==================== design 1
design_1/logic_types.png
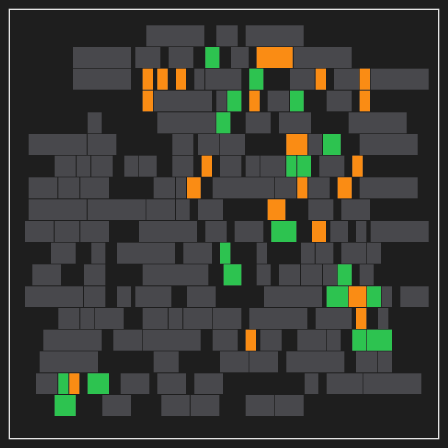

## src/rtl/parity_frame_tx.sv

```systemverilog
// Serial frame transmitter: start bit, 9 data bits LSB first, even parity, stop bit.
//
// state  | meaning
// IDLE   | line high, ready for a word
// START  | start bit (low) for one bit period
// DATA   | shifting out 9 data bits, LSB first
// PARITY | even-parity bit of the captured word
// STOP   | stop bit (high); done on its last cycle
module parity_frame_tx #(
  parameter int CLKS_PER_BIT = 4
) (
  input  logic       clk,
  input  logic       rst,
  input  logic [8:0] x,
  input  logic       valid_in,
  output logic       ready_out,
  output logic       tx_out,
  output logic       parity_out,
  output logic       busy,
  output logic       done
);

  typedef enum logic [2:0] {
    IDLE   = 3'd0,
    START  = 3'd1,
    DATA   = 3'd2,
    PARITY = 3'd3,
    STOP   = 3'd4
  } state_t;

  localparam logic [7:0] CNT_LAST = 8'(CLKS_PER_BIT - 1);

  state_t     state_q, state_d;
  logic [7:0] cnt_q, cnt_d;
  logic [3:0] idx_q, idx_d;
  logic [8:0] shift_q, shift_d;
  logic       parity_q, parity_d;
  logic       bit_end;

  assign bit_end = (cnt_q == CNT_LAST);

  // Next-state logic: bit-period timing, data shifting and word capture.
  always_comb begin
    state_d  = state_q;
    cnt_d    = cnt_q;
    idx_d    = idx_q;
    shift_d  = shift_q;
    parity_d = parity_q;
    case (state_q)
      IDLE: begin
        cnt_d = 8'd0;
        idx_d = 4'd0;
        if (valid_in) begin
          shift_d  = x;
          parity_d = ^x;
          state_d  = START;
        end
      end
      START: begin
        cnt_d = bit_end ? 8'd0 : cnt_q + 8'd1;
        if (bit_end) state_d = DATA;
      end
      DATA: begin
        cnt_d = bit_end ? 8'd0 : cnt_q + 8'd1;
        if (bit_end) begin
          shift_d = shift_q >> 1;
          if (idx_q == 4'd8) begin
            idx_d   = 4'd0;
            state_d = PARITY;
          end else begin
            idx_d = idx_q + 4'd1;
          end
        end
      end
      PARITY: begin
        cnt_d = bit_end ? 8'd0 : cnt_q + 8'd1;
        if (bit_end) state_d = STOP;
      end
      STOP: begin
        cnt_d = bit_end ? 8'd0 : cnt_q + 8'd1;
        if (bit_end) state_d = IDLE;
      end
      default: begin
        state_d = IDLE;
        cnt_d   = 8'd0;
        idx_d   = 4'd0;
      end
    endcase
  end

  // State register; reset wins over a simultaneous accept.
  always_ff @(posedge clk) begin
    if (rst) begin
      state_q  <= IDLE;
      cnt_q    <= 8'd0;
      idx_q    <= 4'd0;
      shift_q  <= 9'd0;
      parity_q <= 1'b0;
    end else begin
      state_q  <= state_d;
      cnt_q    <= cnt_d;
      idx_q    <= idx_d;
      shift_q  <= shift_d;
      parity_q <= parity_d;
    end
  end

  // Line driver and status outputs decoded from the current state.
  always_comb begin
    tx_out = 1'b1;
    case (state_q)
      START:   tx_out = 1'b0;
      DATA:    tx_out = shift_q[0];
      PARITY:  tx_out = parity_q;
      default: tx_out = 1'b1;
    endcase
  end

  assign ready_out  = (state_q == IDLE) && !rst;
  assign busy       = (state_q != IDLE);
  assign done       = (state_q == STOP) && bit_end && !rst;
  assign parity_out = parity_q;

endmodule

```

## config.mk

```make
export PLATFORM = sky130hd
export DESIGN_NAME = parity_frame_tx
export DESIGN_NICKNAME = d
export VERILOG_FILES = /design/src/rtl/parity_frame_tx.sv
export SDC_FILE = /design/constraint.sdc
export NUM_CORES = 1
export LEC_CHECK = 0
export CAP_MARGIN = 15
export CORE_UTILIZATION = 52
export CTS_CLUSTER_SIZE = 12
export DETAILED_ROUTE_END_ITERATION = 10
export PLACE_DENSITY_LB_ADDON = 0.05
export SYNTH_ARGS = -nofsm -noshare
export SYNTH_HDL_FRONTEND = slang
export SYNTH_SLANG_ARGS = --single-unit
```

## constraint.sdc

```tcl
create_clock -name clk -period 4.3 [get_ports clk]
set_clock_uncertainty 0.2 [all_clocks]
set_input_delay 0.86 -clock clk [delete_from_list [all_inputs] [get_ports clk]]
set_output_delay 0.86 -clock clk [all_outputs]
set_load 0.03 [all_outputs]
```

==================== design 2
--- config.mk ---
export PLATFORM = sky130hd
export DESIGN_NAME = conv_window_gen_flat
export DESIGN_NICKNAME = d
export VERILOG_FILES = /design/src/rtl/conv_window_gen_pkg.sv /design/src/rtl/conv_window_gen_if.sv /design/src/rtl/conv_window_gen_line_delay.sv /design/src/rtl/conv_window_gen.sv /design/src/flat_wrapper.sv
export SDC_FILE = /design/constraint.sdc
export NUM_CORES = 1
export LEC_CHECK = 0
export CORE_MARGIN = 2
export CORE_UTILIZATION = 39
export CTS_BUF_LIST = sky130_fd_sc_hd__clkbuf_16
export DETAILED_ROUTE_END_ITERATION = 12
export PLACE_DENSITY_LB_ADDON = 0.05
export RECOVER_POWER = 25
export REMOVE_ABC_BUFFERS = 1
export SETUP_SLACK_MARGIN = 0.3
export SLEW_MARGIN = 20
export SYNTH_ARGS = -nofsm -noshare
export SYNTH_HDL_FRONTEND = slang
export SYNTH_SLANG_ARGS = --single-unit
--- constraint.sdc ---
create_clock -name clk -period 1.2 [get_ports clk]
set_input_delay 0.18 -clock clk [delete_from_list [all_inputs] [get_ports clk]]
set_output_delay 0.18 -clock clk [all_outputs]
set_load 0.005 [all_outputs]
--- src/rtl/conv_window_gen_pkg.sv ---
// Shared defaults and index helpers for the convolution window generator.
package cnn_pkg;

  localparam int DEF_WIDTH = 4;
  localparam int DEF_K     = 3;

  function automatic int cnt_w(input int n);
    return (n > 1) ? $clog2(n) : 1;
  endfunction

  // Flat element index of window cell (r,c); r=0 oldest row, c=0 oldest column.
  function automatic int win_idx(input int r, input int c, input int k);
    return r * k + c;
  endfunction

endpackage

--- src/rtl/conv_window_gen_if.sv ---
// Pixel-in / window-out bundle; master is the pixel source, slave the window generator.
interface conv_window_gen_if
  import cnn_pkg::*;
#(
  parameter int IMG_W = 28,
  parameter int IMG_H = 28,
  parameter int K     = DEF_K,
  parameter int WIDTH = DEF_WIDTH
);

  logic                          in_valid;
  logic [WIDTH-1:0]              in_data;
  logic                          win_valid;
  logic [K*K*WIDTH-1:0]          win_data;
  logic [cnt_w(IMG_H)-1:0]       win_row;
  logic [cnt_w(IMG_W)-1:0]       win_col;
  logic                          frame_done;

  modport master (
    output in_valid, in_data,
    input  win_valid, win_data, win_row, win_col, frame_done
  );

  modport slave (
    input  in_valid, in_data,
    output win_valid, win_data, win_row, win_col, frame_done
  );

endinterface

--- src/rtl/conv_window_gen_line_delay.sv ---
// Enable-gated line delay: so is si delayed by DEPTH accepted beats; cleared by synchronous reset.
module win_line_delay
  import cnn_pkg::*;
#(
  parameter int DEPTH = 28,
  parameter int WIDTH = DEF_WIDTH
) (
  input  logic             clk,
  input  logic             rst_n,
  input  logic             en,
  input  logic [WIDTH-1:0] si,
  output logic [WIDTH-1:0] so
);

  logic [DEPTH-1:0][WIDTH-1:0] sr_q;

  always_ff @(posedge clk) begin
    if (!rst_n) begin
      sr_q <= '0;
    end else if (en) begin
      sr_q <= {sr_q[DEPTH-2:0], si};
    end
  end

  assign so = sr_q[DEPTH-1];

endmodule

--- src/rtl/conv_window_gen.sv ---
// K x K sliding window over a row-major pixel stream; one-cycle registered latency, no backpressure.
module conv_window_gen
  import cnn_pkg::*;
#(
  parameter int IMG_W = 28,
  parameter int IMG_H = 28,
  parameter int K     = DEF_K,
  parameter int WIDTH = DEF_WIDTH
) (
  input  logic              clk,
  input  logic              rst_n,
  conv_window_gen_if.slave  bus
);

  localparam int RW = cnt_w(IMG_H);
  localparam int CW = cnt_w(IMG_W);
  localparam logic [RW-1:0] ROW_LAST  = RW'(IMG_H - 1);
  localparam logic [CW-1:0] COL_LAST  = CW'(IMG_W - 1);
  localparam logic [RW-1:0] ROW_FIRST = RW'(K - 1);
  localparam logic [CW-1:0] COL_FIRST = CW'(K - 1);

  logic                        accept;
  logic [RW-1:0]               row_q, row_d;
  logic [CW-1:0]               col_q, col_d;
  logic [K*K-1:0][WIDTH-1:0]   win_q, win_d;
  logic                        win_valid_q, win_valid_d;
  logic                        frame_done_q, frame_done_d;
  logic [RW-1:0]               win_row_q, win_row_d;
  logic [CW-1:0]               win_col_q, win_col_d;
  logic [WIDTH-1:0]            tap [K-1];

  assign accept = bus.in_valid;

  // tap[j] holds the pixel (j+1) rows above the one currently on in_data.
  for (genvar j = 0; j < K - 1; j++) begin : g_ld
    if (j == 0) begin : g_first
      win_line_delay #(.DEPTH(IMG_W), .WIDTH(WIDTH)) u_ld (
        .clk(clk), .rst_n(rst_n), .en(accept), .si(bus.in_data), .so(tap[j])
      );
    end else begin : g_chain
      win_line_delay #(.DEPTH(IMG_W), .WIDTH(WIDTH)) u_ld (
        .clk(clk), .rst_n(rst_n), .en(accept), .si(tap[j-1]), .so(tap[j])
      );
    end
  end

  always_comb begin
    row_d        = row_q;
    col_d        = col_q;
    win_d        = win_q;
    win_valid_d  = 1'b0;
    frame_done_d = 1'b0;
    win_row_d    = win_row_q;
    win_col_d    = win_col_q;
    if (accept) begin
      win_valid_d  = (row_q >= ROW_FIRST) && (col_q >= COL_FIRST);
      frame_done_d = (row_q == ROW_LAST) && (col_q == COL_LAST);
      win_row_d    = row_q;
      win_col_d    = col_q;
      if (col_q == COL_LAST) begin
        col_d = '0;
        row_d = (row_q == ROW_LAST) ? '0 : row_q + 1'b1;
      end else begin
        col_d = col_q + 1'b1;
      end
      for (int r = 0; r < K; r++) begin
        for (int c = 0; c < K - 1; c++) begin
          win_d[win_idx(r, c, K)] = win_q[win_idx(r, c + 1, K)];
        end
      end
      win_d[win_idx(K - 1, K - 1, K)] = bus.in_data;
      for (int j = 0; j < K - 1; j++) begin
        win_d[win_idx(K - 2 - j, K - 1, K)] = tap[j];
      end
    end
  end

  always_ff @(posedge clk) begin
    if (!rst_n) begin
      row_q        <= '0;
      col_q        <= '0;
      win_q        <= '0;
      win_valid_q  <= 1'b0;
      frame_done_q <= 1'b0;
      win_row_q    <= '0;
      win_col_q    <= '0;
    end else begin
      row_q        <= row_d;
      col_q        <= col_d;
      win_q        <= win_d;
      win_valid_q  <= win_valid_d;
      frame_done_q <= frame_done_d;
      win_row_q    <= win_row_d;
      win_col_q    <= win_col_d;
    end
  end

  assign bus.win_valid  = win_valid_q;
  assign bus.win_data   = win_q;
  assign bus.win_row    = win_row_q;
  assign bus.win_col    = win_col_q;
  assign bus.frame_done = frame_done_q;

endmodule

--- src/flat_wrapper.sv ---
// flat-port wrapper written by rule: the top's interface ports become plain ports
module conv_window_gen_flat import cnn_pkg::*;
#(
  parameter int IMG_W = 28,
  parameter int IMG_H = 28,
  parameter int K     = DEF_K,
  parameter int WIDTH = DEF_WIDTH
)
  (clk, rst_n, bus_in_valid, bus_in_data, bus_win_valid, bus_win_data, bus_win_row, bus_win_col, bus_frame_done);
  conv_window_gen_if #(.IMG_W(IMG_W), .IMG_H(IMG_H), .K(K), .WIDTH(WIDTH)) bus_i ();
  input  logic clk;
  input  logic rst_n;
  input wire logic [$bits(bus_i.in_valid)-1:0] bus_in_valid;
  input wire logic [$bits(bus_i.in_data)-1:0] bus_in_data;
  output wire logic [$bits(bus_i.win_valid)-1:0] bus_win_valid;
  output wire logic [$bits(bus_i.win_data)-1:0] bus_win_data;
  output wire logic [$bits(bus_i.win_row)-1:0] bus_win_row;
  output wire logic [$bits(bus_i.win_col)-1:0] bus_win_col;
  output wire logic [$bits(bus_i.frame_done)-1:0] bus_frame_done;
  assign bus_i.in_valid = bus_in_valid;
  assign bus_i.in_data = bus_in_data;
  assign bus_win_valid = bus_i.win_valid;
  assign bus_win_data = bus_i.win_data;
  assign bus_win_row = bus_i.win_row;
  assign bus_win_col = bus_i.win_col;
  assign bus_frame_done = bus_i.frame_done;
  conv_window_gen #(.IMG_W(IMG_W), .IMG_H(IMG_H), .K(K), .WIDTH(WIDTH)) u_core (.clk(clk), .rst_n(rst_n), .bus(bus_i));
endmodule
==================== design 3
==> src/rtl/out_port_stats_pkg.sv <==
// Shared IOQ header constants for the output-port statistics stage.
package out_port_stats_pkg;

  localparam logic [7:0]  IO_QUEUE_STAGE_NUM = 8'hFF;
  localparam int unsigned IOQ_DST_PORT_POS   = 0;
  localparam int unsigned FIFO_DEPTH_BITS    = 3;

endpackage : out_port_stats_pkg

==> src/rtl/fallthrough_small_fifo.sv <==
// Small FIFO with a prefetched output register: the head word is visible
// on dout whenever empty is low, and rd_en consumes it.
module fallthrough_small_fifo
  import out_port_stats_pkg::*;
#(
  parameter int unsigned WIDTH          = 72,
  parameter int unsigned MAX_DEPTH_BITS = 3
) (
  input  logic             clk,
  input  logic             reset,
  input  logic [WIDTH-1:0] din,
  input  logic             wr_en,
  input  logic             rd_en,
  output logic [WIDTH-1:0] dout,
  output logic             full,
  output logic             nearly_full,
  output logic             empty
);

  localparam int unsigned DEPTH   = 1 << MAX_DEPTH_BITS;
  localparam int unsigned COUNT_W = MAX_DEPTH_BITS + 1;

  logic [WIDTH-1:0]          mem [DEPTH];
  logic [MAX_DEPTH_BITS-1:0] wr_ptr;
  logic [MAX_DEPTH_BITS-1:0] rd_ptr;
  logic [COUNT_W-1:0]        count;
  logic                      dout_valid;
  logic                      push_c;
  logic                      pop_c;
  logic                      load_c;

  assign full        = (count == COUNT_W'(DEPTH));
  assign nearly_full = (count >= COUNT_W'(DEPTH - 1));
  assign empty       = !dout_valid;

  assign push_c = wr_en && !full;
  assign pop_c  = rd_en && dout_valid;
  // Refill the output register whenever it is free or being consumed.
  assign load_c = (count != '0) && (!dout_valid || pop_c);

  always_ff @(posedge clk) begin
    if (push_c) mem[wr_ptr] <= din;
  end

  always_ff @(posedge clk or posedge reset) begin
    if (reset) begin
      wr_ptr     <= '0;
      rd_ptr     <= '0;
      count      <= '0;
      dout_valid <= 1'b0;
      dout       <= '0;
    end else begin
      if (push_c) wr_ptr <= wr_ptr + MAX_DEPTH_BITS'(1);
      if (load_c) begin
        rd_ptr     <= rd_ptr + MAX_DEPTH_BITS'(1);
        dout       <= mem[rd_ptr];
        dout_valid <= 1'b1;
      end else if (pop_c) begin
        dout_valid <= 1'b0;
      end
      case ({push_c, load_c})
        2'b10:   count <= count + COUNT_W'(1);
        2'b01:   count <= count - COUNT_W'(1);
        default: count <= count;
      endcase
    end
  end

endmodule : fallthrough_small_fifo

==> src/rtl/out_port_stats.sv <==
// Buffers packets, drops those with an empty one-hot destination, forwards
// the rest bit-exact and keeps saturating per-port and drop counters.
module out_port_stats
  import out_port_stats_pkg::*;
#(
  parameter int unsigned DATA_WIDTH = 64,
  parameter int unsigned CTRL_WIDTH = DATA_WIDTH / 8,
  parameter int unsigned NUM_PORTS  = 8,
  parameter int unsigned CNT_WIDTH  = 32
) (
  input  logic                         clk,
  input  logic                         reset_n,
  input  logic [DATA_WIDTH-1:0]        in_data,
  input  logic [CTRL_WIDTH-1:0]        in_ctrl,
  input  logic                         in_wr,
  output logic                         in_rdy,
  output logic [DATA_WIDTH-1:0]        out_data,
  output logic [CTRL_WIDTH-1:0]        out_ctrl,
  output logic                         out_wr,
  input  logic                         out_rdy,
  input  logic [$clog2(NUM_PORTS)-1:0] stat_sel,
  input  logic                         stat_clr,
  output logic [CNT_WIDTH-1:0]         stat_pkt_cnt,
  output logic [CNT_WIDTH-1:0]         stat_drop_cnt
);

  localparam int unsigned FIFO_WIDTH = CTRL_WIDTH + DATA_WIDTH;

  typedef enum logic [2:0] {
    WAIT_HDR,
    FWD_HDR,
    FWD_BODY,
    DROP_HDR,
    DROP_BODY
  } state_t;

  state_t                  state;
  state_t                  state_next;
  logic [FIFO_WIDTH-1:0]   fifo_dout;
  logic [DATA_WIDTH-1:0]   head_data;
  logic [CTRL_WIDTH-1:0]   head_ctrl;
  logic [NUM_PORTS-1:0]    dst_ports;
  logic                    fifo_empty;
  logic                    fifo_full;
  logic                    fifo_nearly_full;
  logic                    fifo_reset;
  logic                    head_is_ioq;
  logic                    head_is_body;
  logic                    pop_c;
  logic                    fwd_c;
  logic                    drop_inc_c;
  logic                    pkt_inc_c;
  logic [CNT_WIDTH-1:0]    pkt_cnt [NUM_PORTS];
  logic [CNT_WIDTH-1:0]    drop_cnt;

  assign fifo_reset = !reset_n;

  fallthrough_small_fifo #(
    .WIDTH          (FIFO_WIDTH),
    .MAX_DEPTH_BITS (FIFO_DEPTH_BITS)
  ) u_in_fifo (
    .clk         (clk),
    .reset       (fifo_reset),
    .din         ({in_ctrl, in_data}),
    .wr_en       (in_wr && !fifo_full),
    .rd_en       (pop_c),
    .dout        (fifo_dout),
    .full        (fifo_full),
    .nearly_full (fifo_nearly_full),
    .empty       (fifo_empty)
  );

  assign in_rdy       = !fifo_nearly_full;
  assign head_ctrl    = fifo_dout[FIFO_WIDTH-1:DATA_WIDTH];
  assign head_data    = fifo_dout[DATA_WIDTH-1:0];
  assign dst_ports    = head_data[IOQ_DST_PORT_POS +: NUM_PORTS];
  assign head_is_ioq  = (head_ctrl == CTRL_WIDTH'(IO_QUEUE_STAGE_NUM));
  assign head_is_body = (head_ctrl == '0);

  always_ff @(posedge clk or negedge reset_n) begin
    if (!reset_n) state <= WAIT_HDR;
    else          state <= state_next;
  end

  // Packet walker: header classification, then header/body/EOP tracking.
  always_comb begin
    state_next = state;
    pop_c      = 1'b0;
    fwd_c      = 1'b0;
    drop_inc_c = 1'b0;
    pkt_inc_c  = 1'b0;
    unique case (state)
      WAIT_HDR: begin
        if (!fifo_empty) begin
          if (!head_is_ioq) begin
            pop_c      = 1'b1;
            drop_inc_c = 1'b1;
          end else if (dst_ports == '0) begin
            pop_c      = 1'b1;
            drop_inc_c = 1'b1;
            state_next = DROP_HDR;
          end else if (out_rdy) begin
            pop_c      = 1'b1;
            fwd_c      = 1'b1;
            pkt_inc_c  = 1'b1;
            state_next = FWD_HDR;
          end
        end
      end
      FWD_HDR: begin
        if (out_rdy && !fifo_empty) begin
          pop_c = 1'b1;
          fwd_c = 1'b1;
          if (head_is_body) state_next = FWD_BODY;
        end
      end
      FWD_BODY: begin
        if (out_rdy && !fifo_empty) begin
          pop_c = 1'b1;
          fwd_c = 1'b1;
          if (!head_is_body) state_next = WAIT_HDR;
        end
      end
      DROP_HDR: begin
        if (!fifo_empty) begin
          pop_c = 1'b1;
          if (head_is_body) state_next = DROP_BODY;
        end
      end
      DROP_BODY: begin
        if (!fifo_empty) begin
          pop_c = 1'b1;
          if (!head_is_body) state_next = WAIT_HDR;
        end
      end
      default: state_next = WAIT_HDR;
    endcase
  end

  // Output bus holds the last forwarded word between writes.
  always_ff @(posedge clk or negedge reset_n) begin
    if (!reset_n) begin
      out_wr   <= 1'b0;
      out_data <= '0;
      out_ctrl <= '0;
    end else begin
      out_wr <= fwd_c;
      if (fwd_c) begin
        out_data <= head_data;
        out_ctrl <= head_ctrl;
      end
    end
  end

  // Saturating counters; a clear overrides any increment in the same cycle.
  always_ff @(posedge clk or negedge reset_n) begin
    if (!reset_n) begin
      drop_cnt <= '0;
      for (int i = 0; i < int'(NUM_PORTS); i++) pkt_cnt[i] <= '0;
    end else if (stat_clr) begin
      drop_cnt <= '0;
      for (int i = 0; i < int'(NUM_PORTS); i++) pkt_cnt[i] <= '0;
    end else begin
      if (drop_inc_c && (drop_cnt != '1)) drop_cnt <= drop_cnt + CNT_WIDTH'(1);
      for (int i = 0; i < int'(NUM_PORTS); i++) begin
        if (pkt_inc_c && dst_ports[i] && (pkt_cnt[i] != '1))
          pkt_cnt[i] <= pkt_cnt[i] + CNT_WIDTH'(1);
      end
    end
  end

  assign stat_pkt_cnt  = pkt_cnt[stat_sel];
  assign stat_drop_cnt = drop_cnt;

endmodule : out_port_stats

==> config.mk <==
export PLATFORM = sky130hd
export DESIGN_NAME = out_port_stats
export DESIGN_NICKNAME = d
export VERILOG_FILES = /design/src/rtl/out_port_stats_pkg.sv /design/src/rtl/fallthrough_small_fifo.sv /design/src/rtl/out_port_stats.sv
export SDC_FILE = /design/constraint.sdc
export NUM_CORES = 2
export LEC_CHECK = 0
export CAP_MARGIN = 0
export CELL_PAD_IN_SITES_DETAIL_PLACEMENT = 1
export CELL_PAD_IN_SITES_GLOBAL_PLACEMENT = 1
export CORE_MARGIN = 4
export CORE_UTILIZATION = 55
export CTS_CLUSTER_DIAMETER = 120
export DETAILED_ROUTE_END_ITERATION = 12
export GPL_TIMING_DRIVEN = 0
export HOLD_SLACK_MARGIN = 0.06
export PLACE_DENSITY = 0.93
export SLEW_MARGIN = 10
export SYNTH_ARGS = -nofsm -noshare
export SYNTH_HDL_FRONTEND = slang
export SYNTH_SLANG_ARGS = --single-unit
==> constraint.sdc <==
create_clock -name clk -period 19.75 [get_ports clk]
set_input_delay 2.9625 -clock clk [delete_from_list [all_inputs] [get_ports clk]]
set_output_delay 2.9625 -clock clk [all_outputs]
set_load 0.01 [all_outputs]
design_1/congestion.png
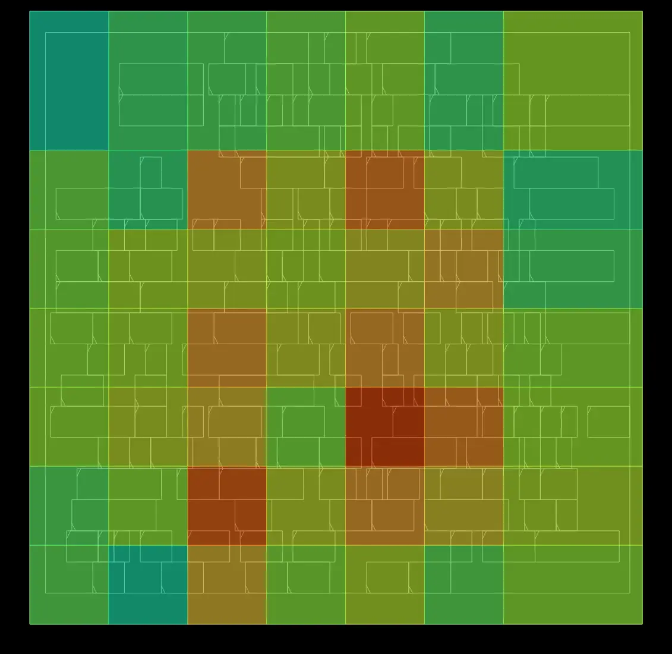
met3 track demand over resource: 0.0254
per-cell routed wire length: 15.0 um
total routing resource utilization after global routing: 0.227
layer with the highest usage after global routing: met2
global-route met2 utilization: 0.379

About design_1/logic_types.png:
color	family	cells	most used
orange	nor cells	21	nor2_1
green	nand cells	19	nand3_1

==> results.sh, design 1 <==
# flow metrics
export IMPL_critical_path_arrival_ns=2.42
export IMPL_clkSinkCount=25
export IMPL_required_ns=3.24
export IMPL_largest_cell_class="combinational gates"
export IMPL_met3RoutedLength_um=66
export IMPL_crit_path_top_delay_cell="sky130_fd_sc_hd__clkdlybuf4s50_1"
export IMPL_ctsHoldBuffers=0
export IMPL_worstPathCellList="ha_1 > nor3b_1 > nand2_1 > nor3_1 > clkdlybuf4s50_1"
export IMPL_clk_transition_reported_paths_ns=0.13
export IMPL_numSynthFlops=25
export IMPL_rsz_0062_raised_after_global_routing="no"
export IMPL_async_flop_share=0
export IMPL_flop_cell="sky130_fd_sc_hd__dfxtp_1"
export IMPL_nNetsFinal=182
export IMPL_final_ant_viol_nets=0
export IMPL_synth_cell_type_count=46
export IMPL_clockNetworkPower_mw=0.104
export IMPL_totalPowerFinal_mw=0.446
export IMPL_cp_max_fo=5
export IMPL_pwr_share_clk=0.234
export IMPL_yosysTopAreaCell="sky130_fd_sc_hd__dfxtp_1"
export IMPL_log_warning_count=27
export IMPL_cts_resized=0
export IMPL_powerComb_mw=0.0892
export IMPL_cellPowerDensity_mw_per_mm2=284
export IMPL_critPathTopFamily="simple AND/OR/NAND/NOR gates"
export IMPL_synth_cells_most_frequent="sky130_fd_sc_hd__dfxtp_1, sky130_fd_sc_hd__nor2_1, sky130_fd_sc_hd__a21oi_1, sky130_fd_sc_hd__nand3_1, sky130_fd_sc_hd__mux2i_1"
export IMPL_antenna_diode_count=0
export IMPL_leakagePower_nw=0.534
export IMPL_setup_slack_ns=0.821
export IMPL_status="completed"
export IMPL_fp_nets=166
export IMPL_timing_reg2reg_setup_slack_ns=1.88
export IMPL_seq_cell_share=0.319
export IMPL_main_area_contributors="sky130_fd_sc_hd__dfxtp_1, sky130_fd_sc_hd__mux2i_1, sky130_fd_sc_hd__a21oi_1"
export IMPL_hp_class="reg -> reg"
export IMPL_sequential_cell_count=25
export IMPL_dp_hpwl_um=2170
export IMPL_top_signal_layer_used="met3"
export IMPL_synth_dominant_cell_count="sky130_fd_sc_hd__dfxtp_1"
export IMPL_power_top_group="registers"
export IMPL_clk_insertion_delay_late_ns=0.31
design 1: cells by family after synthesis:
family                   after synthesis  share of synthesized area
AND/OR/NAND/NOR                       51                      0.218
AND-OR/OR-AND                         37                      0.184
flip-flops                            25                      0.362
buffers and inverters                 14                     0.0580
XOR/XNOR                              13                     0.0924
multiplexers                           8                     0.0580
adder cells (fa/ha/maj)                3                     0.0272
design 1: flip-flops by register name (all words and copies together) (netlist names):
signal / cells
state_q: 3
parity_out: 1
cnt_q: 8
shift_q: 9
idx_q: 4
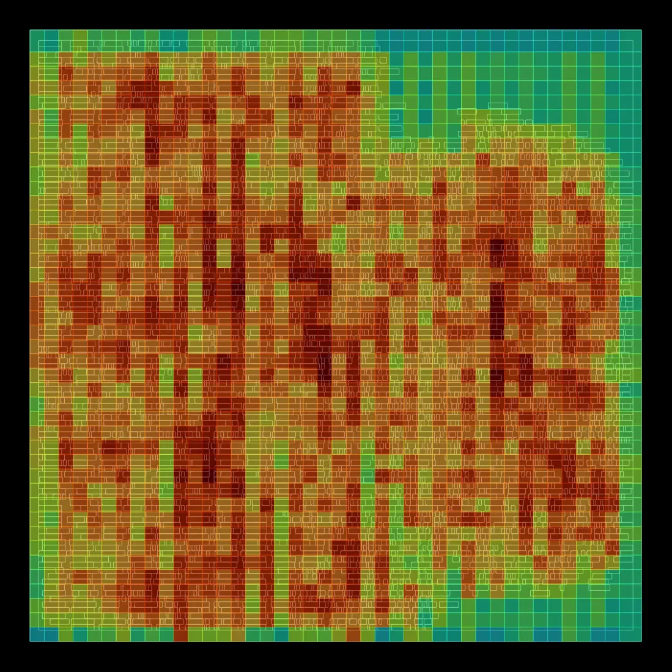
design_3/congestion.png
met1 track demand over resource: 0.477
met3 track demand over resource: 0.0674
utilization after layout: 0.655
per-cell routed wire length: 33.4 um

==> results.sh, design 3 <==
# flow metrics
export IMPL_clkSinkCount=1023
export IMPL_cts_root_buf="sky130_fd_sc_hd__clkbuf_16"
export IMPL_cts_inserted_buffers=105
export IMPL_nMultiInputCombCells=2016
export IMPL_cellPowerDensity_mw_per_mm2=133
export IMPL_yosys_cells=3221
export IMPL_worst_pin_slew_ns=1.32
export IMPL_post_drt_via_cell_ratio=6.80
export IMPL_post_cts_repair_setup_buffers=0
export IMPL_clock_cell_share=0.0695
export IMPL_clk_transition_reported_paths_ns=0.06
export IMPL_reg2reg_depth=14
export IMPL_synthesis_yosys_warnings=0
export IMPL_seq_cell_share=0.539
export IMPL_tritoncts="built"
export IMPL_total_routing_resource_utilization_after_global_routing=0.372
export IMPL_holdPathStages=2
export IMPL_synth_yosys_seq_area_share=0.636
export IMPL_clk_insertion_delay_late_ns=0.74
export IMPL_drc=0
export IMPL_numPlacedInstances=4562
export IMPL_setup_worst_path_start_class="input pin"
export IMPL_setup_worst_path_end="stat_pkt_cnt[25]"
export IMPL_registers_top_by_ff_count="u_in_fifo.mem"
export IMPL_start_point_of_the_worst_hold_path="out_data[9]"
export IMPL_top_signal_layer_used="met5"
export IMPL_status="completed"
export IMPL_maximum_resistive_drop_on_vdd_mv=0.120
export IMPL_r2r_end="u_in_fifo.count[3]"
export IMPL_hold_worst_slack_ns=0.497
export IMPL_nNetsFinal=3704
export IMPL_detailed_place_area_mm2=0.0492
export IMPL_dr_pass1_iters=9
export IMPL_rows=104
export IMPL_finalMaxSlewViolations=0
export IMPL_count_of_library_flops_with_an_enable_pin=576
[design 3: power breakdown]
group | switching, mW | internal (mW) | total, mW | leakage (nW)
registers | 0.272 | 2.61 | 2.89 | 11.1
clock network | 0.940 | 1.21 | 2.15 | 1.78
logic | 1.21 | 0.771 | 1.98 | 6.56
[design 3: metrics by stage]
stage / util / total power, mW / worst slack [ns]
final: 0.655 / 7.02 / 10.98
after global placement: 0.598 / 4.49 / -4.93
after CTS: 0.655 / 6.99 / 10.95
after floorplan: - / 3.85 / 8.93
after global routing: 0.655 / 7.20 / 10.79
after detailed placement: 0.609 / 4.70 / 10.95
design_2/placement_by_type.png
The bar under the picture is 50 um long.
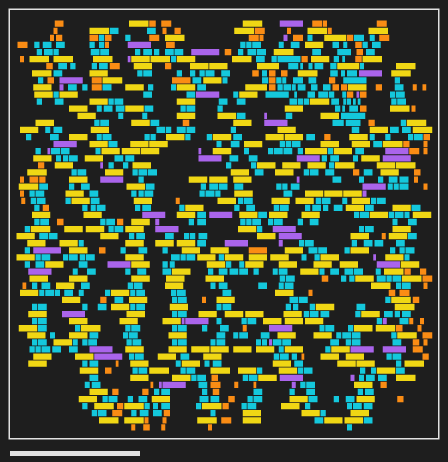
color	class	cells	share of their area
yellow	sequential cells	258	45%
orange	remaining buffers and delay cells	125	8.1%
cyan	combinational and other logic	545	39%
purple	clock drivers and dummy loads	52	8.0%

design_2/logic_types.png
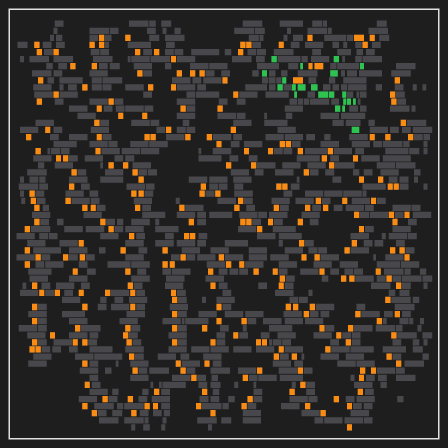
color	family	cells	where
orange	nor cells	250	widely spread
green	nand cells	21	north-east
most common cell after layout, fill and taps aside: sky130_fd_sc_hd__mux2i_1
number of standard cells in the final layout excluding fillers: 1310
multi-input logic portion of the cell area: 0.372

==> results.sh, design 2 <==
# flow metrics
export IMPL_cp_num_cells=5
export IMPL_antenna_diode_count=0
export IMPL_timing_setup_critical_path_class="reg -> reg"
export IMPL_failed_checks="setup timing"
export IMPL_cp_max_fo=3
export IMPL_clock_cell_share=0.0773
export IMPL_setup_worst_path_end_class="register"
export IMPL_rows=58
export IMPL_synthCells=885
export IMPL_seq_cell_share=0.437
export IMPL_internal_power_mw=14.2
export IMPL_clockNetworkPower_mw=8.49
export IMPL_critPathTopFamily="simple AND/OR/NAND/NOR gates"
export IMPL_synthesis_yosys_warnings=0
export IMPL_post_cts_repair_setup_buffers=32
export IMPL_setup_worst_path_start_class="register"
export IMPL_synth_cells_most_frequent="sky130_fd_sc_hd__dfxtp_1, sky130_fd_sc_hd__mux2i_1, sky130_fd_sc_hd__nor2b_1, sky130_fd_sc_hd__buf_4, sky130_fd_sc_hd__clkbuf_1"
export IMPL_synth_adder_area_share=0.00499
export IMPL_start_point_of_the_worst_hold_path="rst_n"
export IMPL_cts_inserted_buffers=29
export IMPL_clk_insertion_delay_late_ns=0.52
export IMPL_cts_resized=251
export IMPL_clk_transition_reported_paths_ns=0.06
export IMPL_netSwitchingFraction=0.206
export IMPL_dp_hpwl_um=9480
export IMPL_setup_slack_ns=-0.0432
export IMPL_stdcell_area_mm2=0.0120
export IMPL_regArea_mm2=0.00524
export IMPL_fp_dieH_um=164
export IMPL_status="complete, but fails checks"
export IMPL_worstReg2RegStart="u_core.row_q[0]"
export IMPL_power_top_group="registers"
export IMPL_largest_stage_delay_on_the_critical_path_ns=0.43
export IMPL_timing_reg2reg_setup_slack_ns=-0.04
export IMPL_hp_class="in -> reg"
export IMPL_setup_violations=2
export IMPL_synth_yosys_seq_area_share=0.515
export IMPL_worst_pin_slew_ns=0.745
export IMPL_required_ns=1.62
export IMPL_drt_met1_wl_um=7170
export IMPL_pre_cts_ws_ns=-0.105
==> design 2: layout by cell type (no fill, tap or decap), drive strengths merged, types with 3 or more instances in the layout <==
master	count
dfxtp	258
mux2i	247
nor2b	246
buf	107
clkbuf	43
inv	11
clkinv	11
nand2	8
nand3	5
a21boi	4
bufinv	4
clkdlybuf4s50	4
ha	4
nand4b	3
==> design 2: metal layers <==
metal	global-route usage	up-vias
met3	0.0231	33
met1	0.137	2774
met4	0.0375	0
met5	0	-
met2	0.202	59
li1	-	3067

==================== design 4
design_4/placement_by_type.png
The bar under the picture is 20 um long.
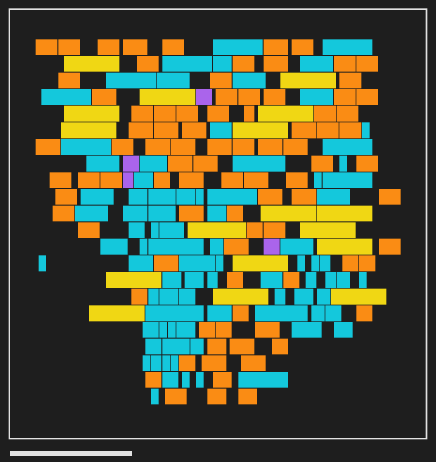

==> config.mk <==
export PLATFORM = sky130hd
export DESIGN_NAME = uart_tx_arbiter_flat
export DESIGN_NICKNAME = d
export VERILOG_FILES = /design/src/rtl/uart_pkg.sv /design/src/rtl/uart_tx_arbiter_if.sv /design/src/rtl/uart_tx_arbiter_rr_arbiter.sv /design/src/rtl/uart_tx_arbiter.sv /design/src/flat_wrapper.sv
export SDC_FILE = /design/constraint.sdc
export NUM_CORES = 1
export LEC_CHECK = 0
export CAP_MARGIN = 10
export CORE_AREA = 4 4 64 66
export CTS_CLUSTER_DIAMETER = 60
export DETAILED_ROUTE_END_ITERATION = 6
export DIE_AREA = 0 0 68 70
export MAX_ROUTING_LAYER = met4
export PLACE_DENSITY = 0.7
export SLEW_MARGIN = 20
export SYNTH_ARGS = -nofsm -noshare
export SYNTH_HDL_FRONTEND = slang
export SYNTH_SLANG_ARGS = --single-unit
==> constraint.sdc <==
create_clock -name clk_i -period 1.9 [get_ports clk_i]
set_clock_uncertainty 0.05 [all_clocks]
set_input_delay 0.285 -clock clk_i [delete_from_list [all_inputs] [get_ports clk_i]]
set_output_delay 0.285 -clock clk_i [all_outputs]
set_load 0.01 [all_outputs]
==> src/rtl/uart_pkg.sv <==
`default_nettype none
// ============================================================================
//  Module      : uart_pkg
//  Description : Shared types and constants for the UART transmit arbiter:
//                FSM state encoding, default byte width, default packet
//                timeout and the round-robin pointer advance helper.
//  Revision    : 1.0  initial release
// ============================================================================
package uart_pkg;

    localparam int UART_DATA_W            = 8;
    localparam int DEFAULT_TIMEOUT_CYCLES = 1_000_000;

    typedef enum logic [2:0] {
        ST_IDLE      = 3'd0,
        ST_ARB       = 3'd1,
        ST_SEND      = 3'd2,
        ST_WAIT_ACK  = 3'd3,
        ST_WAIT_DONE = 3'd4
    } state_e;

    // Index following idx in a ring of n requesters.
    function automatic int rr_next(input int idx, input int n);
        return (idx >= n - 1) ? 0 : idx + 1;
    endfunction

endpackage
`default_nettype wire

==> src/rtl/uart_tx_arbiter_if.sv <==
`default_nettype none
// ============================================================================
//  Module      : uart_tx_arbiter_if
//  Description : Bundle of requester byte streams, transmitter handshake and
//                grant status. The slave modport is the arbiter's view; the
//                master modport is the clients/transmitter side.
//  Revision    : 1.0  initial release
// ============================================================================
interface uart_tx_arbiter_if
    import uart_pkg::*;
#(
    parameter int NUM_REQ = 4,
    parameter int DATA_W  = UART_DATA_W
);
    localparam int ID_W = (NUM_REQ > 1) ? $clog2(NUM_REQ) : 1;

    logic [NUM_REQ-1:0]        req_valid;
    logic [NUM_REQ*DATA_W-1:0] req_data;
    logic [NUM_REQ-1:0]        req_last;
    logic [NUM_REQ-1:0]        req_ready;
    logic [DATA_W-1:0]         tx_data;
    logic                      tx_start;
    logic                      tx_busy;
    logic [ID_W-1:0]           grant_id;
    logic                      grant_valid;
    logic                      timeout_err;

    modport slave (
        input  req_valid, req_data, req_last, tx_busy,
        output req_ready, tx_data, tx_start, grant_id, grant_valid, timeout_err
    );

    modport master (
        output req_valid, req_data, req_last, tx_busy,
        input  req_ready, tx_data, tx_start, grant_id, grant_valid, timeout_err
    );

endinterface
`default_nettype wire

==> src/rtl/uart_tx_arbiter_rr_arbiter.sv <==
`default_nettype none
// ============================================================================
//  Module      : rr_arbiter
//  Description : Combinational round-robin pick. Returns the first set
//                request bit at or above the pointer, wrapping modulo N,
//                plus a flag telling whether any request was set.
//  Revision    : 1.0  initial release
// ============================================================================
module rr_arbiter #(
    parameter int N     = 4,
    parameter int IDX_W = 2
) (
    input  logic [N-1:0]     req_i,
    input  logic [IDX_W-1:0] ptr_i,
    output logic [IDX_W-1:0] idx_o,
    output logic             found_o
);
    logic [N-1:0]     w_rot;
    logic [IDX_W-1:0] w_off;
    logic [IDX_W:0]   w_sum;

    // Rotate so that the pointer position lands on bit 0.
    assign w_rot = N'({req_i, req_i} >> ptr_i);

    // Lowest set bit of the rotated vector is the winner's offset from ptr.
    always_comb begin
        found_o = 1'b0;
        w_off   = '0;
        for (int k = N - 1; k >= 0; k--) begin
            if (w_rot[k]) begin
                found_o = 1'b1;
                w_off   = IDX_W'(k);
            end
        end
    end

    // Undo the rotation: ptr + offset, modulo N.
    assign w_sum = {1'b0, ptr_i} + {1'b0, w_off};
    assign idx_o = (w_sum >= (IDX_W+1)'(N)) ? IDX_W'(w_sum - (IDX_W+1)'(N))
                                            : w_sum[IDX_W-1:0];

endmodule
`default_nettype wire

==> src/rtl/uart_tx_arbiter.sv <==
`default_nettype none
// ============================================================================
//  Module      : uart_tx_arbiter
//  Description : Shares one UART transmitter between NUM_REQ byte-stream
//                requesters with packet-granular round-robin arbitration.
//                The owner keeps the grant until its Last byte completes.
//                Optional feature macro: UART_TX_ARB_TIMEOUT_EN (releases a
//                stalled owner after TIMEOUT_CYCLES and sets a sticky flag).
//  Revision    : 1.0  initial release
// ============================================================================
module uart_tx_arbiter
    import uart_pkg::*;
#(
    parameter int NUM_REQ        = 4,
    parameter int DATA_W         = UART_DATA_W,
    parameter int TIMEOUT_CYCLES = DEFAULT_TIMEOUT_CYCLES
) (
    input  logic             clk_i,
    input  logic             rst_i,
    uart_tx_arbiter_if.slave bus
);
    localparam int ID_W = (NUM_REQ > 1) ? $clog2(NUM_REQ) : 1;

    generate
        if (NUM_REQ < 2 || NUM_REQ > 8 || TIMEOUT_CYCLES < 1) begin : g_param_check
            $error("uart_tx_arbiter: parameter out of range");
        end
    endgenerate

    state_e            state_q, state_d;
    logic [ID_W-1:0]   ptr_q, ptr_d;
    logic [ID_W-1:0]   grant_id_q, grant_id_d;
    logic              grant_valid_q, grant_valid_d;
    logic              last_q, last_d;
    logic [DATA_W-1:0] tx_data_q, tx_data_d;

    logic [ID_W-1:0]   w_pick_idx;
    logic              w_pick_found;
    logic [DATA_W-1:0] w_bytes [NUM_REQ];
    logic              w_own_valid;
    logic              w_own_last;
    logic [DATA_W-1:0] w_own_byte;
    logic [ID_W-1:0]   w_ptr_next;
    logic              w_start;
    logic [NUM_REQ-1:0] w_ready;

`ifdef UART_TX_ARB_TIMEOUT_EN
    localparam int CNT_W = $clog2(TIMEOUT_CYCLES + 1);
    logic [CNT_W-1:0]  tmo_cnt_q, tmo_cnt_d;
    logic              timeout_err_q, timeout_err_d;
`endif

    generate
        for (genvar g = 0; g < NUM_REQ; g++) begin : g_unpack
            assign w_bytes[g] = bus.req_data[g*DATA_W +: DATA_W];
        end
    endgenerate

    rr_arbiter #(
        .N     (NUM_REQ),
        .IDX_W (ID_W)
    ) u_rr (
        .req_i   (bus.req_valid),
        .ptr_i   (ptr_q),
        .idx_o   (w_pick_idx),
        .found_o (w_pick_found)
    );

    assign w_own_valid = bus.req_valid[grant_id_q];
    assign w_own_last  = bus.req_last[grant_id_q];
    assign w_own_byte  = w_bytes[grant_id_q];
    // Just-served requester drops to lowest priority on the next arbitration.
    assign w_ptr_next  = ID_W'(rr_next(int'(grant_id_q), NUM_REQ));

    // Next-state, grant bookkeeping and the start/accept strobes.
    always_comb begin
        state_d       = state_q;
        ptr_d         = ptr_q;
        grant_id_d    = grant_id_q;
        grant_valid_d = grant_valid_q;
        last_d        = last_q;
        tx_data_d     = tx_data_q;
        w_start       = 1'b0;
        w_ready       = '0;
`ifdef UART_TX_ARB_TIMEOUT_EN
        tmo_cnt_d     = tmo_cnt_q;
        timeout_err_d = timeout_err_q;
`endif
        case (state_q)
            ST_IDLE: begin
                // Also covers a reset that left the transmitter mid-byte.
                if ((|bus.req_valid) && !bus.tx_busy) state_d = ST_ARB;
            end
            ST_ARB: begin
                if (w_pick_found) begin
                    grant_id_d    = w_pick_idx;
                    grant_valid_d = 1'b1;
                    state_d       = ST_SEND;
                end else begin
                    state_d = ST_IDLE;
                end
            end
            ST_SEND: begin
                if (w_own_valid && !bus.tx_busy) begin
                    w_start    = 1'b1;
                    w_ready    = {{(NUM_REQ-1){1'b0}}, 1'b1} << grant_id_q;
                    tx_data_d  = w_own_byte;
                    last_d     = w_own_last;
                    state_d    = ST_WAIT_ACK;
`ifdef UART_TX_ARB_TIMEOUT_EN
                    tmo_cnt_d  = '0;
`endif
                end
`ifdef UART_TX_ARB_TIMEOUT_EN
                else if (!w_own_valid) begin
                    if (tmo_cnt_q == CNT_W'(TIMEOUT_CYCLES - 1)) begin
                        timeout_err_d = 1'b1;
                        grant_valid_d = 1'b0;
                        ptr_d         = w_ptr_next;
                        tmo_cnt_d     = '0;
                        state_d       = ST_IDLE;
                    end else begin
                        tmo_cnt_d = tmo_cnt_q + 1'b1;
                    end
                end
`endif
            end
            ST_WAIT_ACK: begin
                // Busy only rises the cycle after the start; waiting here
                // keeps SEND from issuing a second start on a stale Busy=0.
                if (bus.tx_busy) state_d = ST_WAIT_DONE;
            end
            ST_WAIT_DONE: begin
                if (!bus.tx_busy) begin
                    if (last_q) begin
                        grant_valid_d = 1'b0;
                        ptr_d         = w_ptr_next;
                        state_d       = ST_IDLE;
                    end else begin
                        state_d = ST_SEND;
                    end
                end
            end
            default: state_d = ST_IDLE;
        endcase
    end

    // Main state and grant registers.
    always_ff @(posedge clk_i or posedge rst_i) begin
        if (rst_i) begin
            state_q       <= ST_IDLE;
            ptr_q         <= '0;
            grant_id_q    <= '0;
            grant_valid_q <= 1'b0;
            last_q        <= 1'b0;
            tx_data_q     <= '0;
        end else begin
            state_q       <= state_d;
            ptr_q         <= ptr_d;
            grant_id_q    <= grant_id_d;
            grant_valid_q <= grant_valid_d;
            last_q        <= last_d;
            tx_data_q     <= tx_data_d;
        end
    end

`ifdef UART_TX_ARB_TIMEOUT_EN
    // Stall counter and sticky timeout flag.
    always_ff @(posedge clk_i or posedge rst_i) begin
        if (rst_i) begin
            tmo_cnt_q     <= '0;
            timeout_err_q <= 1'b0;
        end else begin
            tmo_cnt_q     <= tmo_cnt_d;
            timeout_err_q <= timeout_err_d;
        end
    end
    assign bus.timeout_err = timeout_err_q;
`else
    assign bus.timeout_err = 1'b0;
`endif

    // The accepted byte is steered straight through in the start cycle so
    // the transmitter sees it with TxStart; the register holds it after.
    assign bus.tx_data     = w_start ? w_own_byte : tx_data_q;
    assign bus.tx_start    = w_start;
    assign bus.req_ready   = w_ready;
    assign bus.grant_id    = grant_id_q;
    assign bus.grant_valid = grant_valid_q;

endmodule
`default_nettype wire

==> src/flat_wrapper.sv <==
// flat-port wrapper written by rule: the top's interface ports become plain ports
module uart_tx_arbiter_flat import uart_pkg::*;
#(
    parameter int NUM_REQ        = 4,
    parameter int DATA_W         = UART_DATA_W,
    parameter int TIMEOUT_CYCLES = DEFAULT_TIMEOUT_CYCLES
)
  (clk_i, rst_i, bus_req_valid, bus_req_data, bus_req_last, bus_tx_busy, bus_req_ready, bus_tx_data, bus_tx_start, bus_grant_id, bus_grant_valid, bus_timeout_err);
  uart_tx_arbiter_if #(.NUM_REQ(NUM_REQ), .DATA_W(DATA_W)) bus_i ();
  input  logic clk_i;
  input  logic rst_i;
  input wire logic [$bits(bus_i.req_valid)-1:0] bus_req_valid;
  input wire logic [$bits(bus_i.req_data)-1:0] bus_req_data;
  input wire logic [$bits(bus_i.req_last)-1:0] bus_req_last;
  input wire logic [$bits(bus_i.tx_busy)-1:0] bus_tx_busy;
  output wire logic [$bits(bus_i.req_ready)-1:0] bus_req_ready;
  output wire logic [$bits(bus_i.tx_data)-1:0] bus_tx_data;
  output wire logic [$bits(bus_i.tx_start)-1:0] bus_tx_start;
  output wire logic [$bits(bus_i.grant_id)-1:0] bus_grant_id;
  output wire logic [$bits(bus_i.grant_valid)-1:0] bus_grant_valid;
  output wire logic [$bits(bus_i.timeout_err)-1:0] bus_timeout_err;
  assign bus_i.req_valid = bus_req_valid;
  assign bus_i.req_data = bus_req_data;
  assign bus_i.req_last = bus_req_last;
  assign bus_i.tx_busy = bus_tx_busy;
  assign bus_req_ready = bus_i.req_ready;
  assign bus_tx_data = bus_i.tx_data;
  assign bus_tx_start = bus_i.tx_start;
  assign bus_grant_id = bus_i.grant_id;
  assign bus_grant_valid = bus_i.grant_valid;
  assign bus_timeout_err = bus_i.timeout_err;
  uart_tx_arbiter #(.NUM_REQ(NUM_REQ), .DATA_W(DATA_W), .TIMEOUT_CYCLES(TIMEOUT_CYCLES)) u_core (.clk_i(clk_i), .rst_i(rst_i), .bus(bus_i));
endmodule
==================== design 5
File: src/rtl/v74x148_irq_enc_pkg.sv
// Shared types and defaults for the v74x148 interrupt priority encoder.
// The V74X148_IRQ_SYNC_EN macro is consumed by the top, not here.
package v74x148_pkg;

   localparam int N_REQ_DEF  = 8;
   localparam int CODE_W_DEF = 3;

   typedef enum logic [1:0] {
      IDLE    = 2'b00,
      PRESENT = 2'b01,
      RELEASE = 2'b10
   } state_e;

   // Idle level of an active-low code bus of width w; callers cast down to their width.
   function automatic logic [31:0] allOnes(input int w);
      return (w >= 32) ? 32'hFFFF_FFFF : ((32'h1 << w) - 32'h1);
   endfunction

endpackage

File: src/rtl/v74x148_irq_enc_if.sv
// Request/acknowledge/code bundle between interrupt sources, the encoder and its consumer.
// The master modport is the source/consumer side; the slave modport is the encoder.
interface v74x148_irq_enc_if
   import v74x148_pkg::*;
#(
   parameter int N_REQ  = N_REQ_DEF,
   parameter int CODE_W = $clog2(N_REQ)
);

   logic              EI_L;
   logic [N_REQ-1:0]  I_L;
   logic              ACK_L;
   logic [CODE_W-1:0] A_L;
   logic              GS_L;
   logic              EO_L;
   logic [N_REQ-1:0]  PEND;

   modport master (
      output EI_L, I_L, ACK_L,
      input  A_L, GS_L, EO_L, PEND
   );

   modport slave (
      input  EI_L, I_L, ACK_L,
      output A_L, GS_L, EO_L, PEND
   );

endinterface

File: src/rtl/v74x148_irq_enc_prienc.sv
// Combinational highest-index-wins priority encoder with an "any request" flag.
module v74x148_prienc #(
   parameter int N_REQ  = 8,
   parameter int CODE_W = 3
) (
   input  logic [N_REQ-1:0]  req_i,
   output logic [CODE_W-1:0] idx_o,
   output logic              any_o
);

   // Ascending scan so the last (highest) set bit overwrites lower ones.
   always_comb begin
      idx_o = '0;
      any_o = 1'b0;
      for (int i = 0; i < N_REQ; i++) begin
         if (req_i[i]) begin
            idx_o = CODE_W'(i);
            any_o = 1'b1;
         end
      end
   end

endmodule

File: src/rtl/v74x148_irq_enc.sv
// Sequential 74x148-style interrupt encoder: sticky falling-edge capture, 4-phase ACK_L handshake.
// Define V74X148_IRQ_SYNC_EN to pass I_L and ACK_L through 2-flop synchronizers.
module v74x148_irq_enc
   import v74x148_pkg::*;
#(
   parameter int N_REQ  = N_REQ_DEF,
   parameter int CODE_W = CODE_W_DEF
) (
   input logic              CLK,
   input logic              RESET_L,
   v74x148_irq_enc_if.slave bus
);

   logic [N_REQ-1:0]  iEff;
   logic              ackEff;

   state_e            state_q, state_d;
   logic [CODE_W-1:0] code_q, code_d;
   logic [N_REQ-1:0]  pend_q, pend_d;
   logic [N_REQ-1:0]  iPrev_q;
   logic [CODE_W-1:0] aL_q, aL_d;
   logic              gsL_q, gsL_d;
   logic              eoL_q, eoL_d;

   logic [N_REQ-1:0]  fell;
   logic [N_REQ-1:0]  clrMask;
   logic [CODE_W-1:0] encIdx;
   logic              encAny;

`ifdef V74X148_IRQ_SYNC_EN
   logic [N_REQ-1:0] iSync1_q, iSync2_q;
   logic             ackSync1_q, ackSync2_q;

   // Synchronizers reset to the inactive (high) level so reset itself never looks like an edge.
   always_ff @(posedge CLK or negedge RESET_L) begin
      if (!RESET_L) begin
         iSync1_q   <= '1;
         iSync2_q   <= '1;
         ackSync1_q <= 1'b1;
         ackSync2_q <= 1'b1;
      end else begin
         iSync1_q   <= bus.I_L;
         iSync2_q   <= iSync1_q;
         ackSync1_q <= bus.ACK_L;
         ackSync2_q <= ackSync1_q;
      end
   end

   assign iEff   = iSync2_q;
   assign ackEff = ackSync2_q;
`else
   assign iEff   = bus.I_L;
   assign ackEff = bus.ACK_L;
`endif

   v74x148_prienc #(
      .N_REQ  (N_REQ),
      .CODE_W (CODE_W)
   ) uEnc (
      .req_i (pend_q),
      .idx_o (encIdx),
      .any_o (encAny)
   );

   always_ff @(posedge CLK or negedge RESET_L) begin
      if (!RESET_L) begin
         state_q <= IDLE;
         code_q  <= '0;
         pend_q  <= '0;
         iPrev_q <= '1;
         aL_q    <= CODE_W'(allOnes(CODE_W));
         gsL_q   <= 1'b1;
         eoL_q   <= 1'b1;
      end else begin
         state_q <= state_d;
         code_q  <= code_d;
         pend_q  <= pend_d;
         iPrev_q <= iEff;
         aL_q    <= aL_d;
         gsL_q   <= gsL_d;
         eoL_q   <= eoL_d;
      end
   end

   // A new edge is OR-ed in after the ACK clear so a same-cycle collision keeps the bit pending.
   always_comb begin
      state_d = state_q;
      code_d  = code_q;
      clrMask = '0;
      fell    = bus.EI_L ? '0 : (iPrev_q & ~iEff);
      if (bus.EI_L) begin
         state_d = IDLE;
      end else begin
         case (state_q)
            IDLE: begin
               if (encAny) begin
                  code_d  = encIdx;
                  state_d = PRESENT;
               end
            end
            PRESENT: begin
               if (!ackEff) begin
                  clrMask[code_q] = 1'b1;
                  state_d         = RELEASE;
               end
            end
            RELEASE: begin
               if (ackEff) state_d = IDLE;
            end
            default: state_d = IDLE;
         endcase
      end
      pend_d = (pend_q & ~clrMask) | fell;
   end

   always_comb begin
      gsL_d = 1'b1;
      aL_d  = CODE_W'(allOnes(CODE_W));
      if (state_d == PRESENT) begin
         gsL_d = 1'b0;
         aL_d  = ~code_d;
      end
      eoL_d = ~(!bus.EI_L && (pend_d == '0) && (state_d == IDLE));
   end

   assign bus.A_L  = aL_q;
   assign bus.GS_L = gsL_q;
   assign bus.EO_L = eoL_q;
   assign bus.PEND = pend_q;

endmodule

File: src/flat_wrapper.sv
// flat-port wrapper written by rule: the top's interface ports become plain ports
module v74x148_irq_enc_flat import v74x148_pkg::*;
#(
   parameter int N_REQ  = N_REQ_DEF,
   parameter int CODE_W = CODE_W_DEF
)
  (CLK, RESET_L, bus_EI_L, bus_I_L, bus_ACK_L, bus_A_L, bus_GS_L, bus_EO_L, bus_PEND);
  v74x148_irq_enc_if #(.N_REQ(N_REQ), .CODE_W(CODE_W)) bus_i ();
  input logic CLK;
  input logic RESET_L;
  input wire logic [$bits(bus_i.EI_L)-1:0] bus_EI_L;
  input wire logic [$bits(bus_i.I_L)-1:0] bus_I_L;
  input wire logic [$bits(bus_i.ACK_L)-1:0] bus_ACK_L;
  output wire logic [$bits(bus_i.A_L)-1:0] bus_A_L;
  output wire logic [$bits(bus_i.GS_L)-1:0] bus_GS_L;
  output wire logic [$bits(bus_i.EO_L)-1:0] bus_EO_L;
  output wire logic [$bits(bus_i.PEND)-1:0] bus_PEND;
  assign bus_i.EI_L = bus_EI_L;
  assign bus_i.I_L = bus_I_L;
  assign bus_i.ACK_L = bus_ACK_L;
  assign bus_A_L = bus_i.A_L;
  assign bus_GS_L = bus_i.GS_L;
  assign bus_EO_L = bus_i.EO_L;
  assign bus_PEND = bus_i.PEND;
  v74x148_irq_enc #(.N_REQ(N_REQ), .CODE_W(CODE_W)) u_core (.CLK(CLK), .RESET_L(RESET_L), .bus(bus_i));
endmodule
File: config.mk
export PLATFORM = sky130hd
export DESIGN_NAME = v74x148_irq_enc_flat
export DESIGN_NICKNAME = d
export VERILOG_FILES = /design/src/rtl/v74x148_irq_enc_pkg.sv /design/src/rtl/v74x148_irq_enc_if.sv /design/src/rtl/v74x148_irq_enc_prienc.sv /design/src/rtl/v74x148_irq_enc.sv /design/src/flat_wrapper.sv
export SDC_FILE = /design/constraint.sdc
export NUM_CORES = 1
export LEC_CHECK = 0
export ABC_CLOCK_PERIOD_IN_PS = 2210
export CORE_ASPECT_RATIO = 1.2
export CORE_MARGIN = 2
export CORE_UTILIZATION = 54
export CTS_BUF_LIST = sky130_fd_sc_hd__clkbuf_4 sky130_fd_sc_hd__clkbuf_8
export DETAILED_ROUTE_END_ITERATION = 8
export HOLD_SLACK_MARGIN = 0.06
export PLACE_DENSITY = 0.92
export SLEW_MARGIN = 20
export SYNTH_ARGS = -nofsm -noshare
export SYNTH_HDL_FRONTEND = slang
export SYNTH_HIERARCHICAL = 1
export SYNTH_SLANG_ARGS = --single-unit
File: constraint.sdc
create_clock -name CLK -period 2.21 [get_ports CLK]
set_clock_uncertainty 0.1 [all_clocks]
set_input_delay 0.221 -clock CLK [delete_from_list [all_inputs] [get_ports CLK]]
set_output_delay 0.221 -clock CLK [all_outputs]
set_load 0.005 [all_outputs]
==================== design 6
## src/rtl/ddr3_app_pkg.sv

```systemverilog
// Shared definitions for the DDR3 app-interface arbiter: command encodings and FSM states.
package ddr3_app_pkg;

    localparam logic [2:0] CMD_WRITE = 3'd0;
    localparam logic [2:0] CMD_READ  = 3'd1;
    localparam int         NUM_REQ   = 2;

    typedef enum logic [1:0] {
        WAIT_CAL = 2'd0,
        ARB      = 2'd1,
        ISSUE    = 2'd2
    } arb_state_t;

endpackage

```

## src/rtl/ddr3_tag_fifo.sv

```systemverilog
// In-order 1-bit tag FIFO remembering which requester issued each outstanding read.
module ddr3_tag_fifo #(
    parameter int DEPTH = 16
) (
    input  logic                     clk,
    input  logic                     rst_n,
    input  logic                     push,
    input  logic                     push_tag,
    input  logic                     pop,
    output logic                     pop_tag,
    output logic                     full,
    output logic                     empty,
    output logic [$clog2(DEPTH):0]   count
);
    localparam int PW = $clog2(DEPTH);

    logic [DEPTH-1:0]   mem_reg;
    logic [PW-1:0]      wr_ptr_reg;
    logic [PW-1:0]      rd_ptr_reg;
    logic [PW:0]        count_reg;
    logic [PW:0]        count_next;
    logic               do_push;
    logic               do_pop;

    assign empty   = (count_reg == '0);
    assign full    = (count_reg == (PW+1)'(DEPTH));
    assign count   = count_reg;
    assign pop_tag = mem_reg[rd_ptr_reg];
    assign do_pop  = pop & ~empty;
    // A full FIFO can still take a push when a pop frees the slot in the same cycle.
    assign do_push = push & (~full | do_pop);

    always_comb begin
        count_next = count_reg;
        case ({do_push, do_pop})
            2'b10:   count_next = count_reg + 1'b1;
            2'b01:   count_next = count_reg - 1'b1;
            default: count_next = count_reg;
        endcase
    end

    always_ff @(posedge clk) begin
        if (do_push) begin
            mem_reg[wr_ptr_reg] <= push_tag;
        end
    end

    always_ff @(posedge clk or negedge rst_n) begin
        if (!rst_n) begin
            wr_ptr_reg <= '0;
            rd_ptr_reg <= '0;
            count_reg  <= '0;
        end else begin
            if (do_push) wr_ptr_reg <= wr_ptr_reg + 1'b1;
            if (do_pop)  rd_ptr_reg <= rd_ptr_reg + 1'b1;
            count_reg <= count_next;
        end
    end

endmodule

```

## src/rtl/ddr3_app_arbiter.sv

```systemverilog
// Round-robin two-requester sequencer in front of the DDR3 controller app interface,
// with in-order routing of read returns back to the issuing requester.
module ddr3_app_arbiter
    import ddr3_app_pkg::*;
#(
    parameter int ADDR_W    = 29,
    parameter int DATA_W    = 256,
    parameter int MASK_W    = 32,
    parameter int TAG_DEPTH = 16
) (
    input  logic                     clk,
    input  logic                     rst_n,
    input  logic                     init_calib_complete,
    input  logic                     m0_en,
    input  logic [2:0]               m0_cmd,
    input  logic [ADDR_W-1:0]        m0_addr,
    input  logic [DATA_W-1:0]        m0_wdf_data,
    input  logic [MASK_W-1:0]        m0_wdf_mask,
    output logic                     m0_rdy,
    output logic                     m0_rd_valid,
    output logic [DATA_W-1:0]        m0_rd_data,
    input  logic                     m1_en,
    input  logic [2:0]               m1_cmd,
    input  logic [ADDR_W-1:0]        m1_addr,
    input  logic [DATA_W-1:0]        m1_wdf_data,
    input  logic [MASK_W-1:0]        m1_wdf_mask,
    output logic                     m1_rdy,
    output logic                     m1_rd_valid,
    output logic [DATA_W-1:0]        m1_rd_data,
    input  logic                     app_rdy,
    input  logic                     wr_data_rdy,
    output logic                     app_en,
    output logic [2:0]               app_cmd,
    output logic [ADDR_W-1:0]        app_addr,
    output logic                     app_wdf_wren,
    output logic                     app_wdf_end,
    output logic [DATA_W-1:0]        app_wdf_data,
    output logic [MASK_W-1:0]        app_wdf_mask,
    output logic                     app_burst,
    input  logic                     app_rd_data_valid,
    input  logic [DATA_W-1:0]        app_rd_data,
    output logic [$clog2(TAG_DEPTH):0] rd_outstanding,
    output logic                     err_orphan,
    output logic [1:0]               arb_state
);
    arb_state_t          state_reg;
    logic                rr_reg;
    logic                app_en_reg;
    logic [2:0]          app_cmd_reg;
    logic [ADDR_W-1:0]   app_addr_reg;
    logic                wren_reg;
    logic [DATA_W-1:0]   wdf_data_reg;
    logic [MASK_W-1:0]   wdf_mask_reg;
    logic                err_orphan_reg;

    logic [NUM_REQ-1:0]  req_en;
    logic [2:0]          req_cmd  [NUM_REQ];
    logic [ADDR_W-1:0]   req_addr [NUM_REQ];
    logic [DATA_W-1:0]   req_data [NUM_REQ];
    logic [MASK_W-1:0]   req_mask [NUM_REQ];
    logic [NUM_REQ-1:0]  eligible;
    logic [NUM_REQ-1:0]  rd_valid_reg;
    logic [DATA_W-1:0]   rd_data_reg [NUM_REQ];

    logic                gnt_any;
    logic                gnt_idx;
    logic                tag_full;
    logic                tag_empty;
    logic                tag_out;
    logic                tag_push;

    assign req_en      = {m1_en, m0_en};
    assign req_cmd[0]  = m0_cmd;
    assign req_cmd[1]  = m1_cmd;
    assign req_addr[0] = m0_addr;
    assign req_addr[1] = m1_addr;
    assign req_data[0] = m0_wdf_data;
    assign req_data[1] = m1_wdf_data;
    assign req_mask[0] = m0_wdf_mask;
    assign req_mask[1] = m1_wdf_mask;

    // A read may only be granted while a tag slot is free.
    generate
        for (genvar gi = 0; gi < NUM_REQ; gi++) begin : g_elig
            assign eligible[gi] = req_en[gi] & ((req_cmd[gi] != CMD_READ) | ~tag_full);
        end
    endgenerate

    assign gnt_any  = (state_reg == ARB) & (|eligible);
    assign gnt_idx  = (&eligible) ? rr_reg : eligible[1];
    assign m0_rdy   = gnt_any & ~gnt_idx;
    assign m1_rdy   = gnt_any &  gnt_idx;
    assign tag_push = gnt_any & (req_cmd[gnt_idx] == CMD_READ);

    ddr3_tag_fifo #(.DEPTH(TAG_DEPTH)) u_tag_fifo (
        .clk      (clk),
        .rst_n    (rst_n),
        .push     (tag_push),
        .push_tag (gnt_idx),
        .pop      (app_rd_data_valid),
        .pop_tag  (tag_out),
        .full     (tag_full),
        .empty    (tag_empty),
        .count    (rd_outstanding)
    );

    always_ff @(posedge clk or negedge rst_n) begin
        if (!rst_n) begin
            state_reg    <= WAIT_CAL;
            rr_reg       <= 1'b0;
            app_en_reg   <= 1'b0;
            app_cmd_reg  <= '0;
            app_addr_reg <= '0;
            wren_reg     <= 1'b0;
            wdf_data_reg <= '0;
            wdf_mask_reg <= '0;
        end else begin
            case (state_reg)
                WAIT_CAL: begin
                    if (init_calib_complete) state_reg <= ARB;
                end
                ARB: begin
                    if (gnt_any) begin
                        rr_reg       <= ~gnt_idx;
                        app_en_reg   <= 1'b1;
                        app_cmd_reg  <= req_cmd[gnt_idx];
                        app_addr_reg <= req_addr[gnt_idx];
                        if (req_cmd[gnt_idx] == CMD_WRITE) begin
                            wren_reg     <= 1'b1;
                            wdf_data_reg <= req_data[gnt_idx];
                            wdf_mask_reg <= req_mask[gnt_idx];
                        end
                        state_reg <= ISSUE;
                    end
                end
                ISSUE: begin
                    if (app_en_reg & app_rdy)      app_en_reg <= 1'b0;
                    if (wren_reg & wr_data_rdy)    wren_reg   <= 1'b0;
                    // Leave once neither handshake will still be pending next cycle.
                    if (!(app_en_reg & ~app_rdy) && !(wren_reg & ~wr_data_rdy))
                        state_reg <= ARB;
                end
                default: state_reg <= WAIT_CAL;
            endcase
        end
    end

    always_ff @(posedge clk or negedge rst_n) begin
        if (!rst_n) begin
            err_orphan_reg <= 1'b0;
        end else if (app_rd_data_valid & tag_empty) begin
            err_orphan_reg <= 1'b1;
        end
    end

    generate
        for (genvar gi = 0; gi < NUM_REQ; gi++) begin : g_rd
            always_ff @(posedge clk or negedge rst_n) begin
                if (!rst_n) begin
                    rd_valid_reg[gi] <= 1'b0;
                    rd_data_reg[gi]  <= '0;
                end else begin
                    rd_valid_reg[gi] <= app_rd_data_valid & ~tag_empty & (tag_out == 1'(gi));
                    if (app_rd_data_valid & ~tag_empty & (tag_out == 1'(gi)))
                        rd_data_reg[gi] <= app_rd_data;
                end
            end
        end
    endgenerate

    assign m0_rd_valid  = rd_valid_reg[0];
    assign m1_rd_valid  = rd_valid_reg[1];
    assign m0_rd_data   = rd_data_reg[0];
    assign m1_rd_data   = rd_data_reg[1];
    assign app_en       = app_en_reg;
    assign app_cmd      = app_cmd_reg;
    assign app_addr     = app_addr_reg;
    assign app_wdf_wren = wren_reg;
    assign app_wdf_end  = wren_reg;
    assign app_wdf_data = wdf_data_reg;
    assign app_wdf_mask = wdf_mask_reg;
    assign app_burst    = 1'b0;
    assign err_orphan   = err_orphan_reg;
    assign arb_state    = state_reg;

endmodule
```

## config.mk

```make
export PLATFORM = sky130hd
export DESIGN_NAME = ddr3_app_arbiter
export DESIGN_NICKNAME = d
export VERILOG_FILES = /design/src/rtl/ddr3_app_pkg.sv /design/src/rtl/ddr3_tag_fifo.sv /design/src/rtl/ddr3_app_arbiter.sv
export SDC_FILE = /design/constraint.sdc
export NUM_CORES = 2
export LEC_CHECK = 0
export CAP_MARGIN = 20
export CELL_PAD_IN_SITES_DETAIL_PLACEMENT = 1
export CELL_PAD_IN_SITES_GLOBAL_PLACEMENT = 1
export CORE_AREA = 2 2 678 680
export CTS_BUF_LIST = sky130_fd_sc_hd__clkbuf_16
export DETAILED_ROUTE_END_ITERATION = 10
export DIE_AREA = 0 0 680 682
export MAX_ROUTING_LAYER = met4
export PLACE_DENSITY = 0.35
export SLEW_MARGIN = 40
export SYNTH_ARGS = -nofsm -noshare
export SYNTH_HDL_FRONTEND = slang
export SYNTH_HIERARCHICAL = 1
export SYNTH_SLANG_ARGS = --single-unit
```

## constraint.sdc

```tcl
create_clock -name clk -period 12.8 [get_ports clk]
set_input_delay 2.56 -clock clk [delete_from_list [all_inputs] [get_ports clk]]
set_output_delay 2.56 -clock clk [all_outputs]
set_load 0.03 [all_outputs]
```

design_4/logic_types.png
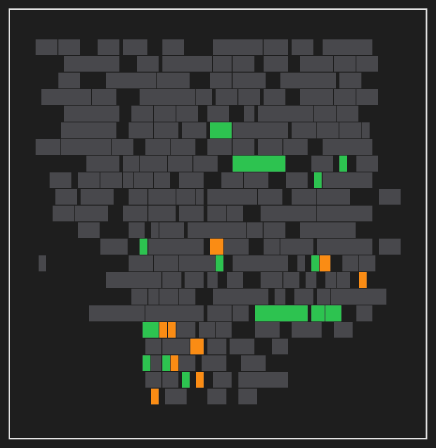
color	family	cells	most used
green	nand cells	14	nand2_1
orange	nor cells	9	nor2_1
number of standard cells in the final layout excluding fillers: 241
most common cell after layout, fill and taps aside: sky130_fd_sc_hd__clkdlybuf4s50_1
multi-input logic portion of the cell area: 0.383

design_4/congestion.png
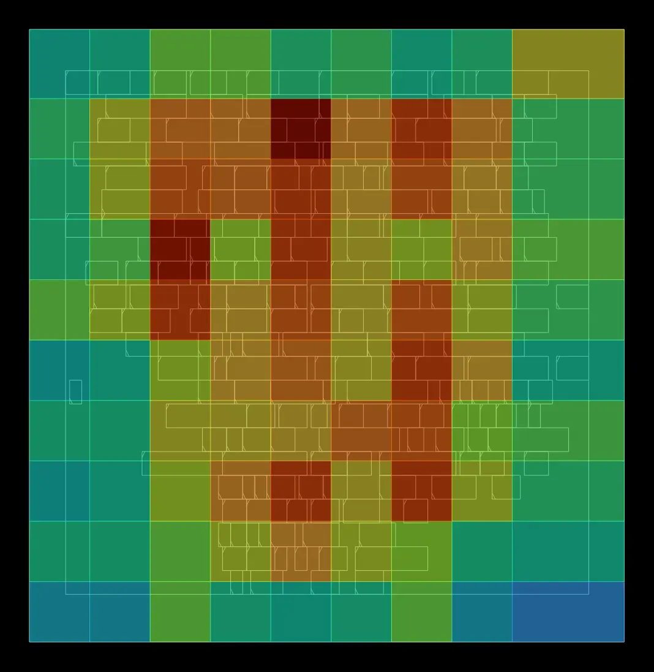
met3 track demand over resource: 0.0322
utilization after layout: 0.636

Notes on design_4/placement_by_type.png above:
color	class	cells	share of their area
orange	remaining buffers and delay cells	88	39%
yellow	sequential cells	17	19%
purple	clock drivers and dummy loads	4	1.2%
cyan	combinational and other logic	84	40%
Finished Cell Area: 0.00228 mm2
floorplan core area: 0.00358 mm2
flop share of the area: 0.187

==> results.sh, design 4 <==
# flow metrics
export IMPL_setup_violations=15
export IMPL_timing_fmax_ghz=0.423
export IMPL_synthesis_yosys_warnings=0
export IMPL_worst_slew_margin_rel=0.658
export IMPL_synth_area_yosys_mm2=0.00122
export IMPL_syn_to_final_growth_pct=85.9
export IMPL_route_met2_wl_um=2810
export IMPL_drt_met1_wl_um=1680
export IMPL_synth_dominant_cell_count="sky130_fd_sc_hd__dfrtp_1"
export IMPL_nMultiInputCombCells=79
export IMPL_tns_ns=-5.25
export IMPL_hp_class="in -> async"
export IMPL_finalMaxSlewViolations=0
export IMPL_timing_reg2reg_setup_slack_ns=-0.17
export IMPL_fin_crit_sh=1.24
export IMPL_detailroute_via_count=1261
export IMPL_setup_slack_ns=-0.465
export IMPL_registers_top_by_ff_count="u_core.tx_data_q"
export IMPL_ys_sh_xor=0.00715
export IMPL_regArea_um2=427
export IMPL_largest_registers="u_core.tx_data_q (8), u_core.state_q (3)"
export IMPL_io_pin_count=60
export IMPL_required_ns=1.56
export IMPL_antenna_diode_count=0
export IMPL_fp_dieArea_mm2=0.00476
export IMPL_met2_usage=0.370
export IMPL_status="complete, but fails checks"
export IMPL_post_route_cells_drive_above_1_share=0.461
export IMPL_failed_checks="setup timing"
export IMPL_timing_setup_critical_path_class="reg -> out"
export IMPL_fp_nets=156
export IMPL_synth_adder_area_share=0.0511
export IMPL_grt_start_max_net_pins=15
export IMPL_numPlacedInstances=224
export IMPL_worst_pin_slew_ns=0.512
export IMPL_cts_inserted_buffers=3
export IMPL_fp_dieH_um=70
export IMPL_power_top_group="combinational logic"
design 4: worst max-delay path by stage:
stage	start	end	slack, ns	cells past startpoint
2_1_floorplan	u_core.ptr_q[0]	u_core.bus.grant_id[1]	-0.13	7
3_3_place_gp	bus_req_valid[3]	bus_tx_data[7]	-0.72	5
3_5_place_dp	bus_req_valid[3]	bus_tx_data[7]	-0.75	5
4_1_cts	u_core.bus.grant_id[0]	bus_tx_data[5]	-0.48	5
5_1_grt	u_core.bus.grant_id[0]	bus_tx_data[5]	-0.52	5
6_report	u_core.bus.grant_id[0]	bus_tx_data[1]	-0.47	5
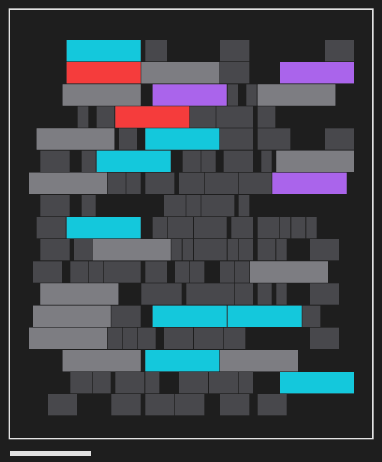
design_5/flops_by_reg.png
The bar under the picture is 10 um long. Other sequential cells in the stronger gray, the rest of the logic in the fainter gray.
color	signal	sequential cells
purple	`u_core/code_q`	3
red	`u_core/state_q`	2
cyan	`u_core/bus.PEND`	8
not colored	13

==> results.sh, design 5 <==
# flow metrics
export IMPL_status="completed"
export IMPL_yosys_area_top_type_share=0.322
export IMPL_htreeDepth=1
export IMPL_met2_usage=0.384
export IMPL_fp_nets=98
export IMPL_dp_hpwl_um=1670
export IMPL_multi_input_comb_area_um2=380
export IMPL_setup_worst_path_start_class="register"
export IMPL_async_flop_share=1.00
export IMPL_setup_worst_path_end="u_core/bus.EO_L"
export IMPL_largest_cell_class="sequential cells"
export IMPL_largest_stage_delay_on_the_critical_path_ns=0.46
export IMPL_netlist_area_mm2=0.00106
export IMPL_critical_path_arrival_ns=1.91
export IMPL_clk_transition_reported_paths_ns=0.13
export IMPL_dr_pass1_iters=4
export IMPL_avgRoutedWirePerCell_um=16.8
export IMPL_internal_power_mw=0.748
export IMPL_max_cap_viol_count=0
export IMPL_pwr_share_seq=0.574
export IMPL_drt_met1_wl_um=895
export IMPL_synth_area_yosys_mm2=0.00106
export IMPL_cp_num_cells=6
export IMPL_stdcell_area_mm2=0.00137
export IMPL_setup_worst_path_end_class="register"
export IMPL_io_pin_count=25
export IMPL_nNetsFinal=128
export IMPL_tap_cells=19
export IMPL_coreArea_mm2=0.00185
export IMPL_port_buffer_count=24
export IMPL_finalMaxSlewViolations=0
export IMPL_aoi_share=0.125
export IMPL_flop_cell="sky130_fd_sc_hd__dfstp_2"
export IMPL_rows=17
export IMPL_synth_yosys_seq_area_share=0.628
export IMPL_grt_overflow=0
export IMPL_post_cts_repair_setup_buffers=0
design 5: flip-flops by register name (all words and copies together), names as in the netlist:
signal,count
u_core/bus.A_L,3
u_core/bus.EO_L,1
u_core/bus.GS_L,1
u_core/bus.PEND,8
u_core/code_q,3
u_core/iPrev_q,8
u_core/state_q,2
design 5: per-stage QoR:
stage	cells	total power, mW	worst slack, ns
detailed placement	130	0.784	0.229
CTS	134	1.02	0.447
global placement	130	0.773	0.258
floorplan	86	0.666	0.743
global route	134	1.06	0.319
finish	134	1.01	0.444
design_6/placement_by_type.png
The bar under the picture is 200 um long.
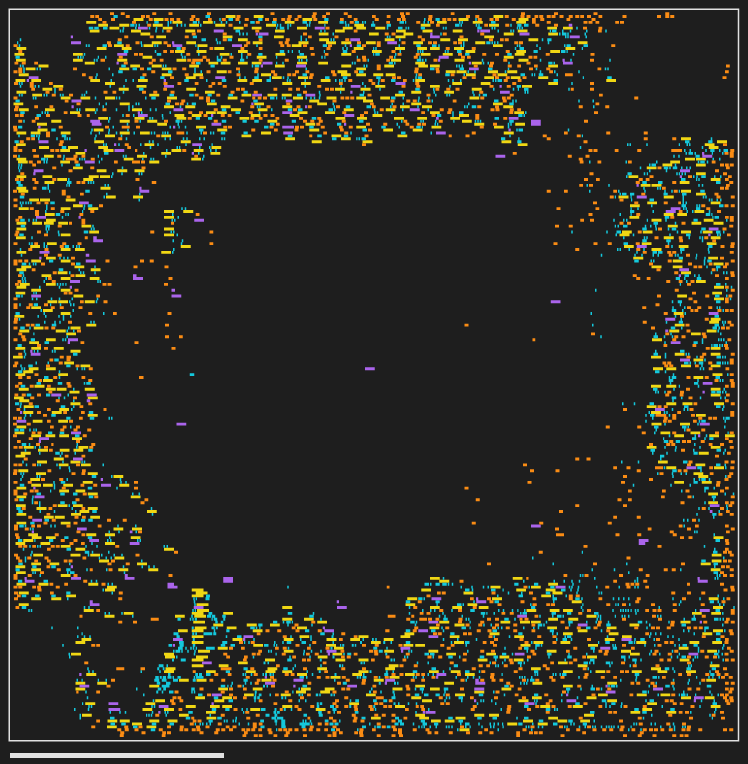
color	class	cells	share of their area
purple	clock drivers and dummy loads	227	6.9%
cyan	combinational and other logic	2392	24%
orange	remaining buffers and delay cells	1799	31%
yellow	sequential cells	869	38%
placement row count: 249
flop share of the area: 0.333
Finished Cell Area: 0.0655 mm2

==> results.sh, design 6 <==
# flow metrics
export IMPL_route_met2_wl_um=159000
export IMPL_grt_busiest_layer="met2"
export IMPL_globalRouteMet3Util=0.0465
export IMPL_cts_inserted_buffers=136
export IMPL_max_cap_viol_count=0
export IMPL_post_route_cells_drive_above_1_share=0.0931
export IMPL_cellPowerDensity_mw_per_mm2=278
export IMPL_pwr_share_clk=0.195
export IMPL_place_congestion=0.900
export IMPL_yosys_area_top_type_share=0.587
export IMPL_ys_sh_simple=0.180
export IMPL_detailroute_via_count=33500
export IMPL_yosys_cells=3459
export IMPL_clock_path_buffers=4
export IMPL_fillers=53000
export IMPL_cts_root_buf="sky130_fd_sc_hd__clkbuf_16"
export IMPL_fp_dieArea_mm2=0.464
export IMPL_fin_crit_sh=0.629
export IMPL_status="completed"
export IMPL_synth_adder_area_share=0.00365
export IMPL_synthCells=3459
export IMPL_pre_cts_ws_ns=4.74
export IMPL_count_of_library_flops_with_an_enable_pin=16
export IMPL_detailed_place_area_mm2=0.0611
export IMPL_port_buffer_count=1750
export IMPL_worst_hold_path_endpoint="err_orphan"
export IMPL_regArea_mm2=0.0218
export IMPL_finalMaxSlewViolations=0
export IMPL_met1_usage=0.143
export IMPL_critical_path_startpoint="m0_en"
export IMPL_power_combinational_fraction=0.529
export IMPL_hold_worst_slack_ns=0.465
export IMPL_p_switching_mw=8.45
export IMPL_cp_num_cells=7
export IMPL_post_drt_via_cell_ratio=2.94
## design 6: cell usage after synthesis, drive strengths merged, types with 3 or more instances
master,instances
nand2,1676
dfrtp,853
mux2,547
clkbuf,153
buf,45
mux2i,37
o21ai,37
nor2,19
edfxtp,16
ha,9
inv,9
xnor2,8
a21oi,5
nand2b,5
nand3b,4
nor3,4
a21o,3
nor2b,3
## design 6: cell type report
cell class,count,area share
antenna,89,0.00340
tap,6024,0.115
inverter,11,0.000860
multi-input combinational,2381,0.209
clock inverter,87,0.00742
clock buffer,140,0.0535
sequential,869,0.333
timing repair buffer,1799,0.277


## Gallery

Track usage over the die.
picture 1
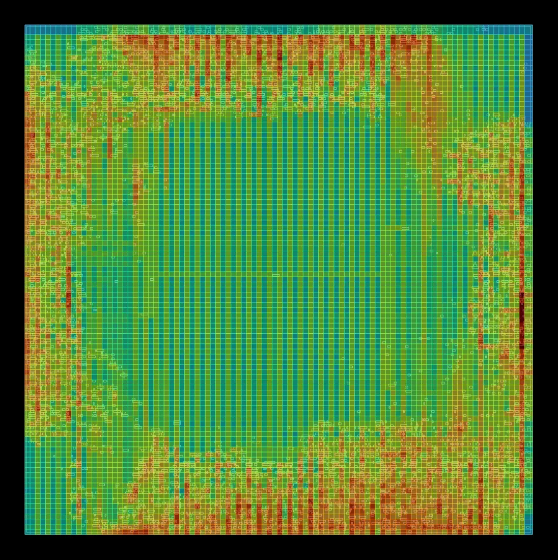
picture 2
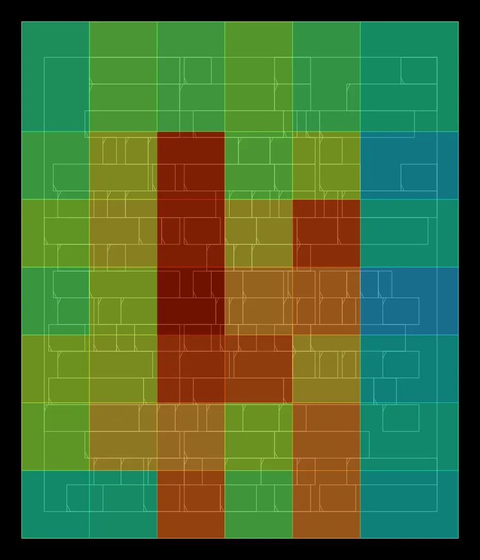
picture 3
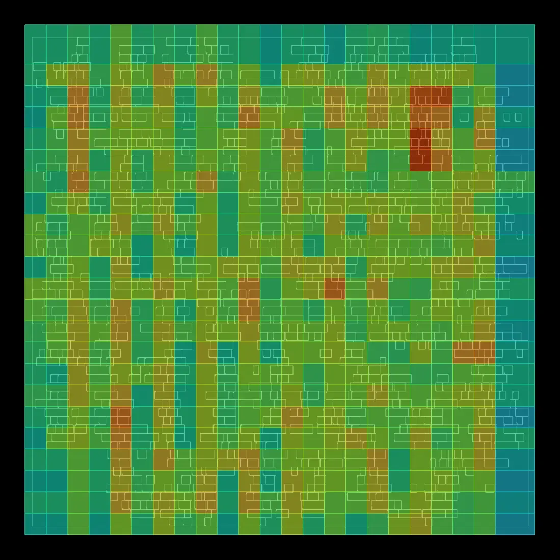
picture 2 -> design 5
picture 1 -> design 6
picture 3 -> design 2


==> notes/layouts.md <==
Pictures saved along the way, in no particular order.

Sequential cells colored by netlist name.
(a)
The bar under the picture is 50 um long. Other sequential cells in the stronger gray, the rest of the logic in the fainter gray.
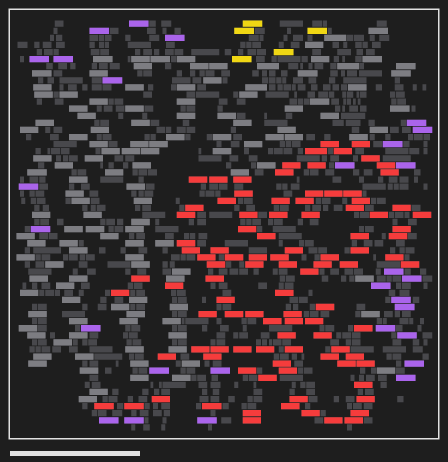
(b)
The bar under the picture is 200 um long. Other sequential cells in the stronger gray, the rest of the logic in the fainter gray.
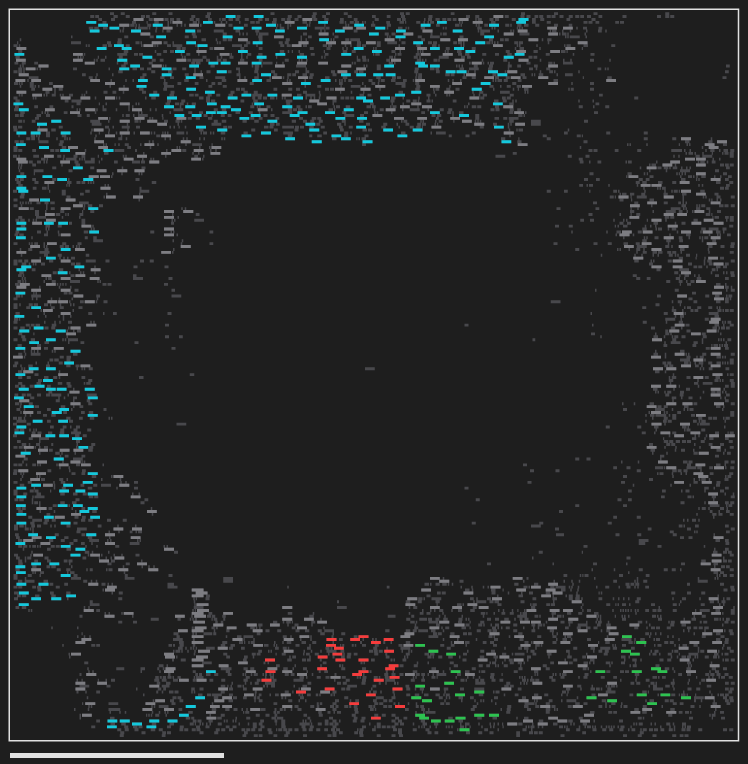
(c)
The bar under the picture is 20 um long. Other sequential cells in the stronger gray, the rest of the logic in the fainter gray.
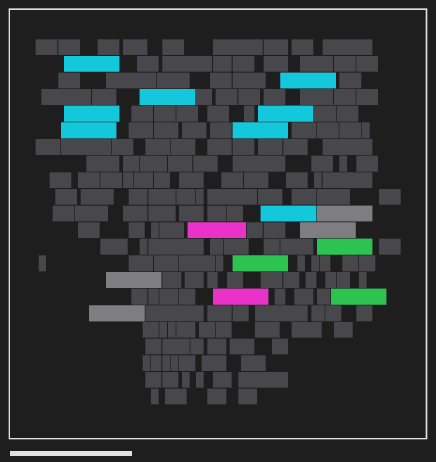
(d)
The bar under the picture is 20 um long. Other sequential cells in the stronger gray, the rest of the logic in the fainter gray.
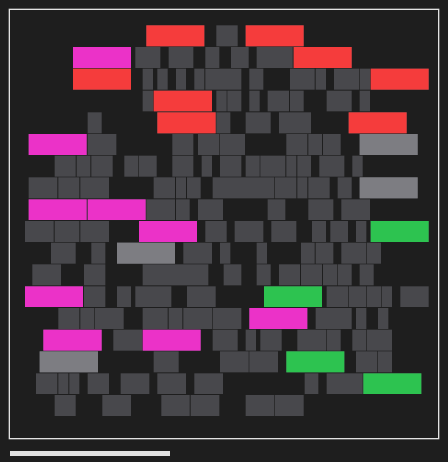
(e)
The bar under the picture is 100 um long. Other sequential cells in the stronger gray, the rest of the logic in the fainter gray.
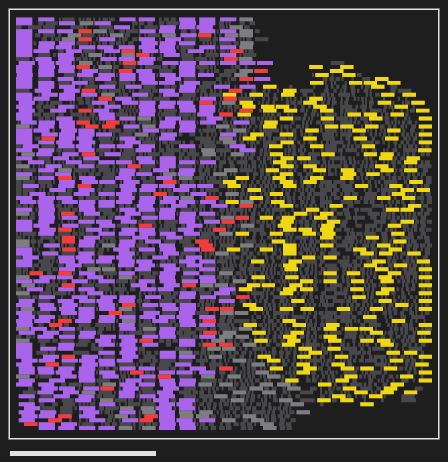
design 2 -> (a)
design 4 -> (c)
design 3 -> (e)
design 1 -> (d)
design 6 -> (b)
The one with the smallest die is (d).
The one with the most cells is (b).

Key to (a):
color	signal	sequential cells
yellow	`u_core.bus.win_col`	5
purple	`u_core.bus.win_data`	28
red	`u_core.g_ld.g_chain.u_ld.sr_q`	100
not colored	125

Power and IR drop assume default switching activity.
